==================== bf_loader_flat
### Clock nets, bf_loader_flat

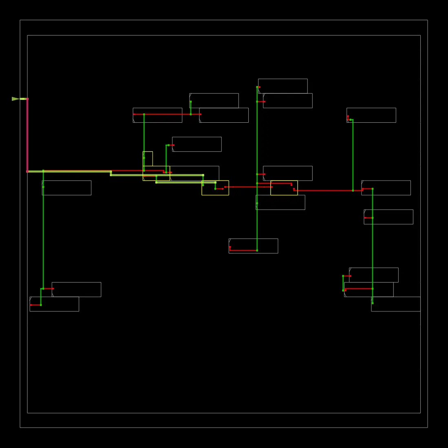

**config.mk**
```make
export PLATFORM = sky130hd
export DESIGN_NAME = bf_loader_flat
export DESIGN_NICKNAME = d
export VERILOG_FILES = /design/src/rtl/bf_loader_if.sv /design/src/rtl/bf_loader.sv /design/src/flat_wrapper.sv
export SDC_FILE = /design/constraint.sdc
export NUM_CORES = 1
export LEC_CHECK = 0
export CORE_UTILIZATION = 30
export DETAILED_ROUTE_END_ITERATION = 12
export PLACE_DENSITY = 0.58
export REMOVE_ABC_BUFFERS = 1
export SYNTH_ARGS = -nofsm -noshare
export SYNTH_HDL_FRONTEND = slang
export SYNTH_SLANG_ARGS = --single-unit
```
**constraint.sdc**
```tcl
create_clock -name clk -period 5.7 [get_ports clk]
set_input_delay 0.57 -clock clk [delete_from_list [all_inputs] [get_ports clk]]
set_output_delay 0.57 -clock clk [all_outputs]
set_load 0.1 [all_outputs]
```
**src/rtl/bf_loader_if.sv**
```systemverilog
// Byte-stream bundle between the program source, the loader and the interpreter.
// The loader takes the master modport. The source and interpreter side takes the slave modport.
interface bf_loader_if;
  // Handshake rule for both byte streams: a byte moves only in a cycle where
  // valid and ack are both high. The ack side may look at valid in the same cycle.
  logic       src_valid;
  logic [7:0] src_data;
  logic       src_last;
  logic       src_ack;
  logic       bf_in_valid;
  logic [7:0] bf_in_data;
  logic       bf_in_ack;
  logic       bf_start;
  logic       bf_ready;

  modport master (
    input  src_valid, src_data, src_last, bf_in_ack, bf_ready,
    output src_ack, bf_in_valid, bf_in_data, bf_start
  );

  modport slave (
    output src_valid, src_data, src_last, bf_in_ack, bf_ready,
    input  src_ack, bf_in_valid, bf_in_data, bf_start
  );
endinterface

```
**src/rtl/bf_loader.sv**
```systemverilog
// Front-end of the Brainfuck interpreter.
// It filters the program text down to command bytes and checks the program length
// and bracket balance. It writes the commands and a 0x00 terminator into code
// memory and pulses start. After that it forwards runtime input bytes until the
// interpreter reports ready again.
module bf_loader #(
  parameter int MAX_LEN = 255
) (
  input  logic        clk,
  input  logic        nrst,
  bf_loader_if.master bus,
  output logic [7:0]  prog_len,
  output logic        busy,
  output logic        error,
  output logic [2:0]  dbg_state_o
);

  typedef enum logic [2:0] {
    S_IDLE  = 3'd0,
    S_LOAD  = 3'd1,
    S_TERM  = 3'd2,
    S_START = 3'd3,
    S_RUN   = 3'd4,
    S_ERR   = 3'd5
  } state_t;

  localparam logic [7:0] MAX_LEN_B = 8'(MAX_LEN);

  state_t     state_q, state_d;
  logic [7:0] depth_q, depth_d;
  logic [7:0] len_q, len_d;
  logic       is_cmd;

  // Classify the current source byte as one of the eight commands or as a comment.
  always_comb begin
    is_cmd = 1'b0;
    case (bus.src_data)
      8'h2B, 8'h2D, 8'h3C, 8'h3E, 8'h2E, 8'h2C, 8'h5B, 8'h5D: is_cmd = 1'b1;
      default: is_cmd = 1'b0;
    endcase
  end

  // State, bracket depth and program length registers.
  always_ff @(posedge clk or negedge nrst) begin
    if (!nrst) begin
      state_q <= S_IDLE;
      depth_q <= 8'd0;
      len_q   <= 8'd0;
    end else begin
      state_q <= state_d;
      depth_q <= depth_d;
      len_q   <= len_d;
    end
  end

  // Next-state logic and the combinational handshake outputs.
  always_comb begin
    state_d         = state_q;
    depth_d         = depth_q;
    len_d           = len_q;
    bus.src_ack     = 1'b0;
    bus.bf_in_valid = 1'b0;
    bus.bf_in_data  = 8'h00;
    bus.bf_start    = 1'b0;
    case (state_q)
      S_IDLE: begin
        // The first byte is left in place. LOAD consumes it on the next cycle.
        if (bus.bf_ready && bus.src_valid) begin
          state_d = S_LOAD;
          depth_d = 8'd0;
          len_d   = 8'd0;
        end
      end
      S_LOAD: begin
        if (bus.src_valid) begin
          if (!is_cmd) begin
            // A comment byte is dropped in one cycle. It can still end the program.
            bus.src_ack = 1'b1;
            if (bus.src_last) state_d = (depth_q != 8'd0) ? S_ERR : S_TERM;
          end else if ((bus.src_data == 8'h5D && depth_q == 8'd0) || len_q == MAX_LEN_B) begin
            // A byte that would break the program is swallowed and not written.
            bus.src_ack = 1'b1;
            state_d     = S_ERR;
          end else begin
            bus.bf_in_valid = 1'b1;
            bus.bf_in_data  = bus.src_data;
            bus.src_ack     = bus.bf_in_ack;
            if (bus.bf_in_ack) begin
              len_d = len_q + 8'd1;
              if (bus.src_data == 8'h5B)      depth_d = depth_q + 8'd1;
              else if (bus.src_data == 8'h5D) depth_d = depth_q - 8'd1;
              if (bus.src_last) state_d = (depth_d != 8'd0) ? S_ERR : S_TERM;
            end
          end
        end
      end
      S_TERM: begin
        bus.bf_in_valid = 1'b1;
        if (bus.bf_in_ack) state_d = S_START;
      end
      S_START: begin
        // bf_in_valid stays low here so the start cycle never doubles as a code write.
        bus.bf_start = 1'b1;
        state_d      = S_RUN;
      end
      S_RUN: begin
        bus.bf_in_valid = bus.src_valid && !bus.bf_ready;
        bus.bf_in_data  = bus.src_data;
        bus.src_ack     = bus.bf_in_ack && !bus.bf_ready;
        if (bus.bf_ready) begin
          state_d = S_IDLE;
          depth_d = 8'd0;
        end
      end
      S_ERR: begin
        // This state holds until nrst. The interpreter's code pointer is not rewound.
        state_d = S_ERR;
      end
      default: state_d = S_IDLE;
    endcase
  end

  assign prog_len    = len_q;
  assign busy        = (state_q != S_IDLE);
  assign error       = (state_q == S_ERR);
  assign dbg_state_o = state_q;

endmodule

```
**src/flat_wrapper.sv**
```systemverilog
// flat-port wrapper written by rule: the top's interface ports become plain ports
module bf_loader_flat 
#(
  parameter int MAX_LEN = 255
)
  (clk, nrst, prog_len, busy, error, dbg_state_o, bus_src_valid, bus_src_data, bus_src_last, bus_bf_in_ack, bus_bf_ready, bus_src_ack, bus_bf_in_valid, bus_bf_in_data, bus_bf_start);
  bf_loader_if bus_i ();
  input  logic clk;
  input  logic nrst;
  output logic [7:0] prog_len;
  output logic busy;
  output logic error;
  output logic [2:0] dbg_state_o;
  input wire logic [$bits(bus_i.src_valid)-1:0] bus_src_valid;
  input wire logic [$bits(bus_i.src_data)-1:0] bus_src_data;
  input wire logic [$bits(bus_i.src_last)-1:0] bus_src_last;
  input wire logic [$bits(bus_i.bf_in_ack)-1:0] bus_bf_in_ack;
  input wire logic [$bits(bus_i.bf_ready)-1:0] bus_bf_ready;
  output wire logic [$bits(bus_i.src_ack)-1:0] bus_src_ack;
  output wire logic [$bits(bus_i.bf_in_valid)-1:0] bus_bf_in_valid;
  output wire logic [$bits(bus_i.bf_in_data)-1:0] bus_bf_in_data;
  output wire logic [$bits(bus_i.bf_start)-1:0] bus_bf_start;
  assign bus_i.src_valid = bus_src_valid;
  assign bus_i.src_data = bus_src_data;
  assign bus_i.src_last = bus_src_last;
  assign bus_i.bf_in_ack = bus_bf_in_ack;
  assign bus_i.bf_ready = bus_bf_ready;
  assign bus_src_ack = bus_i.src_ack;
  assign bus_bf_in_valid = bus_i.bf_in_valid;
  assign bus_bf_in_data = bus_i.bf_in_data;
  assign bus_bf_start = bus_i.bf_start;
  bf_loader #(.MAX_LEN(MAX_LEN)) u_core (.clk(clk), .nrst(nrst), .bus(bus_i), .prog_len(prog_len), .busy(busy), .error(error), .dbg_state_o(dbg_state_o));
endmodule
```
==================== z_core_lsu
--- src/rtl/z_core_pkg.sv ---
// Shared Z-Core constants: control-unit opcodes, funct3 size/sign encodings,
// LSU state encoding and the funct3 legality helper.
package z_core_pkg;

  localparam logic [6:0] OPC_LOAD   = 7'b0000011;
  localparam logic [6:0] OPC_STORE  = 7'b0100011;
  localparam logic [6:0] OPC_OP_IMM = 7'b0010011;
  localparam logic [6:0] OPC_OP     = 7'b0110011;
  localparam logic [6:0] OPC_LUI    = 7'b0110111;
  localparam logic [6:0] OPC_AUIPC  = 7'b0010111;
  localparam logic [6:0] OPC_JAL    = 7'b1101111;
  localparam logic [6:0] OPC_JALR   = 7'b1100111;
  localparam logic [6:0] OPC_BRANCH = 7'b1100011;
  localparam logic [6:0] OPC_SYSTEM = 7'b1110011;

  localparam logic [2:0] F3_B   = 3'b000;
  localparam logic [2:0] F3_H   = 3'b001;
  localparam logic [2:0] F3_W   = 3'b010;
  localparam logic [2:0] F3_D   = 3'b011;
  localparam logic [2:0] F3_BU  = 3'b100;
  localparam logic [2:0] F3_HU  = 3'b101;
  localparam logic [2:0] F3_WU  = 3'b110;
  localparam logic [2:0] F3_INV = 3'b111;

  typedef enum logic [2:0] {
    ST_IDLE   = 3'd0,
    ST_ISSUE  = 3'd1,
    ST_WAIT   = 3'd2,
    ST_ISSUE2 = 3'd3,
    ST_WAIT2  = 3'd4,
    ST_RESP   = 3'd5
  } lsu_state_e;

  function automatic logic lsu_f3_illegal(input logic [2:0] f3, input logic wen,
                                          input logic is_64);
    logic ill;
    ill = 1'b0;
    if (f3 == F3_INV) begin
      ill = 1'b1;
    end else if (wen && f3[2]) begin
      ill = 1'b1;
    end else if (!is_64 && (f3 == F3_D || f3 == F3_WU)) begin
      ill = 1'b1;
    end else begin
      ill = 1'b0;
    end
    return ill;
  endfunction

endpackage

--- src/rtl/z_core_lsu_align.sv ---
// Combinational lane logic: store strobe/data shifter over a two-beat window
// and load data extractor with sign/zero extension.
module z_core_lsu_align #(
  parameter int DATA_WIDTH = 32,
  parameter int STRB_WIDTH = DATA_WIDTH / 8,
  parameter int OFF_W      = $clog2(STRB_WIDTH)
) (
  input  logic [OFF_W-1:0]        off,
  input  logic [1:0]              size_log2,
  input  logic                    zero_ext,
  input  logic [DATA_WIDTH-1:0]   wdata,
  input  logic [DATA_WIDTH-1:0]   beat0,
  input  logic [DATA_WIDTH-1:0]   beat1,
  output logic [2*STRB_WIDTH-1:0] wstrb,
  output logic [2*DATA_WIDTH-1:0] wdata_sh,
  output logic [DATA_WIDTH-1:0]   rdata
);

  logic [3:0]              nbytes_s;
  logic [2*STRB_WIDTH-1:0] mask_s;
  logic [DATA_WIDTH-1:0]   rd_sh_s;
  logic                    sign_s;

  // Lane shifting for both directions; upper halves belong to the second beat.
  always_comb begin
    nbytes_s = 4'd1 << size_log2;
    mask_s   = '0;
    for (int i = 0; i < 2 * STRB_WIDTH; i++) begin
      mask_s[i] = (i < int'(nbytes_s));
    end
    wstrb    = mask_s << off;
    wdata_sh = {{DATA_WIDTH{1'b0}}, wdata} << {off, 3'b000};
    rd_sh_s  = DATA_WIDTH'({beat1, beat0} >> {off, 3'b000});
    case (size_log2)
      2'd0:    sign_s = rd_sh_s[7];
      2'd1:    sign_s = rd_sh_s[15];
      2'd2:    sign_s = rd_sh_s[31];
      default: sign_s = rd_sh_s[DATA_WIDTH-1];
    endcase
    sign_s = sign_s & ~zero_ext;
    rdata  = '0;
    for (int i = 0; i < STRB_WIDTH; i++) begin
      rdata[8*i +: 8] = (i < int'(nbytes_s)) ? rd_sh_s[8*i +: 8] : {8{sign_s}};
    end
  end

endmodule

--- src/rtl/z_core_lsu.sv ---
// Z-Core load/store unit. Define Z_CORE_LSU_MISALIGN_SPLIT_EN to complete
// misaligned accesses in hardware (two beats when crossing a beat boundary).
module z_core_lsu
  import z_core_pkg::*;
#(
  parameter int DATA_WIDTH = 32,
  parameter int ADDR_WIDTH = 32,
  parameter int STRB_WIDTH = DATA_WIDTH / 8
) (
  input  logic                  clk,
  input  logic                  rstn,
  input  logic                  req_valid,
  output logic                  req_ready,
  input  logic                  req_wen,
  input  logic [2:0]            req_funct3,
  input  logic [ADDR_WIDTH-1:0] req_addr,
  input  logic [DATA_WIDTH-1:0] req_wdata,
  output logic                  resp_valid,
  output logic [DATA_WIDTH-1:0] resp_rdata,
  output logic                  resp_err,
  output logic                  resp_misaligned,
  output logic                  mem_req,
  output logic                  mem_wen,
  output logic [ADDR_WIDTH-1:0] mem_addr,
  output logic [DATA_WIDTH-1:0] mem_wdata,
  output logic [STRB_WIDTH-1:0] mem_wstrb,
  input  logic [DATA_WIDTH-1:0] mem_rdata,
  input  logic                  mem_ready,
  input  logic                  mem_busy
);

  localparam int OFF_W = $clog2(STRB_WIDTH);
  localparam logic IS_64 = (DATA_WIDTH == 64);
  localparam logic [ADDR_WIDTH-1:0] BEAT_BYTES = ADDR_WIDTH'(STRB_WIDTH);
  localparam logic [ADDR_WIDTH-1:0] BEAT_MASK  = ~(BEAT_BYTES - ADDR_WIDTH'(1));
`ifdef Z_CORE_LSU_MISALIGN_SPLIT_EN
  localparam logic SPLIT_EN = 1'b1;
`else
  localparam logic SPLIT_EN = 1'b0;
`endif

  lsu_state_e              state_q, state_d;
  logic                    wen_q, wen_d;
  logic [2:0]              f3_q, f3_d;
  logic [ADDR_WIDTH-1:0]   addr_q, addr_d;
  logic [DATA_WIDTH-1:0]   wdata_q, wdata_d;
  logic [DATA_WIDTH-1:0]   beat0_q, beat0_d;
  logic [DATA_WIDTH-1:0]   beat1_s;
  logic                    resp_valid_q, resp_valid_d;
  logic [DATA_WIDTH-1:0]   resp_rdata_q, resp_rdata_d;
  logic                    resp_err_q, resp_err_d;
  logic                    resp_mis_q, resp_mis_d;
  logic                    req_mis_s;
  logic                    cross_s;
  logic [OFF_W-1:0]        req_size_mask_s;
  logic [ADDR_WIDTH-1:0]   beat_addr_s;
  logic [2*STRB_WIDTH-1:0] wstrb_s;
  logic [2*DATA_WIDTH-1:0] wdata_sh_s;
  logic [DATA_WIDTH-1:0]   rdata_s;

  assign req_ready       = (state_q == ST_IDLE);
  assign resp_valid      = resp_valid_q;
  assign resp_rdata      = resp_rdata_q;
  assign resp_err        = resp_err_q;
  assign resp_misaligned = resp_mis_q;

  assign req_size_mask_s = OFF_W'((4'd1 << req_funct3[1:0]) - 4'd1);
  assign req_mis_s       = |(req_addr[OFF_W-1:0] & req_size_mask_s);
  assign cross_s = ({3'b000, addr_q[OFF_W-1:0]} + (OFF_W + 3)'(4'd1 << f3_q[1:0]))
                   > (OFF_W + 3)'(STRB_WIDTH);
  assign beat_addr_s = addr_q & BEAT_MASK;

`ifdef Z_CORE_LSU_MISALIGN_SPLIT_EN
  logic [DATA_WIDTH-1:0] beat1_q, beat1_d;

  // Second-beat capture; only loads in WAIT2 update it.
  always_comb begin
    beat1_d = (state_q == ST_WAIT2 && mem_ready && !wen_q) ? mem_rdata : beat1_q;
  end

  // Second beat register.
  always_ff @(posedge clk or negedge rstn) begin
    if (!rstn) begin
      beat1_q <= '0;
    end else begin
      beat1_q <= beat1_d;
    end
  end

  assign beat1_s = beat1_d;
`else
  assign beat1_s = '0;
`endif

  z_core_lsu_align #(
    .DATA_WIDTH (DATA_WIDTH),
    .STRB_WIDTH (STRB_WIDTH),
    .OFF_W      (OFF_W)
  ) u_align (
    .off       (addr_q[OFF_W-1:0]),
    .size_log2 (f3_q[1:0]),
    .zero_ext  (f3_q[2]),
    .wdata     (wdata_q),
    .beat0     (beat0_d),
    .beat1     (beat1_s),
    .wstrb     (wstrb_s),
    .wdata_sh  (wdata_sh_s),
    .rdata     (rdata_s)
  );

  // Sequencer: accept, walk one or two bus beats, then respond.
  always_comb begin
    state_d    = state_q;
    wen_d      = wen_q;
    f3_d       = f3_q;
    addr_d     = addr_q;
    wdata_d    = wdata_q;
    beat0_d    = beat0_q;
    resp_err_d = 1'b0;
    resp_mis_d = 1'b0;
    case (state_q)
      ST_IDLE: begin
        if (req_valid) begin
          wen_d   = req_wen;
          f3_d    = req_funct3;
          addr_d  = req_addr;
          wdata_d = req_wdata;
          if (lsu_f3_illegal(req_funct3, req_wen, IS_64)) begin
            state_d    = ST_RESP;
            resp_err_d = 1'b1;
          end else if (req_mis_s && !SPLIT_EN) begin
            state_d    = ST_RESP;
            resp_mis_d = 1'b1;
          end else begin
            state_d = ST_ISSUE;
          end
        end else begin
          state_d = ST_IDLE;
        end
      end
      ST_ISSUE: state_d = mem_busy ? ST_ISSUE : ST_WAIT;
      ST_WAIT: begin
        if (mem_ready) begin
          beat0_d = wen_q ? beat0_q : mem_rdata;
          state_d = (SPLIT_EN && cross_s) ? ST_ISSUE2 : ST_RESP;
        end else begin
          state_d = ST_WAIT;
        end
      end
      ST_ISSUE2: state_d = mem_busy ? ST_ISSUE2 : ST_WAIT2;
      ST_WAIT2:  state_d = mem_ready ? ST_RESP : ST_WAIT2;
      ST_RESP:   state_d = ST_IDLE;
      default:   state_d = ST_IDLE;
    endcase
    // Rejections leave IDLE straight for RESP and so never carry load data.
    resp_valid_d = (state_d == ST_RESP);
    resp_rdata_d = (state_d == ST_RESP && state_q != ST_IDLE && !wen_q) ? rdata_s : '0;
  end

  // Bus-side drive, active only in the issue states.
  always_comb begin
    mem_req   = 1'b0;
    mem_wen   = 1'b0;
    mem_addr  = '0;
    mem_wdata = '0;
    mem_wstrb = '0;
    case (state_q)
      ST_ISSUE: begin
        mem_req   = ~mem_busy;
        mem_wen   = wen_q;
        mem_addr  = beat_addr_s;
        mem_wdata = wdata_sh_s[DATA_WIDTH-1:0];
        mem_wstrb = wen_q ? wstrb_s[STRB_WIDTH-1:0] : '0;
      end
      ST_ISSUE2: begin
        mem_req   = ~mem_busy;
        mem_wen   = wen_q;
        mem_addr  = beat_addr_s + BEAT_BYTES;
        mem_wdata = wdata_sh_s[2*DATA_WIDTH-1:DATA_WIDTH];
        mem_wstrb = wen_q ? wstrb_s[2*STRB_WIDTH-1:STRB_WIDTH] : '0;
      end
      default: begin
        mem_req = 1'b0;
      end
    endcase
  end

  // State, request latch and registered response.
  always_ff @(posedge clk or negedge rstn) begin
    if (!rstn) begin
      state_q      <= ST_IDLE;
      wen_q        <= 1'b0;
      f3_q         <= 3'b000;
      addr_q       <= '0;
      wdata_q      <= '0;
      beat0_q      <= '0;
      resp_valid_q <= 1'b0;
      resp_rdata_q <= '0;
      resp_err_q   <= 1'b0;
      resp_mis_q   <= 1'b0;
    end else begin
      state_q      <= state_d;
      wen_q        <= wen_d;
      f3_q         <= f3_d;
      addr_q       <= addr_d;
      wdata_q      <= wdata_d;
      beat0_q      <= beat0_d;
      resp_valid_q <= resp_valid_d;
      resp_rdata_q <= resp_rdata_d;
      resp_err_q   <= resp_err_d;
      resp_mis_q   <= resp_mis_d;
    end
  end

endmodule

--- config.mk ---
export PLATFORM = sky130hd
export DESIGN_NAME = z_core_lsu
export DESIGN_NICKNAME = d
export VERILOG_FILES = /design/src/rtl/z_core_pkg.sv /design/src/rtl/z_core_lsu_align.sv /design/src/rtl/z_core_lsu.sv
export SDC_FILE = /design/constraint.sdc
export NUM_CORES = 1
export LEC_CHECK = 0
export CELL_PAD_IN_SITES_DETAIL_PLACEMENT = 0
export CELL_PAD_IN_SITES_GLOBAL_PLACEMENT = 1
export CORE_MARGIN = 3
export CORE_UTILIZATION = 34
export CTS_BUF_LIST = sky130_fd_sc_hd__clkbuf_2 sky130_fd_sc_hd__clkbuf_4 sky130_fd_sc_hd__clkbuf_8
export DETAILED_ROUTE_END_ITERATION = 16
export PLACE_DENSITY = 0.91
export SYNTH_ARGS = -nofsm -noshare
export SYNTH_HDL_FRONTEND = slang
export SYNTH_SLANG_ARGS = --single-unit
--- constraint.sdc ---
create_clock -name clk -period 2.2 [get_ports clk]
set_clock_uncertainty 0.1 [all_clocks]
set_input_delay 0.22 -clock clk [delete_from_list [all_inputs] [get_ports clk]]
set_output_delay 0.22 -clock clk [all_outputs]
set_load 0.01 [all_outputs]
==================== mux4_rr_arbiter
**src/rtl/proc_pkg.sv**
```systemverilog
// Shared types and helpers for the four-way round-robin write-port arbiter.
package proc_pkg;

  localparam int NREQ = 4;
  localparam int DW   = 16;

  typedef enum logic {
    IDLE,
    GRANT
  } arb_state_e;

  // Returns {found, idx}: the first requester at or after ptr (mod 4) with req set.
  function automatic logic [2:0] rr_pick(input logic [3:0] req, input logic [1:0] ptr);
    logic [2:0] res;
    logic [1:0] idx;
    res = 3'b000;
    for (int k = NREQ - 1; k >= 0; k--) begin
      idx = ptr + 2'(k);
      if (req[idx]) res = {1'b1, idx};
    end
    return res;
  endfunction

endpackage

```
**src/rtl/mult4_2.sv**
```systemverilog
// Team 4:1 selector; num picks one of in_1..in_4 onto out.
module mult4_2 #(
  parameter int W = 16
) (
  input  logic [1:0]   num,
  input  logic [W-1:0] in_1,
  input  logic [W-1:0] in_2,
  input  logic [W-1:0] in_3,
  input  logic [W-1:0] in_4,
  output logic [W-1:0] out
);

  always_comb begin
    out = in_1;
    case (num)
      2'd0: out = in_1;
      2'd1: out = in_2;
      2'd2: out = in_3;
      2'd3: out = in_4;
      default: out = in_1;
    endcase
  end

endmodule

```
**src/rtl/mux4_rr_arbiter.sv**
```systemverilog
// Round-robin arbiter sharing one 16-bit write port among four requesters;
// control lives here, the data word is routed through mult4_2.
module mux4_rr_arbiter
  import proc_pkg::*;
(
  input  logic          clk,
  input  logic          rst_n,
  input  logic [3:0]    req,
  input  logic [DW-1:0] data_0,
  input  logic [DW-1:0] data_1,
  input  logic [DW-1:0] data_2,
  input  logic [DW-1:0] data_3,
  input  logic          out_ready,
  output logic          out_valid,
  output logic [DW-1:0] out_data,
  output logic [1:0]    sel,
  output logic [3:0]    gnt,
  output logic [3:0]    ack
);

  arb_state_e state;
  logic [1:0] ptr;
  logic       xfer;
  logic [2:0] pick_idle;
  logic [2:0] pick_next;

  // Gating with rst_n keeps a word presented during reset from being taken or acked.
  assign out_valid = rst_n && (state == GRANT) && req[sel];
  assign xfer      = out_valid && out_ready;
  assign ack       = xfer ? (4'b0001 << sel) : 4'b0000;

  // The post-transfer pick already uses the advanced pointer, so a waiting
  // requester is granted without a bubble.
  assign pick_idle = rr_pick(req, ptr);
  assign pick_next = rr_pick(req & ~(4'b0001 << sel), sel + 2'd1);

  always_ff @(posedge clk) begin
    if (!rst_n) begin
      state <= IDLE;
      ptr   <= 2'd0;
      gnt   <= 4'b0000;
      sel   <= 2'd0;
    end else begin
      case (state)
        IDLE: begin
          if (pick_idle[2]) begin
            state <= GRANT;
            sel   <= pick_idle[1:0];
            gnt   <= 4'b0001 << pick_idle[1:0];
          end
        end
        GRANT: begin
          if (xfer) begin
            ptr <= sel + 2'd1;
            if (pick_next[2]) begin
              sel <= pick_next[1:0];
              gnt <= 4'b0001 << pick_next[1:0];
            end else begin
              state <= IDLE;
              gnt   <= 4'b0000;
            end
          end else if (!req[sel]) begin
            state <= IDLE;
            gnt   <= 4'b0000;
          end
        end
        default: begin
          state <= IDLE;
          gnt   <= 4'b0000;
        end
      endcase
    end
  end

  mult4_2 #(.W(DW)) u_mux (
    .num  (sel),
    .in_1 (data_0),
    .in_2 (data_1),
    .in_3 (data_2),
    .in_4 (data_3),
    .out  (out_data)
  );

endmodule

```
**config.mk**
```make
export PLATFORM = sky130hd
export DESIGN_NAME = mux4_rr_arbiter
export DESIGN_NICKNAME = d
export VERILOG_FILES = /design/src/rtl/proc_pkg.sv /design/src/rtl/mult4_2.sv /design/src/rtl/mux4_rr_arbiter.sv
export SDC_FILE = /design/constraint.sdc
export NUM_CORES = 1
export LEC_CHECK = 0
export CAP_MARGIN = 20
export CORE_ASPECT_RATIO = 0.6
export CORE_UTILIZATION = 35
export DETAILED_ROUTE_END_ITERATION = 7
export PLACE_DENSITY = 0.95
export SLEW_MARGIN = 10
export SYNTH_ARGS = -nofsm -noshare
export SYNTH_HDL_FRONTEND = slang
export SYNTH_SLANG_ARGS = --single-unit
```
**constraint.sdc**
```tcl
create_clock -name clk -period 4.2 [get_ports clk]
set_clock_uncertainty 0.1 [all_clocks]
set_input_delay 0.63 -clock clk [delete_from_list [all_inputs] [get_ports clk]]
set_output_delay 0.63 -clock clk [all_outputs]
set_load 0.01 [all_outputs]
```
==================== tinyqv_mem_arbiter
**src/rtl/tinyqv_mem_pkg.sv**
```systemverilog
// Shared types for the TinyQV memory arbiter: FSM state encoding and mem_len codes.
package tinyqv_mem_pkg;

    typedef enum logic [2:0] {
        ST_IDLE       = 3'd0,
        ST_INSTR_RUN  = 3'd1,
        ST_INSTR_STOP = 3'd2,
        ST_DATA       = 3'd3,
        ST_DATA_DONE  = 3'd4
    } arb_state_t;

    localparam logic [1:0] LEN_BYTE   = 2'b00;
    localparam logic [1:0] LEN_HALF   = 2'b01;
    localparam logic [1:0] LEN_WORD   = 2'b10;
    localparam logic [1:0] LEN_STREAM = 2'b11;

    // A pending write wins over a read when both are (illegally) raised together.
    function automatic logic [1:0] request_len(input logic [1:0] read_n, input logic [1:0] write_n);
        return (write_n != 2'b11) ? write_n : read_n;
    endfunction

endpackage

```
**src/rtl/tinyqv_mem_arbiter.sv**
```systemverilog
// Arbitrates the TinyQV instruction stream and data accesses onto one memory controller.
// Optional TINYQV_MEM_ARB_FAIRNESS_EN guarantees MIN_INSTR_BEATS beats after a data access.
module tinyqv_mem_arbiter
    import tinyqv_mem_pkg::*;
#(
    parameter int ADDR_W          = 24,
    parameter int MIN_INSTR_BEATS = 2
) (
    input  logic              clk,
    input  logic              rst,

    input  logic [22:0]       instr_addr,
    input  logic              instr_fetch_restart,
    input  logic              instr_fetch_stall,
    output logic              instr_fetch_started,
    output logic              instr_fetch_stopped,
    output logic [15:0]       instr_data_in,
    output logic              instr_ready,

    input  logic [24:0]       data_addr,
    input  logic [1:0]        data_write_n,
    input  logic [1:0]        data_read_n,
    input  logic [31:0]       data_out,
    output logic              data_ready,
    output logic [31:0]       data_in,

    output logic [ADDR_W-1:0] mem_addr,
    output logic              mem_start,
    output logic              mem_is_write,
    output logic [1:0]        mem_len,
    output logic [31:0]       mem_wdata,
    output logic              mem_stop,
    input  logic              mem_busy,
    input  logic              mem_beat,
    input  logic [31:0]       mem_rdata
);

    arb_state_t  state;
    logic        data_req;
    logic        req_is_write;
    logic [1:0]  req_len;
    logic        start_data;
    logic        start_stream;
    logic        data_may_preempt;
    logic        stop_stream;
    logic [31:0] data_addr_ext;
    logic [31:0] instr_addr_ext;
    logic        unused_addr_bits;

    assign data_req      = (data_read_n != 2'b11) || (data_write_n != 2'b11);
    assign req_is_write  = (data_write_n != 2'b11);
    assign req_len       = request_len(data_read_n, data_write_n);

    // Nothing new is launched while the controller is still draining a previous transaction.
    assign start_data    = (state == ST_IDLE) && !mem_busy && data_req;
    assign start_stream  = (state == ST_IDLE) && !mem_busy && !data_req &&
                           instr_fetch_restart && !instr_fetch_stall;
    assign stop_stream   = instr_fetch_stall || instr_fetch_restart || (data_req && data_may_preempt);

    assign data_addr_ext    = 32'(data_addr);
    assign instr_addr_ext   = {8'b0, instr_addr, 1'b0};
    assign unused_addr_bits = &{1'b0, data_addr_ext[31:ADDR_W], instr_addr_ext[31:ADDR_W]};

`ifdef TINYQV_MEM_ARB_FAIRNESS_EN
    localparam int CNT_W = (MIN_INSTR_BEATS < 2) ? 1 : $clog2(MIN_INSTR_BEATS + 1);

    logic [CNT_W-1:0] beat_count;
    logic             guard_active;
    logic             after_data;

    assign data_may_preempt = !guard_active || (beat_count >= CNT_W'(MIN_INSTR_BEATS));

    // The stream launched right after a data access is protected until it has delivered enough beats.
    always_ff @(posedge clk) begin
        if (rst) begin
            beat_count   <= '0;
            guard_active <= 1'b0;
            after_data   <= 1'b0;
        end else begin
            if ((state == ST_DATA_DONE) && !data_req && !mem_busy)
                after_data <= 1'b1;
            if (start_stream) begin
                guard_active <= after_data;
                after_data   <= 1'b0;
                beat_count   <= '0;
            end else if ((state == ST_INSTR_RUN) && mem_beat &&
                         (beat_count < CNT_W'(MIN_INSTR_BEATS))) begin
                beat_count <= beat_count + 1'b1;
            end
        end
    end
`else
    localparam int unused_min_beats = MIN_INSTR_BEATS;

    assign data_may_preempt = 1'b1;
`endif

    always_ff @(posedge clk) begin
        if (rst) begin
            state               <= ST_IDLE;
            mem_start           <= 1'b0;
            mem_stop            <= 1'b0;
            instr_fetch_started <= 1'b0;
            instr_fetch_stopped <= 1'b0;
            instr_ready         <= 1'b0;
            data_ready          <= 1'b0;
            mem_len             <= LEN_STREAM;
            mem_is_write        <= 1'b0;
            mem_addr            <= '0;
            mem_wdata           <= '0;
        end else begin
            mem_start           <= 1'b0;
            mem_stop            <= 1'b0;
            instr_fetch_started <= 1'b0;
            instr_fetch_stopped <= 1'b0;
            instr_ready         <= 1'b0;
            data_ready          <= 1'b0;

            case (state)
                ST_IDLE: begin
                    if (start_data) begin
                        mem_start    <= 1'b1;
                        mem_addr     <= data_addr_ext[ADDR_W-1:0];
                        mem_len      <= req_len;
                        mem_is_write <= req_is_write;
                        mem_wdata    <= data_out;
                        state        <= ST_DATA;
                    end else if (start_stream) begin
                        mem_start           <= 1'b1;
                        mem_addr            <= instr_addr_ext[ADDR_W-1:0];
                        mem_len             <= LEN_STREAM;
                        mem_is_write        <= 1'b0;
                        instr_fetch_started <= 1'b1;
                        state               <= ST_INSTR_RUN;
                    end
                end

                // A beat landing in the same cycle as the stop decision is still handed to the CPU.
                ST_INSTR_RUN: begin
                    instr_ready <= mem_beat;
                    if (stop_stream) begin
                        mem_stop <= 1'b1;
                        state    <= ST_INSTR_STOP;
                    end
                end

                // Wait one cycle for the controller to see mem_stop before trusting mem_busy.
                ST_INSTR_STOP: begin
                    if (!mem_busy && !mem_stop) begin
                        instr_fetch_stopped <= 1'b1;
                        state               <= ST_IDLE;
                    end
                end

                ST_DATA: begin
                    if (mem_beat) begin
                        data_ready <= 1'b1;
                        state      <= ST_DATA_DONE;
                    end
                end

                ST_DATA_DONE: begin
                    if (!data_req && !mem_busy)
                        state <= ST_IDLE;
                end

                default: state <= ST_IDLE;
            endcase
        end
    end

    always_ff @(posedge clk) begin
        if ((state == ST_INSTR_RUN) && mem_beat)
            instr_data_in <= mem_rdata[15:0];
    end

    always_ff @(posedge clk) begin
        if ((state == ST_DATA) && mem_beat && !mem_is_write)
            data_in <= mem_rdata;
    end

endmodule
```
**config.mk**
```make
export PLATFORM = sky130hd
export DESIGN_NAME = tinyqv_mem_arbiter
export DESIGN_NICKNAME = d
export VERILOG_FILES = /design/src/rtl/tinyqv_mem_pkg.sv /design/src/rtl/tinyqv_mem_arbiter.sv
export SDC_FILE = /design/constraint.sdc
export NUM_CORES = 1
export LEC_CHECK = 0
export ABC_AREA = 0
export CAP_MARGIN = 20
export CORE_AREA = 2 2 114 116
export DETAILED_ROUTE_END_ITERATION = 10
export DIE_AREA = 0 0 116 118
export GPL_ROUTABILITY_DRIVEN = 0
export HOLD_SLACK_MARGIN = 0.12
export PLACE_DENSITY = 0.73
export SETUP_SLACK_MARGIN = 0.1
export SLEW_MARGIN = 25
export SYNTH_ARGS = -nofsm -noshare
export SYNTH_HDL_FRONTEND = slang
export SYNTH_SLANG_ARGS = --single-unit
```
**constraint.sdc**
```tcl
create_clock -name clk -period 4.7 [get_ports clk]
set_input_delay 0.94 -clock clk [delete_from_list [all_inputs] [get_ports clk]]
set_output_delay 0.94 -clock clk [all_outputs]
set_load 0.02 [all_outputs]
```
### Floorplan with the power grid, bf_loader_flat

Scale: 4 px per micron. Pins as bars on the die edge. Tap cells in grey.
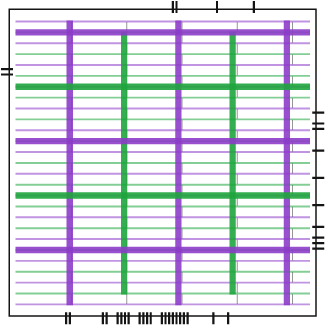
- VSS: purple
- VDD: green
- met4 straps: 5
- tap cells: 70

### Signal wires on met2, bf_loader_flat

Scale: 4 px per micron.
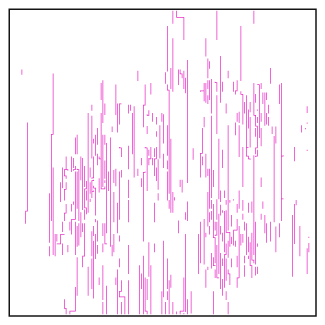
- longest straight run: 34.3 microns
- wire length on this layer: 1990 microns
- nets with wire on the layer: 212
- main direction: vertical

## Picture notes: 'Clock nets' of bf_loader_flat
flip-flop and latch count: 19
power of the clock network: 0.0932 mW

==> out/qor.txt, bf_loader_flat <==
TritonCTS clock tree - done
total buffers and inverters traversed by the critical path - 2
die footprint - 5823 sq um
Die Width - 76.31 microns
total routed wirelength - 4185 microns
Setup Fix Bufs, Post-CTS - 0
worst hold slack after final layout - 0.5133 ns
worst reg2reg path depth - 7
cell area after placement - 2059 sq um
Final Skew - 0.005754 ns
WL/cell - 13.20 microns
# hold bufs at CTS - 0
DR iter-0 viols - 75
capture instance of the worst register-to-register path - u_core.prog_len[3]$_DFFE_PN0P_
share of Yosys cell area claimed by the top area cell type - 28.70%
initial antenna violation count - 0
FF-to-FF setup slack - 3.02 ns
number of buffers created by CTS - 3
post-synth area from yosys stat - 1657 sq um
top flip-flop cell by instance count after synthesis - dfrtp_1
utilization after layout - 40.46%
switching power share of the total - 58.90%
async set or reset register ratio after synthesis - 100.0%
DP Wirelength - 3228 microns
Synth area leaders - dfrtp_1, nand2_1, nor2_1, o21ai_0, nand3_1
Mapped Area - 1657 sq um
wire length of the first global-routing pass - 7300 microns
sequential share of power - 22.6%
synthesis-to-layout area growth - 27.11%
finished layout cell area - 2106 sq um
ratio of cells with drive above 1 in the final layout - 6.478%
number of cells in the yosys synthesis report - 217
worst reg2reg startpoint - u_core.depth_q[4]$_DFFE_PN0P_
sort of element at the end of the critical path - output pin
number of gates resized after cts - 0
clk slew on worst S/H paths - 0.07 ns
share of synthesized area occupied by flip-flops and latches - 28.70%
timing endpoint of the critical path - bus_bf_in_data[2]
result of the run - completed
Placeable Area - 5205 sq um
setup repair after global routing missed its margin - no
power consumed by sequential cells - 0.209 mW
post-synthesis register bit count - 19
## bf_loader_flat: metal layers
| layer | GRT usage (%) | share of wire [%] | up-vias |
|---|---|---|---|
| li1 | - | - | 854 |
| met1 | 20.40 | 49 | 780 |
| met2 | 25.50 | 48 | 29 |
| met3 | 2.754 | 3.0 | 2 |
| met4 | 1.346 | 0.31 | 0 |
| met5 | 0 | 0 | - |
## bf_loader_flat: area by class of cell
class,instances,area [sq um]
Timing Repair Buffer,38,377.9
Sequential cell,19,475.5
Inverter,10,37.54
Clock inverter,1,5.005
Multi-Input combinational cell,176,1081
Clock buffer,3,41.29
Fill cell,545,3099
Tap cell,70,87.58
## bf_loader_flat: kinds of logic (layout without fill, tap and decap cells)
group / after synthesis / after routing / share of synthesized area [%]
AOI/OAI and AO/OA: 51 / 51 / 21.60
xor gates and xnor gates: 4 / 4 / 2.115
adders and majority gates: 4 / 4 / 3.021
buffers and inverters: 22 / 52 / 6.043
DFF: 19 / 19 / 28.70
muxes: 1 / 1 / 0.6797
and+or+nand+nor: 116 / 116 / 37.84
## bf_loader_flat: state kept, by name, summed over array words and instances, names as in the netlist
register	flops
u_core.depth_q	8
u_core.dbg_state_o	3
u_core.prog_len	8
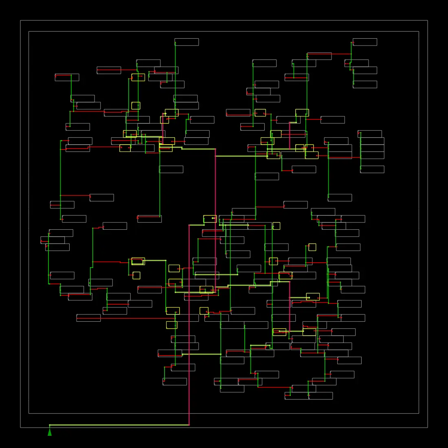
*Clock nets, z_core_lsu*
TritonCTS sink count: 138
number of buffers created by CTS: 17
flip-flop and latch count: 138

==> out/qor.txt, z_core_lsu <==
Final Setup Violations - 86
FF/Latch Area - 3456 sq um
number of nets with antenna violations after routing - 0
async set or reset register ratio after synthesis - 100.0%
instance count after placement with tap cells included - 1384
power of the clock network - 2.08 mW
Adder Share, Synth - 0.1623%
xor/xnor share of the synthesized area - 3.295%
number of cells in the yosys synthesis report - 856
result of the run - complete, but fails checks
WL/cell - 19.35 microns
number of warning messages in the yosys log - 0
violated checks - negative setup slack
fin worst setup slack - -0.4627 ns
Top Layout Cells - nand2_1, clkdlybuf4s50_1, dfrtp_1
peak fanout along the critical path - 3
z_core_lsu: per-layer routing:
layer	GRT usage [%]	wire length [microns]
met3	4.591	2041
met4	9.629	968
met1	30.05	11900
met2	36.71	14170
met5	0	0
z_core_lsu: worst min-delay path, cell delays in order:
cell and delay [ns]:
clkdlybuf4s50_1 0.39, nand2_1 0.06, nand2_1 0.04
z_core_lsu: how the worst min path moves through the flow:
| stage | endpoint | slack, ns | cells after the start |
|---|---|---|---|
| final | wdata_q[20]$_DFFE_PN0P_ | 0.17 | 3 |
| after global routing | wdata_q[20]$_DFFE_PN0P_ | 0.16 | 3 |
| after CTS | wdata_q[29]$_DFFE_PN0P_ | 0.16 | 3 |
| after detailed placement | beat0_q[0]$_DFF_PN0_ | 0.16 | 1 |
| after global placement | beat0_q[0]$_DFF_PN0_ | 0.15 | 1 |
| after floorplan | addr_q[0]$_DFFE_PN0P_ | -0.18 | 0 |
z_core_lsu: state kept, by name (all words and copies together), names as in the netlist:
| signal | flops |
|---|---|
| resp_rdata | 32 |
| resp_err | 1 |
| wen_q | 1 |
| resp_misaligned | 1 |
| state_q | 3 |
| f3_q | 3 |
| beat0_q | 32 |
| resp_valid | 1 |
| addr_q | 32 |
| wdata_q | 32 |
### Clock nets, mux4_rr_arbiter

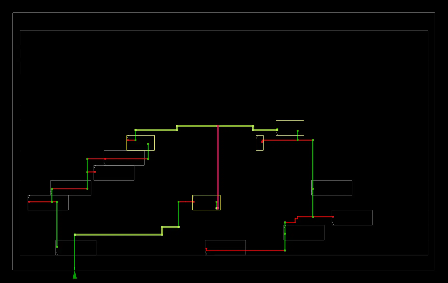
TritonCTS sink count: 9
flip-flop and latch count: 9

==> out/qor.txt, mux4_rr_arbiter <==
sort of element at the end of the critical path - output pin
combinational cell fraction of total power - 61.9%
post-synth area from yosys stat - 1171 sq um
and+or+nand+nor area frac - 22.86%
clock period minus worst slack - 3.378 ns
peak fanout along the critical path - 11
number of non-clock buffers - 98
post-place setup slack - 0.8569 ns
busiest grt layer - met2
Die Y-Extent - 46.81 microns
number of signal-net inverters in the final layout - 21
cell mode on critical path - clkdlybuf4s50_1
Levels on crit path - 5
Post-Syn Instances - 155
final layout net count - 322
Critical Setup Path Class - primary input to output pin
Synth area leaders - mux2i_1, dfxtp_1, a222oi_1, inv_1, a21oi_1
crit path launch - rst_n
vias post-DR - 1593
final hold violations - 0
antenna cell count - 0
top-level I/O count - 98
TritonCTS clock tree - done
xor/xnor share of the synthesized area - 0%
die footprint - 3589 sq um
sequential share of power - 19.4%
Clock power frac - 18.8%
# port buffers - 97
area fraction in mux cells - 16.24%
most area-hungry cell class in the final design - non-clock buffers
result of the run - completed
==> mux4_rr_arbiter: Yosys cell counts <==
cell / n
inv_1: 21
mux2i_1: 19
a222oi_1: 16
a21oi_1: 10
dfxtp_1: 9
clkbuf_1: 8
nand2_1: 8
o21ai_0: 7
nor2_1: 6
a31oi_1: 5
and2_2: 5
nor2b_1: 5
ha_1: 4
nand2b_1: 4
nand3b_1: 3
o22ai_1: 3
buf_1: 2
nor3b_1: 2
nor4_1: 2
a2111oi_2: 1
a211oi_1: 1
and2_1: 1
and2_4: 1
buf_2: 1
nand3_1: 1
nand4b_1: 1
nor3_1: 1
o21a_1: 1
o2bb2ai_1: 1
o32ai_4: 1
or2_2: 1
or3_1: 1
or3b_1: 1
or3b_2: 1
or4_1: 1
==> mux4_rr_arbiter: power groups by stage <==
stage / Combinational [mW] / Sequential [mW] / Clock [mW]
CTS: 0.342 / 0.107 / 0.107
global placement: 0.335 / 0.108 / 0
finish: 0.343 / 0.107 / 0.104
floorplan: 0.165 / 0.107 / 0
global route: 0.366 / 0.109 / 0.110
detailed placement: 0.341 / 0.108 / 0
==> mux4_rr_arbiter: registers in the layout, summed over array words and instances (netlist names) <==
name / cells
gnt: 4
ptr: 2
sel: 2
state: 1
### Signal wires on met2, tinyqv_mem_arbiter

Scale: 2 px per micron.
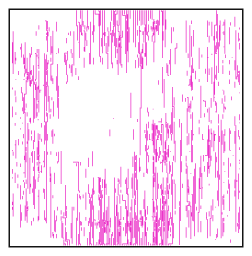
- longest straight run: 59.2 microns
- share of all routed wire: 48%
- main direction: vertical
- nets with wire on the layer: 630

==> out/qor.txt, tinyqv_mem_arbiter <==
final layout net count - 732
group drawing the most power - the clock network
Die Y-Extent - 118 microns
Final Skew - 0.005159 ns
gr ovfl total - 0
top flip-flop cell by instance count after synthesis - dfxtp_1
Comb area share - 17.70%
synthesis-to-layout area growth - 70.75%
setup repair after global routing missed its margin - no
syn_area_per_cell - 11.20 sq um
Top Layout Cells - clkdlybuf4s50_1, nand2_1, dfxtp_1
critical path's top delay family - simple AND/OR/NAND/NOR gates
DR iter-0 viols - 215
die footprint - 13690 sq um
count of filler cells inserted in the layout - 1036
Rel. slew slack - 37.22%
First-pass DRT Iterations - 4
power density cells - 432.5 nW/um^2
result of the run - completed
DRC Markers - 0
top-level I/O count - 235
share of Yosys cell area claimed by the top area cell type - 33.76%
most area-hungry cell class in the final design - sequential cells
power dissipated by switching net loads - 0.8364 mW
tinyqv_mem_arbiter: metrics by stage:
step	cell area [sq um]	std cells	total power [mW]	utilization, %	hold WS [ns]
6_report	7289	795	3.152	58.72	0.4531
3_3_place_gp	6656	763	1.806	53.62	0.4423
2_1_floorplan	4269	381	1.542	-	0.5115
5_1_grt	7289	795	3.294	58.72	0.4709
4_1_cts	7289	795	3.194	58.72	0.4534
3_5_place_dp	6661	763	1.820	53.66	0.4463
tinyqv_mem_arbiter: sequential cells by signal (all words and copies together) (netlist names):
name,flops
instr_ready,1
mem_addr,24
data_in,32
mem_wdata,32
instr_fetch_started,1
mem_start,1
instr_data_in,16
mem_len,2
mem_is_write,1
data_ready,1
state,3
instr_fetch_stopped,1
mem_stop,1
tinyqv_mem_arbiter: synth_stat cells, types with 2 or more instances:
library cell,count
a311oi_1,7
buf_2,4
nand2_1,113
a21oi_1,37
edfxtp_1,48
dfxtp_1,68
a22oi_1,2
a311oi_2,16
nor3_1,7
nand2b_1,2
clkbuf_1,8
inv_1,3
buf_4,2
nor2_1,32
o21bai_1,2
buf_6,9

==================== cv3_column_feeder
`config.mk`:
```
export PLATFORM = sky130hd
export DESIGN_NAME = cv3_column_feeder
export DESIGN_NICKNAME = d
export VERILOG_FILES = /design/src/rtl/cv3_column_feeder.sv
export SDC_FILE = /design/constraint.sdc
export NUM_CORES = 1
export LEC_CHECK = 0
export ABC_AREA = 1
export CORE_AREA = 4 4 189 191
export CTS_CLUSTER_DIAMETER = 80
export DETAILED_ROUTE_END_ITERATION = 7
export DIE_AREA = 0 0 193 195
export PLACE_DENSITY = 0.42
export SYNTH_ARGS = -nofsm -noshare
export SYNTH_HDL_FRONTEND = slang
export SYNTH_SLANG_ARGS = --single-unit
```
`constraint.sdc`:
```
create_clock -name clk -period 1.2 [get_ports clk]
set_input_delay 0.12 -clock clk [delete_from_list [all_inputs] [get_ports clk]]
set_output_delay 0.12 -clock clk [all_outputs]
set_load 0.01 [all_outputs]
```
`src/rtl/cv3_column_feeder.sv`:
```
`default_nettype none
// cv3_column_feeder: streams kernel columns then image columns from two read ports to a column consumer.
// Rev 1.0

module cv3_column_feeder #(
  parameter int DATA_WIDTH     = 16,
  parameter int KERNEL_SIZE    = 3,
  parameter int INPUT_COL_SIZE = 12,
  parameter int IMAGE_WIDTH    = 12
) (
  input  logic                                                clk,
  input  logic                                                rst,
  input  logic                                                start,
  input  logic                                                skip_kernel,
  input  logic                                                pause,
  output logic                                                busy,
  output logic                                                done,
  output logic                                                kern_rd_en,
  output logic [((KERNEL_SIZE > 1) ? $clog2(KERNEL_SIZE) : 1)-1:0] kern_rd_addr,
  input  logic signed [KERNEL_SIZE-1:0][DATA_WIDTH-1:0]       kern_rd_data,
  output logic                                                img_rd_en,
  output logic [((IMAGE_WIDTH > 1) ? $clog2(IMAGE_WIDTH) : 1)-1:0] img_rd_addr,
  input  logic signed [INPUT_COL_SIZE-1:0][DATA_WIDTH-1:0]    img_rd_data,
  output logic                                                kernel_load,
  output logic                                                valid_out,
  output logic signed [KERNEL_SIZE-1:0][DATA_WIDTH-1:0]       kernel_column,
  output logic signed [INPUT_COL_SIZE-1:0][DATA_WIDTH-1:0]    input_column
);

  localparam int KAW = (KERNEL_SIZE > 1) ? $clog2(KERNEL_SIZE) : 1;
  localparam int IAW = (IMAGE_WIDTH > 1) ? $clog2(IMAGE_WIDTH) : 1;
  localparam int CW  = (KAW > IAW) ? KAW : IAW;
  localparam logic [CW-1:0] K_LAST = CW'(KERNEL_SIZE - 1);
  localparam logic [CW-1:0] I_LAST = CW'(IMAGE_WIDTH - 1);

  typedef enum logic [1:0] {
    IDLE   = 2'd0,
    LOAD_K = 2'd1,
    FEED   = 2'd2
  } state_t;

  state_t          state;
  logic [CW-1:0]   cnt;
  logic            kern_vld;
  logic            img_vld;
  logic            done_r;

  // Read enables decode the registered state; pause gates FEED reads in the same cycle.
  assign kern_rd_en   = (state == LOAD_K);
  assign kern_rd_addr = cnt[KAW-1:0];
  assign img_rd_en    = (state == FEED) && !pause;
  assign img_rd_addr  = cnt[IAW-1:0];

  assign kernel_load   = kern_vld;
  assign valid_out     = kern_vld || img_vld;
  assign done          = done_r;
  assign busy          = (state != IDLE) || done_r;
  assign kernel_column = kern_rd_data;
  assign input_column  = img_rd_data;

  always_ff @(posedge clk) begin
    if (rst) begin
      state    <= IDLE;
      cnt      <= '0;
      kern_vld <= 1'b0;
      img_vld  <= 1'b0;
      done_r   <= 1'b0;
    end else begin
      kern_vld <= kern_rd_en;
      img_vld  <= img_rd_en;
      done_r   <= img_rd_en && (cnt == I_LAST);
      case (state)
        IDLE: begin
          // The done cycle still counts as busy, so a start there is dropped.
          if (start && !done_r) begin
            cnt   <= '0;
            state <= skip_kernel ? FEED : LOAD_K;
          end
        end
        LOAD_K: begin
          if (cnt == K_LAST) begin
            cnt   <= '0;
            state <= FEED;
          end else begin
            cnt <= cnt + CW'(1);
          end
        end
        FEED: begin
          if (!pause) begin
            if (cnt == I_LAST) begin
              cnt   <= '0;
              state <= IDLE;
            end else begin
              cnt <= cnt + CW'(1);
            end
          end
        end
        default: begin
          state <= IDLE;
          cnt   <= '0;
        end
      endcase
    end
  end

endmodule

`default_nettype wire
```
==================== bus_arbiter_msi_flat
$ cat src/rtl/bus_arbiter_msi_if.sv
// Shared snooping-bus signal bundle between the arbiter and the requesters/memory.
// master is the arbiter's view; slave is the requester/memory side.
interface bus_arbiter_msi_if #(
    parameter int BUS_W = 9
);
    logic [2:0]       req;
    logic [BUS_W-1:0] msg0;
    logic [BUS_W-1:0] msg1;
    logic [BUS_W-1:0] msg2;
    logic [2:0]       snoop_flush;
    logic [BUS_W-1:0] flush_data;
    logic             mem_ack;
    logic [2:0]       grant;
    logic [BUS_W-1:0] bus_msg;
    logic             bus_valid;
    logic             bus_wb;
    logic             mem_req;
    logic [2:0]       done;
    logic             err;

    modport master (
        input  req, msg0, msg1, msg2, snoop_flush, flush_data, mem_ack,
        output grant, bus_msg, bus_valid, bus_wb, mem_req, done, err
    );

    modport slave (
        output req, msg0, msg1, msg2, snoop_flush, flush_data, mem_ack,
        input  grant, bus_msg, bus_valid, bus_wb, mem_req, done, err
    );
endinterface

$ cat src/rtl/bus_arbiter_msi.sv
// Round-robin arbiter and transaction sequencer for the 3-requester MSI snooping bus.
// One transaction at a time: ADDR broadcast, SNOOP, then FLUSH or MEM, then DONE.
module bus_arbiter_msi #(
    parameter int BUS_W       = 9,
    parameter int MEM_TIMEOUT = 15
) (
    input  logic                clock,
    input  logic                reset,
    bus_arbiter_msi_if.master   bus
);
    localparam int CW = $clog2(MEM_TIMEOUT + 1);

    typedef enum logic [2:0] {IDLE, ADDR, SNOOP, FLUSH, MEM, DONE} state_t;

    state_t           state;
    logic [1:0]       ptr, win, sel, c0, c1, c2;
    logic             any, multi;
    logic [CW-1:0]    cnt;
    logic [2:0]       grant, done, flush_m;
    logic [BUS_W-1:0] bus_msg, sel_msg;
    logic             bus_valid, bus_wb, mem_req, err;
    logic [1:0]       op;

    // Scan order ptr, ptr+1, ptr+2 (mod 3); ptr is always kept in 0..2.
    always_comb begin
        c0  = ptr;
        c1  = (ptr == 2'd2) ? 2'd0 : ptr + 2'd1;
        c2  = (ptr == 2'd0) ? 2'd2 : ptr - 2'd1;
        any = |bus.req;
        if (bus.req[c0])      sel = c0;
        else if (bus.req[c1]) sel = c1;
        else                  sel = c2;
        case (sel)
            2'd0:    sel_msg = bus.msg0;
            2'd1:    sel_msg = bus.msg1;
            default: sel_msg = bus.msg2;
        endcase
    end

    // The owner never snoops its own line.
    assign flush_m = bus.snoop_flush & ~grant;
    assign multi   = |(flush_m & (flush_m - 3'd1));
    assign op      = bus_msg[BUS_W-1 -: 2];

    always_ff @(posedge clock) begin
        if (reset) begin
            state     <= IDLE;
            ptr       <= '0;
            win       <= '0;
            cnt       <= '0;
            grant     <= '0;
            bus_msg   <= '0;
            bus_valid <= 1'b0;
            bus_wb    <= 1'b0;
            mem_req   <= 1'b0;
            done      <= '0;
            err       <= 1'b0;
        end else begin
            bus_valid <= 1'b0;
            bus_wb    <= 1'b0;
            done      <= '0;
            err       <= 1'b0;
            case (state)
                IDLE: if (any) begin
                    win       <= sel;
                    grant     <= 3'b001 << sel;
                    bus_msg   <= sel_msg;
                    bus_valid <= 1'b1;
                    state     <= ADDR;
                end
                ADDR: state <= SNOOP;
                SNOOP: begin
                    if (op == 2'b00 || op == 2'b11) begin
                        done  <= 3'b001 << win;
                        state <= DONE;
                    end else if (|flush_m) begin
                        // Flush data is the same wire for any flusher, so the
                        // lowest-index choice only matters for the err report.
                        bus_msg   <= bus.flush_data;
                        bus_valid <= 1'b1;
                        bus_wb    <= 1'b1;
                        err       <= multi;
                        state     <= FLUSH;
                    end else begin
                        mem_req <= 1'b1;
                        state   <= MEM;
                    end
                end
                FLUSH: begin
                    done  <= 3'b001 << win;
                    state <= DONE;
                end
                MEM: begin
                    cnt <= cnt + 1'b1;
                    if (bus.mem_ack) begin
                        mem_req <= 1'b0;
                        done    <= 3'b001 << win;
                        state   <= DONE;
                    end else if (cnt == CW'(MEM_TIMEOUT - 1)) begin
                        mem_req <= 1'b0;
                        err     <= 1'b1;
                        done    <= 3'b001 << win;
                        state   <= DONE;
                    end
                end
                DONE: begin
                    grant <= '0;
                    ptr   <= (win == 2'd2) ? 2'd0 : win + 2'd1;
                    cnt   <= '0;
                    state <= IDLE;
                end
                default: state <= IDLE;
            endcase
        end
    end

    assign bus.grant     = grant;
    assign bus.bus_msg   = bus_msg;
    assign bus.bus_valid = bus_valid;
    assign bus.bus_wb    = bus_wb;
    assign bus.mem_req   = mem_req;
    assign bus.done      = done;
    assign bus.err       = err;
endmodule
$ cat src/flat_wrapper.sv
// flat-port wrapper written by rule: the top's interface ports become plain ports
module bus_arbiter_msi_flat 
#(
    parameter int BUS_W       = 9,
    parameter int MEM_TIMEOUT = 15
)
  (clock, reset, bus_req, bus_msg0, bus_msg1, bus_msg2, bus_snoop_flush, bus_flush_data, bus_mem_ack, bus_grant, bus_bus_msg, bus_bus_valid, bus_bus_wb, bus_mem_req, bus_done, bus_err);
  bus_arbiter_msi_if #(.BUS_W(BUS_W)) bus_i ();
  input  logic clock;
  input  logic reset;
  input wire logic [$bits(bus_i.req)-1:0] bus_req;
  input wire logic [$bits(bus_i.msg0)-1:0] bus_msg0;
  input wire logic [$bits(bus_i.msg1)-1:0] bus_msg1;
  input wire logic [$bits(bus_i.msg2)-1:0] bus_msg2;
  input wire logic [$bits(bus_i.snoop_flush)-1:0] bus_snoop_flush;
  input wire logic [$bits(bus_i.flush_data)-1:0] bus_flush_data;
  input wire logic [$bits(bus_i.mem_ack)-1:0] bus_mem_ack;
  output wire logic [$bits(bus_i.grant)-1:0] bus_grant;
  output wire logic [$bits(bus_i.bus_msg)-1:0] bus_bus_msg;
  output wire logic [$bits(bus_i.bus_valid)-1:0] bus_bus_valid;
  output wire logic [$bits(bus_i.bus_wb)-1:0] bus_bus_wb;
  output wire logic [$bits(bus_i.mem_req)-1:0] bus_mem_req;
  output wire logic [$bits(bus_i.done)-1:0] bus_done;
  output wire logic [$bits(bus_i.err)-1:0] bus_err;
  assign bus_i.req = bus_req;
  assign bus_i.msg0 = bus_msg0;
  assign bus_i.msg1 = bus_msg1;
  assign bus_i.msg2 = bus_msg2;
  assign bus_i.snoop_flush = bus_snoop_flush;
  assign bus_i.flush_data = bus_flush_data;
  assign bus_i.mem_ack = bus_mem_ack;
  assign bus_grant = bus_i.grant;
  assign bus_bus_msg = bus_i.bus_msg;
  assign bus_bus_valid = bus_i.bus_valid;
  assign bus_bus_wb = bus_i.bus_wb;
  assign bus_mem_req = bus_i.mem_req;
  assign bus_done = bus_i.done;
  assign bus_err = bus_i.err;
  bus_arbiter_msi #(.BUS_W(BUS_W), .MEM_TIMEOUT(MEM_TIMEOUT)) u_core (.clock(clock), .reset(reset), .bus(bus_i));
endmodule
$ cat config.mk
export PLATFORM = sky130hd
export DESIGN_NAME = bus_arbiter_msi_flat
export DESIGN_NICKNAME = d
export VERILOG_FILES = /design/src/rtl/bus_arbiter_msi_if.sv /design/src/rtl/bus_arbiter_msi.sv /design/src/flat_wrapper.sv
export SDC_FILE = /design/constraint.sdc
export NUM_CORES = 1
export LEC_CHECK = 0
export CAP_MARGIN = 20
export CELL_PAD_IN_SITES_DETAIL_PLACEMENT = 1
export CELL_PAD_IN_SITES_GLOBAL_PLACEMENT = 1
export CORE_UTILIZATION = 29
export CTS_CLUSTER_DIAMETER = 150
export DETAILED_ROUTE_END_ITERATION = 7
export PLACE_DENSITY = 0.73
export SETUP_SLACK_MARGIN = 0.5
export SYNTH_ARGS = -nofsm -noshare
export SYNTH_HDL_FRONTEND = slang
export SYNTH_SLANG_ARGS = --single-unit
$ cat constraint.sdc
create_clock -name clock -period 2.2 [get_ports clock]
set_input_delay 0.55 -clock clock [delete_from_list [all_inputs] [get_ports clock]]
set_output_delay 0.55 -clock clock [all_outputs]
set_load 0.005 [all_outputs]
### Met3 routing, bus_arbiter_msi_flat

Scale: 4 px per micron.
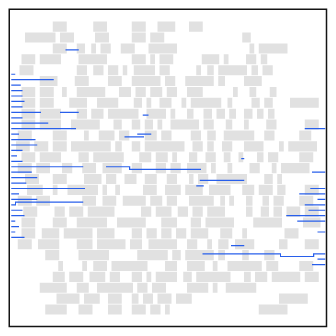
- share of all routed wire: 5.0%
- nets with wire on the layer: 48
- wire length on this layer: 304 microns

### Clock nets, bus_arbiter_msi_flat

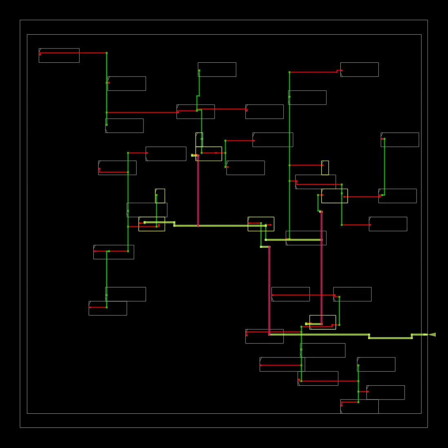
flip-flop and latch count: 30
clock latency at the later pin of the worst-skew pair: 0.29 ns
TritonCTS sink count: 30
power of the clock network: 0.431 mW
number of buffers created by CTS: 5

==> out/qor.txt, bus_arbiter_msi_flat <==
result of the run - completed
final hold violations - 0
uppermost signal routing layer after detailed routing - met4
Die Width - 78.97 microns
amount of wire on met2 after detailed routing - 3134 microns
instance count after placement with tap cells included - 343
Tool Warnings - 32
placer congestion estimate - 0.8583
most used logic cell in the final layout - clkdlybuf4s50_1
utilization after layout - 54.66%
number of non-clock buffers - 101
worst hold slack after final layout - 0.4902 ns
highest ir drop seen on vdd - 0.2865 mV
FF/Latch Area - 619.3 sq um
Levels on crit path - 10
area used by multi-input combinational logic - 1215 sq um
M1 WL - 2586 microns
combinational cell fraction of total power - 41.4%
# hold bufs at CTS - 0
top cells by count - dfxtp_1, nor2_1, a21oi_1, a22oi_1, nand2_1
post-place setup slack - -0.3535 ns
post-synthesis register bit count - 30
async set or reset register ratio after synthesis - 0%
number of H-tree levels - 2
highest attainable clock frequency - 482.1 MHz
fin cells - 366
==> bus_arbiter_msi_flat: registers in the layout, summed over array words and instances (netlist names) <==
| name | count |
|---|---|
| u_core.bus.bus_msg | 9 |
| u_core.cnt | 4 |
| u_core.bus.done | 3 |
| u_core.bus.grant | 3 |
| u_core.state | 3 |
| u_core.c0 | 2 |
| u_core.win | 2 |
| u_core.bus.bus_valid | 1 |
| u_core.bus.bus_wb | 1 |
| u_core.bus.err | 1 |
| u_core.bus.mem_req | 1 |
==> bus_arbiter_msi_flat: worst reg2reg max path: stages, from the launching register on <==
cell       delay, ns
dfxtp_4         0.37
inv_6           0.08
ha_4            0.15
mux2i_1         0.17
nand2_1         0.08
a2bb2oi_2       0.17
a31oi_4         0.07
buf_6           0.15
buf_16          0.13
mux2_4          0.30
a221o_1         0.30
==> bus_arbiter_msi_flat: logic make-up after synthesis <==
kind of cell	after synthesis	share of synthesized area, %
fa+ha+maj	5	3.642
buf+inv	15	4.369
simple gates	72	23.02
xor+xnor	1	0.5099
flops	30	34.96
compound gates	59	25.57
mux	11	7.939
### Met3 routing, cv3_column_feeder

Scale: 1.5 px per micron.
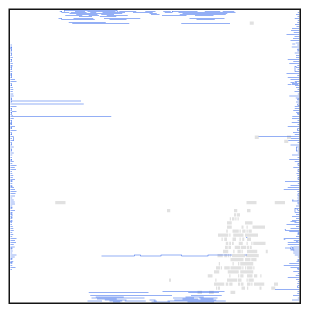
- longest straight run: 66.9 microns
- nets with wire on the layer: 194
- share of all routed wire: 24%

### Signal wires by layer, cv3_column_feeder

Scale: 2 px per micron.
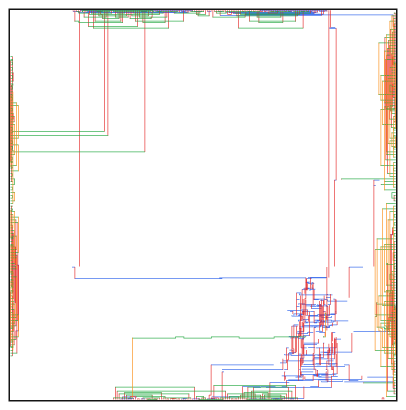
- metal 4: orange (wire length 1540 microns)
- metal 3: green (wire length 2060 microns)
- metal 1: blue (wire length 1590 microns)
- metal 2: red (wire length 3310 microns)

==> out/qor.txt, cv3_column_feeder <==
violated checks - negative setup slack
required time at the endpoint of the critical path - 1.37 ns
number of buffers created by CTS - 3
Setup Fix Bufs, Post-CTS - 2
share of synthesized area occupied by flip-flops and latches - 7.635%
First-pass DRT Iterations - 4
result of the run - complete, but fails checks
number of cells in the yosys synthesis report - 315
die footprint - 37640 sq um
synth unique cells - 18
maximum number of pins on one net before global-route repair - 8
placer congestion estimate - 0.6722
power consumed by sequential cells - 0.400 mW
critical path's top delay family - simple AND/OR/NAND/NOR gates
area fraction in compound gates after synthesis - 1.485%
peak fanout along the critical path - 7
share of the cycle needed by the critical path after routing - 104.3%
Final Setup Violations - 6
Top Layout Cells - buf_4, nand2_1, inv_1
M1 WL - 1588 microns
uppermost signal routing layer after detailed routing - met4
fin worst setup slack - -0.05183 ns
combinational cell fraction of total power - 53.2%
number of enable flip-flop cells - 0
cv3_column_feeder: final timing paths:
check / start / slack, ns / end / cells after the start
max: state[1]$_SDFFE_PP0P_ / -0.05 / img_rd_addr[3]$_SDFFE_PP0P_ / 8
min: img_rd_data[166] / 0.24 / input_column[166] / 0
max reg2reg: state[1]$_SDFFE_PP0P_ / -0.05 / img_rd_addr[3]$_SDFFE_PP0P_ / 8
min reg2reg: img_rd_addr[1]$_SDFFE_PP0P_ / 0.52 / img_rd_addr[1]$_SDFFE_PP0P_ / 2
cv3_column_feeder: through the flow:
step / util (%) / area (sq um)
4_1_cts: 4.694 / 1602
3_3_place_gp: 4.184 / 1428
5_1_grt: 4.723 / 1612
3_5_place_dp: 4.184 / 1428
2_1_floorplan: - / 2362
6_report: 4.723 / 1612
cv3_column_feeder: registers in the layout, indices dropped and copies added, names as in the netlist:
name,cells
img_rd_addr,4
kernel_load,1
done,1
img_vld,1
state,2
cv3_column_feeder: area by class of cell:
cell class              count  area [sq um]
repair buffers             35         322.8
fillers                  4002         32510
clock buffers               4         78.83
inverters                  13         51.30
flip-flops and latches      9         190.2
well taps                 455         569.3
multi-input cells          51         399.1

## Gallery

Floorplan with the power grid.
image #1
Scale: 4 px per micron. Pins as bars on the die edge. Tap cells in grey.
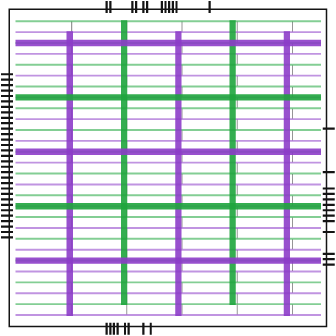
image #2
Scale: 2 px per micron. Pins as bars on the die edge. Tap cells in grey.
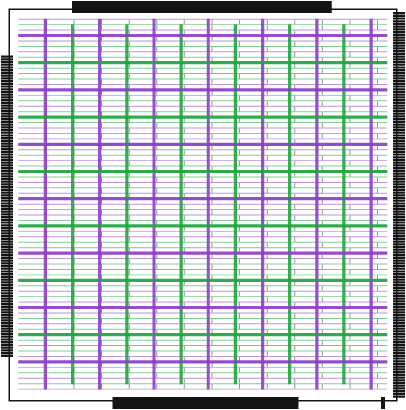
cv3_column_feeder -> image #2
bus_arbiter_msi_flat -> image #1
- largest die: image #2

Key to image #1:
- VDD: green
- VSS: purple
- tap cells: 72
- met1 rails: 28
- signal pins: 64
- rows: 27


==================== dds_cfg_scheduler
### Signal wires by layer, dds_cfg_scheduler

Scale: 1 px per micron.
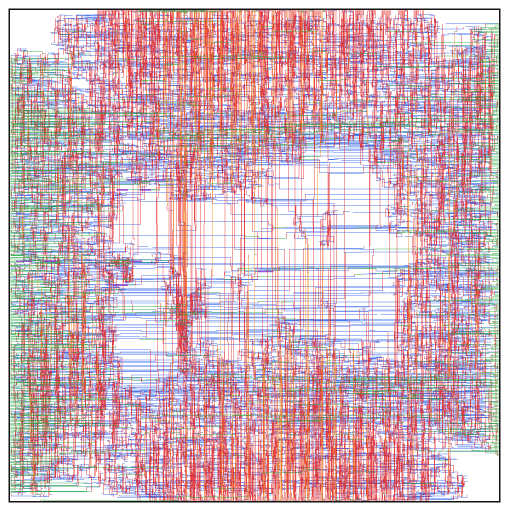
### Floorplan with the power grid, dds_cfg_scheduler

Pins as bars on the die edge. Tap cells in grey.
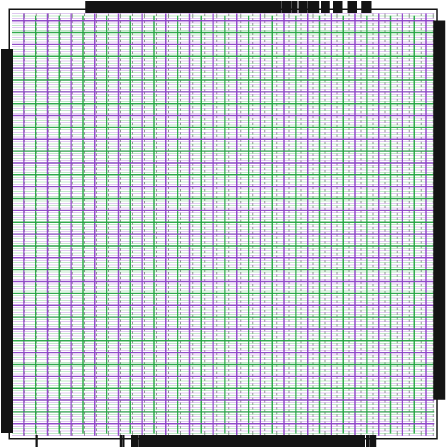
### Signal wires on met2, dds_cfg_scheduler

Scale: 1 px per micron.
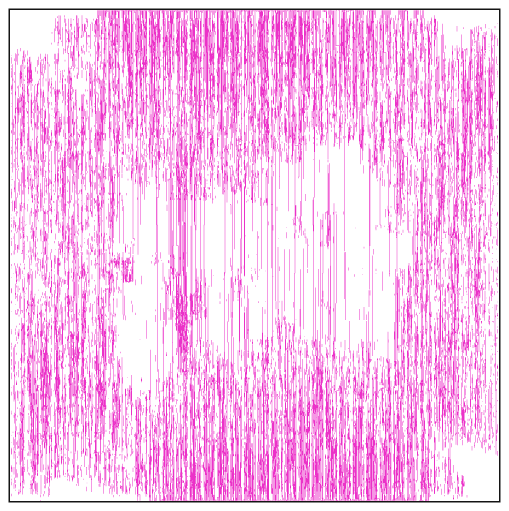
$ cat config.mk
export PLATFORM = sky130hd
export DESIGN_NAME = dds_cfg_scheduler
export DESIGN_NICKNAME = d
export VERILOG_FILES = /design/src/rtl/dds_cfg_pkg.sv /design/src/rtl/dds_cfg_bank.sv /design/src/rtl/dds_cfg_scheduler.sv
export SDC_FILE = /design/constraint.sdc
export NUM_CORES = 2
export LEC_CHECK = 0
export ABC_AREA = 0
export CAP_MARGIN = 20
export CORE_AREA = 2 2 487 489
export DETAILED_ROUTE_END_ITERATION = 8
export DIE_AREA = 0 0 489 491
export GPL_TIMING_DRIVEN = 0
export SETUP_SLACK_MARGIN = 0.5
export SYNTH_ARGS = -nofsm -noshare
export SYNTH_HDL_FRONTEND = slang
export SYNTH_SLANG_ARGS = --single-unit
$ cat constraint.sdc
create_clock -name clk -period 88.3 [get_ports clk]
set_clock_uncertainty 0.2 [all_clocks]
set_input_delay 26.49 -clock clk [delete_from_list [all_inputs] [get_ports clk]]
set_output_delay 26.49 -clock clk [all_outputs]
set_load 0.02 [all_outputs]
$ cat src/rtl/dds_cfg_pkg.sv
// Shared field codes, FSM encoding, widths and channel record for the DDS configuration scheduler.
package dds_cfg_pkg;

  localparam int FCW_W = 32;
  localparam int PCW_W = 10;
  localparam int AMP_W = 16;
  localparam int OFF_W = 16;

  typedef enum logic [1:0] {
    FLD_FCW    = 2'd0,
    FLD_PCW    = 2'd1,
    FLD_AMP    = 2'd2,
    FLD_OFFSET = 2'd3
  } field_e;

  typedef enum logic [1:0] {
    ST_IDLE      = 2'd0,
    ST_WAIT_SYNC = 2'd1,
    ST_APPLY     = 2'd2
  } state_e;

  typedef struct packed {
    logic [FCW_W-1:0] fcw;
    logic [PCW_W-1:0] pcw;
    logic [AMP_W-1:0] amp;
    logic [OFF_W-1:0] off;
  } chan_cfg_t;

  function automatic logic [31:0] cfg_field(input chan_cfg_t cfg, input field_e fld);
    logic [31:0] val;
    val = '0;
    case (fld)
      FLD_FCW:    val = cfg.fcw;
      FLD_PCW:    val = 32'(cfg.pcw);
      FLD_AMP:    val = 32'(cfg.amp);
      FLD_OFFSET: val = 32'(cfg.off);
      default:    val = '0;
    endcase
    return val;
  endfunction

endpackage

$ cat src/rtl/dds_cfg_bank.sv
// One channel's shadow/active parameter pair with its dirty flag.
// DDS_CFG_READBACK_EN exposes the shadow record for host readback.
module dds_cfg_bank
  import dds_cfg_pkg::*;
#(
  parameter logic [OFF_W-1:0] RST_OFFSET = '0
) (
  input  logic        clk,
  input  logic        rst,
  input  logic        wr_en,
  input  field_e      wr_field,
  input  logic [31:0] wr_data,
  input  logic        apply,
`ifdef DDS_CFG_READBACK_EN
  output chan_cfg_t   shadow,
`endif
  output chan_cfg_t   active,
  output logic        dirty
);

  localparam chan_cfg_t RST_CFG = '{fcw: '0, pcw: '0, amp: '0, off: RST_OFFSET};

  chan_cfg_t shadow_q;

  // NOTE: state uses non-blocking assignments so every register samples pre-edge values.
  always_ff @(posedge clk or posedge rst) begin
    if (rst) begin
      shadow_q <= RST_CFG;
      active   <= RST_CFG;
      dirty    <= 1'b0;
    end else begin
      if (wr_en) begin
        dirty <= 1'b1;
        case (wr_field)
          FLD_FCW:    shadow_q.fcw <= wr_data[FCW_W-1:0];
          FLD_PCW:    shadow_q.pcw <= wr_data[PCW_W-1:0];
          FLD_AMP:    shadow_q.amp <= wr_data[AMP_W-1:0];
          FLD_OFFSET: shadow_q.off <= wr_data[OFF_W-1:0];
          default:    shadow_q     <= shadow_q;
        endcase
      end
      // Writes are only accepted in IDLE, so wr_en and apply never coincide.
      if (apply && dirty) begin
        active <= shadow_q;
        dirty  <= 1'b0;
      end
    end
  end

`ifdef DDS_CFG_READBACK_EN
  assign shadow = shadow_q;
`endif

endmodule

$ cat src/rtl/dds_cfg_scheduler.sv
// Atomic configuration sequencer for the triangle DDS array: shadow writes, commit, synced apply.
// Optional feature macro DDS_CFG_READBACK_EN adds a registered shadow/active readback port.
module dds_cfg_scheduler
  import dds_cfg_pkg::*;
#(
  parameter int               CHANNELS     = 16,
  parameter int               CH_W         = $clog2(CHANNELS),
  parameter int               SYNC_TIMEOUT = 4096,
  parameter logic [OFF_W-1:0] RST_OFFSET   = 16'h0000
) (
  input  logic                      clk,
  input  logic                      rst,
  input  logic                      wr_valid,
  output logic                      wr_ready,
  input  logic [CH_W-1:0]           wr_chan,
  input  logic [1:0]                wr_field,
  input  logic [31:0]               wr_data,
  input  logic                      commit_valid,
  output logic                      commit_ready,
  input  logic                      commit_sync,
  input  logic                      commit_phclr,
  input  logic                      sync_tick,
  output logic [CHANNELS*FCW_W-1:0] act_fcw,
  output logic [CHANNELS*PCW_W-1:0] act_pcw,
  output logic [CHANNELS*AMP_W-1:0] act_amp,
  output logic [CHANNELS*OFF_W-1:0] act_off,
  output logic                      update_strb,
  output logic                      phase_clr,
  output logic [CHANNELS-1:0]       dirty,
  output logic                      busy,
  output logic                      timeout_err,
  output logic                      cfg_err
`ifdef DDS_CFG_READBACK_EN
  ,
  input  logic [CH_W-1:0]           rd_chan,
  input  logic [1:0]                rd_field,
  input  logic                      rd_sel_act,
  output logic [31:0]               rd_data
`endif
);

  localparam int CNT_W = $clog2(SYNC_TIMEOUT + 1);

  state_e           state_q, state_d;
  logic [CNT_W-1:0] sync_cnt;
  logic             phclr_q;
  logic             idle, apply, commit_acc, wr_acc, wr_in_range, timeout_hit;

  chan_cfg_t        active_cfg [CHANNELS];
`ifdef DDS_CFG_READBACK_EN
  chan_cfg_t        shadow_cfg [CHANNELS];
`endif

  assign idle         = (state_q == ST_IDLE);
  assign apply        = (state_q == ST_APPLY);
  assign wr_ready     = idle;
  assign commit_ready = idle;
  assign busy         = !idle;
  assign commit_acc   = idle && commit_valid;
  assign wr_acc       = idle && wr_valid;
  assign wr_in_range  = (32'(wr_chan) < CHANNELS);
  assign timeout_hit  = (sync_cnt == CNT_W'(SYNC_TIMEOUT - 1));

  // NOTE: next-state is defaulted first so no path through the case infers a latch.
  always_comb begin
    state_d = state_q;
    case (state_q)
      ST_IDLE:      if (commit_acc) state_d = commit_sync ? ST_WAIT_SYNC : ST_APPLY;
      ST_WAIT_SYNC: if (sync_tick || timeout_hit) state_d = ST_APPLY;
      ST_APPLY:     state_d = ST_IDLE;
      default:      state_d = ST_IDLE;
    endcase
  end

  always_ff @(posedge clk or posedge rst) begin
    if (rst) begin
      state_q     <= ST_IDLE;
      sync_cnt    <= '0;
      phclr_q     <= 1'b0;
      timeout_err <= 1'b0;
      cfg_err     <= 1'b0;
      update_strb <= 1'b0;
      phase_clr   <= 1'b0;
    end else begin
      state_q     <= state_d;
      sync_cnt    <= (state_q == ST_WAIT_SYNC) ? sync_cnt + CNT_W'(1) : '0;
      update_strb <= apply;
      phase_clr   <= apply && phclr_q;
      if (commit_acc) begin
        phclr_q     <= commit_phclr;
        timeout_err <= 1'b0;
        cfg_err     <= 1'b0;
      end
      // A tick arriving on the last wait cycle still counts as a normal synced apply.
      if ((state_q == ST_WAIT_SYNC) && !sync_tick && timeout_hit) timeout_err <= 1'b1;
      // A bad write riding with a commit belongs to that commit, so its error survives the clear.
      if (wr_acc && !wr_in_range) cfg_err <= 1'b1;
    end
  end

  for (genvar c = 0; c < CHANNELS; c++) begin : g_bank
    dds_cfg_bank #(
      .RST_OFFSET(RST_OFFSET)
    ) u_bank (
      .clk      (clk),
      .rst      (rst),
      .wr_en    (wr_acc && (wr_chan == CH_W'(c))),
      .wr_field (field_e'(wr_field)),
      .wr_data  (wr_data),
      .apply    (apply),
`ifdef DDS_CFG_READBACK_EN
      .shadow   (shadow_cfg[c]),
`endif
      .active   (active_cfg[c]),
      .dirty    (dirty[c])
    );

    assign act_fcw[c*FCW_W +: FCW_W] = active_cfg[c].fcw;
    assign act_pcw[c*PCW_W +: PCW_W] = active_cfg[c].pcw;
    assign act_amp[c*AMP_W +: AMP_W] = active_cfg[c].amp;
    assign act_off[c*OFF_W +: OFF_W] = active_cfg[c].off;
  end

`ifdef DDS_CFG_READBACK_EN
  chan_cfg_t rd_cfg;

  always_comb begin
    rd_cfg = '0;
    for (int c = 0; c < CHANNELS; c++) begin
      if (rd_chan == CH_W'(c)) rd_cfg = rd_sel_act ? active_cfg[c] : shadow_cfg[c];
    end
  end

  always_ff @(posedge clk or posedge rst) begin
    if (rst) rd_data <= '0;
    else     rd_data <= cfg_field(rd_cfg, field_e'(rd_field));
  end
`endif

endmodule

==> out/qor.txt <==
Mapped Area - 90310 sq um
global-route met2 utilization - 39.81%
fin worst setup slack - 58.70 ns
most area-hungry cell class in the final design - sequential cells
amount of wire on met2 after detailed routing - 142100 microns
count of filler cells inserted in the layout - 19.83k
die footprint - 240100 sq um
Rel. slew slack - 26.41%
utilization after layout - 50.16%
cell area after placement - 108500 sq um
layout multi-input combinational cell count - 2583
Post-Syn Instances - 5369
power of the clock network - 1.14 mW
combinational gate power - 0.684 mW
Non-clock buffering overhead - 13.76%
WL/cell - 30.21 microns
final hold violations - 0
clk buf depth - 4
Top Layout Cells - dfrtp_1, mux2_2, clkdlybuf4s50_1
met1 Resource Use GR - 32.48%
top cells by count - dfrtp_1, mux2_2, buf_2, clkbuf_1, buf_4
starting density of the core - 38.51%
number of max-slew violations in the final report - 0
xor/xnor share of the synthesized area - 0.02910%
result of the run - completed
area fraction in compound gates after synthesis - 0.2674%
highest attainable clock frequency - 33.78 MHz
post-synth area from yosys stat - 90310 sq um
top-level I/O count - 1252
syn_area_per_cell - 16.82 sq um
Critical Setup Path Class - primary input to register
met3 demand-to-capacity share in global routing - 9.455%
share of Yosys cell area claimed by the top area cell type - 66.59%
number of nets produced by synthesis - 5415
accumulated negative setup slack - 0 ns
TritonCTS clock tree - done
peak fanout along the critical path - 10
share of synthesized area occupied by flip-flops and latches - 66.59%
wire length of the first global-routing pass - 435300 microns
number of non-clock buffers - 1707
cell with the largest stage delay on the worst path - nand3_1
number of signal-net inverters in the final layout - 7
met3 routed WL - 28950 microns
clock latency at the later pin of the worst-skew pair - 0.93 ns
TritonCTS sink count - 2403
required time at the endpoint of the critical path - 88.88 ns
number of H-tree levels - 5
# port buffers - 1233
most used logic cell in the final layout - dfrtp_1
Die Y-Extent - 491 microns
initial antenna violation count - 55
slowest stage delay, CP - 0.91 ns
About 'Signal wires by layer' of dds_cfg_scheduler:
- metal 5: purple (wire length 110 microns)
- metal 4: orange (wire length 15700 microns)
- metal 2: red (wire length 142 mm)
- metal 1: blue (wire length 125 mm)
- metal 3: green (wire length 29.0 mm)

About 'Floorplan with the power grid' of dds_cfg_scheduler:
- VSS: purple
- VDD: green
- tap cells: 3150
- signal pins: 1252

About 'Signal wires on met2' of dds_cfg_scheduler:
- share of all routed wire: 46%
- longest straight run: 193 microns

-- state kept, by name, indices dropped and copies added (netlist names) --
name,count
g_bank.u_bank.active,1184
g_bank.u_bank.shadow_q,1184
g_bank.u_bank.dirty,16
sync_cnt,13
state_q,2
phase_clr,1
phclr_q,1
timeout_err,1
update_strb,1
-- final timing paths --
path                                                                  from                                         end  slack [ns]
worst min-delay path            g_bank[13].u_bank.shadow_q[54]$_DFFE_PP0P_    g_bank[13].u_bank.active[54]$_DFFE_PP0P_        0.24
min in group asynchronous                                              rst  g_bank[10].u_bank.shadow_q[62]$_DFFE_PP0P_       25.91
worst min register to register  g_bank[13].u_bank.shadow_q[54]$_DFFE_PP0P_    g_bank[13].u_bank.active[54]$_DFFE_PP0P_        0.24
max in group asynchronous                                              rst    g_bank[3].u_bank.shadow_q[0]$_DFFE_PP0P_       59.05
worst max-delay path                                            wr_chan[0]  g_bank[15].u_bank.shadow_q[57]$_DFFE_PP0P_       58.70
worst max register to register                      state_q[0]$_DFFE_PP0P_    g_bank[15].u_bank.active[26]$_DFFE_PP0P_       84.11


==> notes/layouts.md <==
Pictures saved along the way, in no particular order.

Signal wires on met2.
panel A
Scale: 4 px per micron.
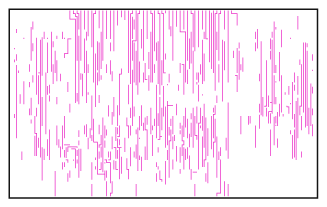
panel B
Scale: 2 px per micron.
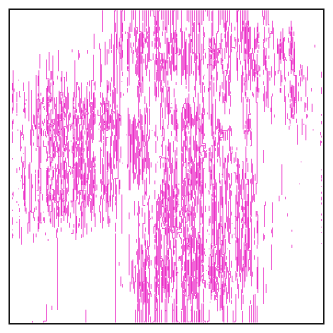
panel C
Scale: 1.5 px per micron.
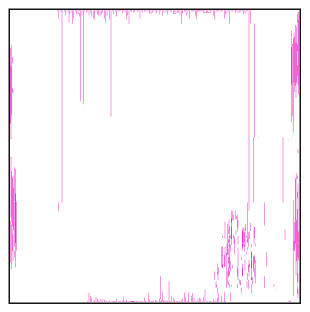
panel D
Scale: 4 px per micron.
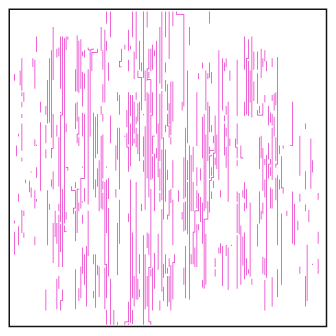
panel D: bus_arbiter_msi_flat
panel A: mux4_rr_arbiter
panel B: z_core_lsu
panel C: cv3_column_feeder
The one with the largest die is panel C.

Key to panel C:
- longest straight run: 133 microns
- wire length on this layer: 3310 microns


==> layout pictures side by side <==
Clock nets.
(a)
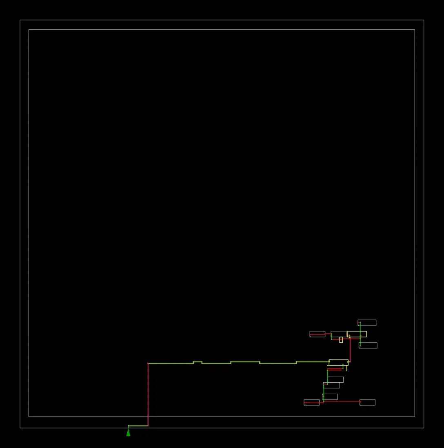
(b)
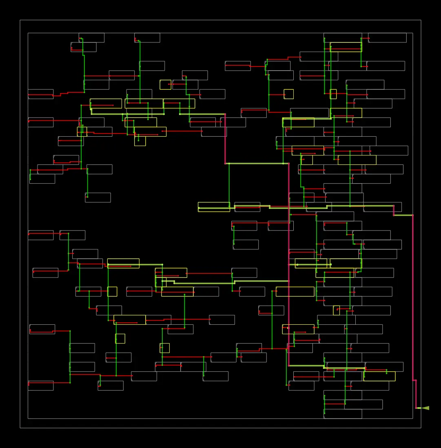
(c)
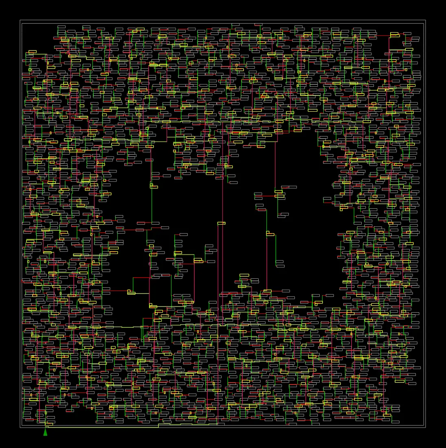
- most sequential cells: (c)
- fewest sequential cells: (a)
| picture | from |
|---|---|
| (b) | tinyqv_mem_arbiter |
| (c) | dds_cfg_scheduler |
| (a) | cv3_column_feeder |

Power figures rest on the tool's default switching activity, not on a simulated workload.
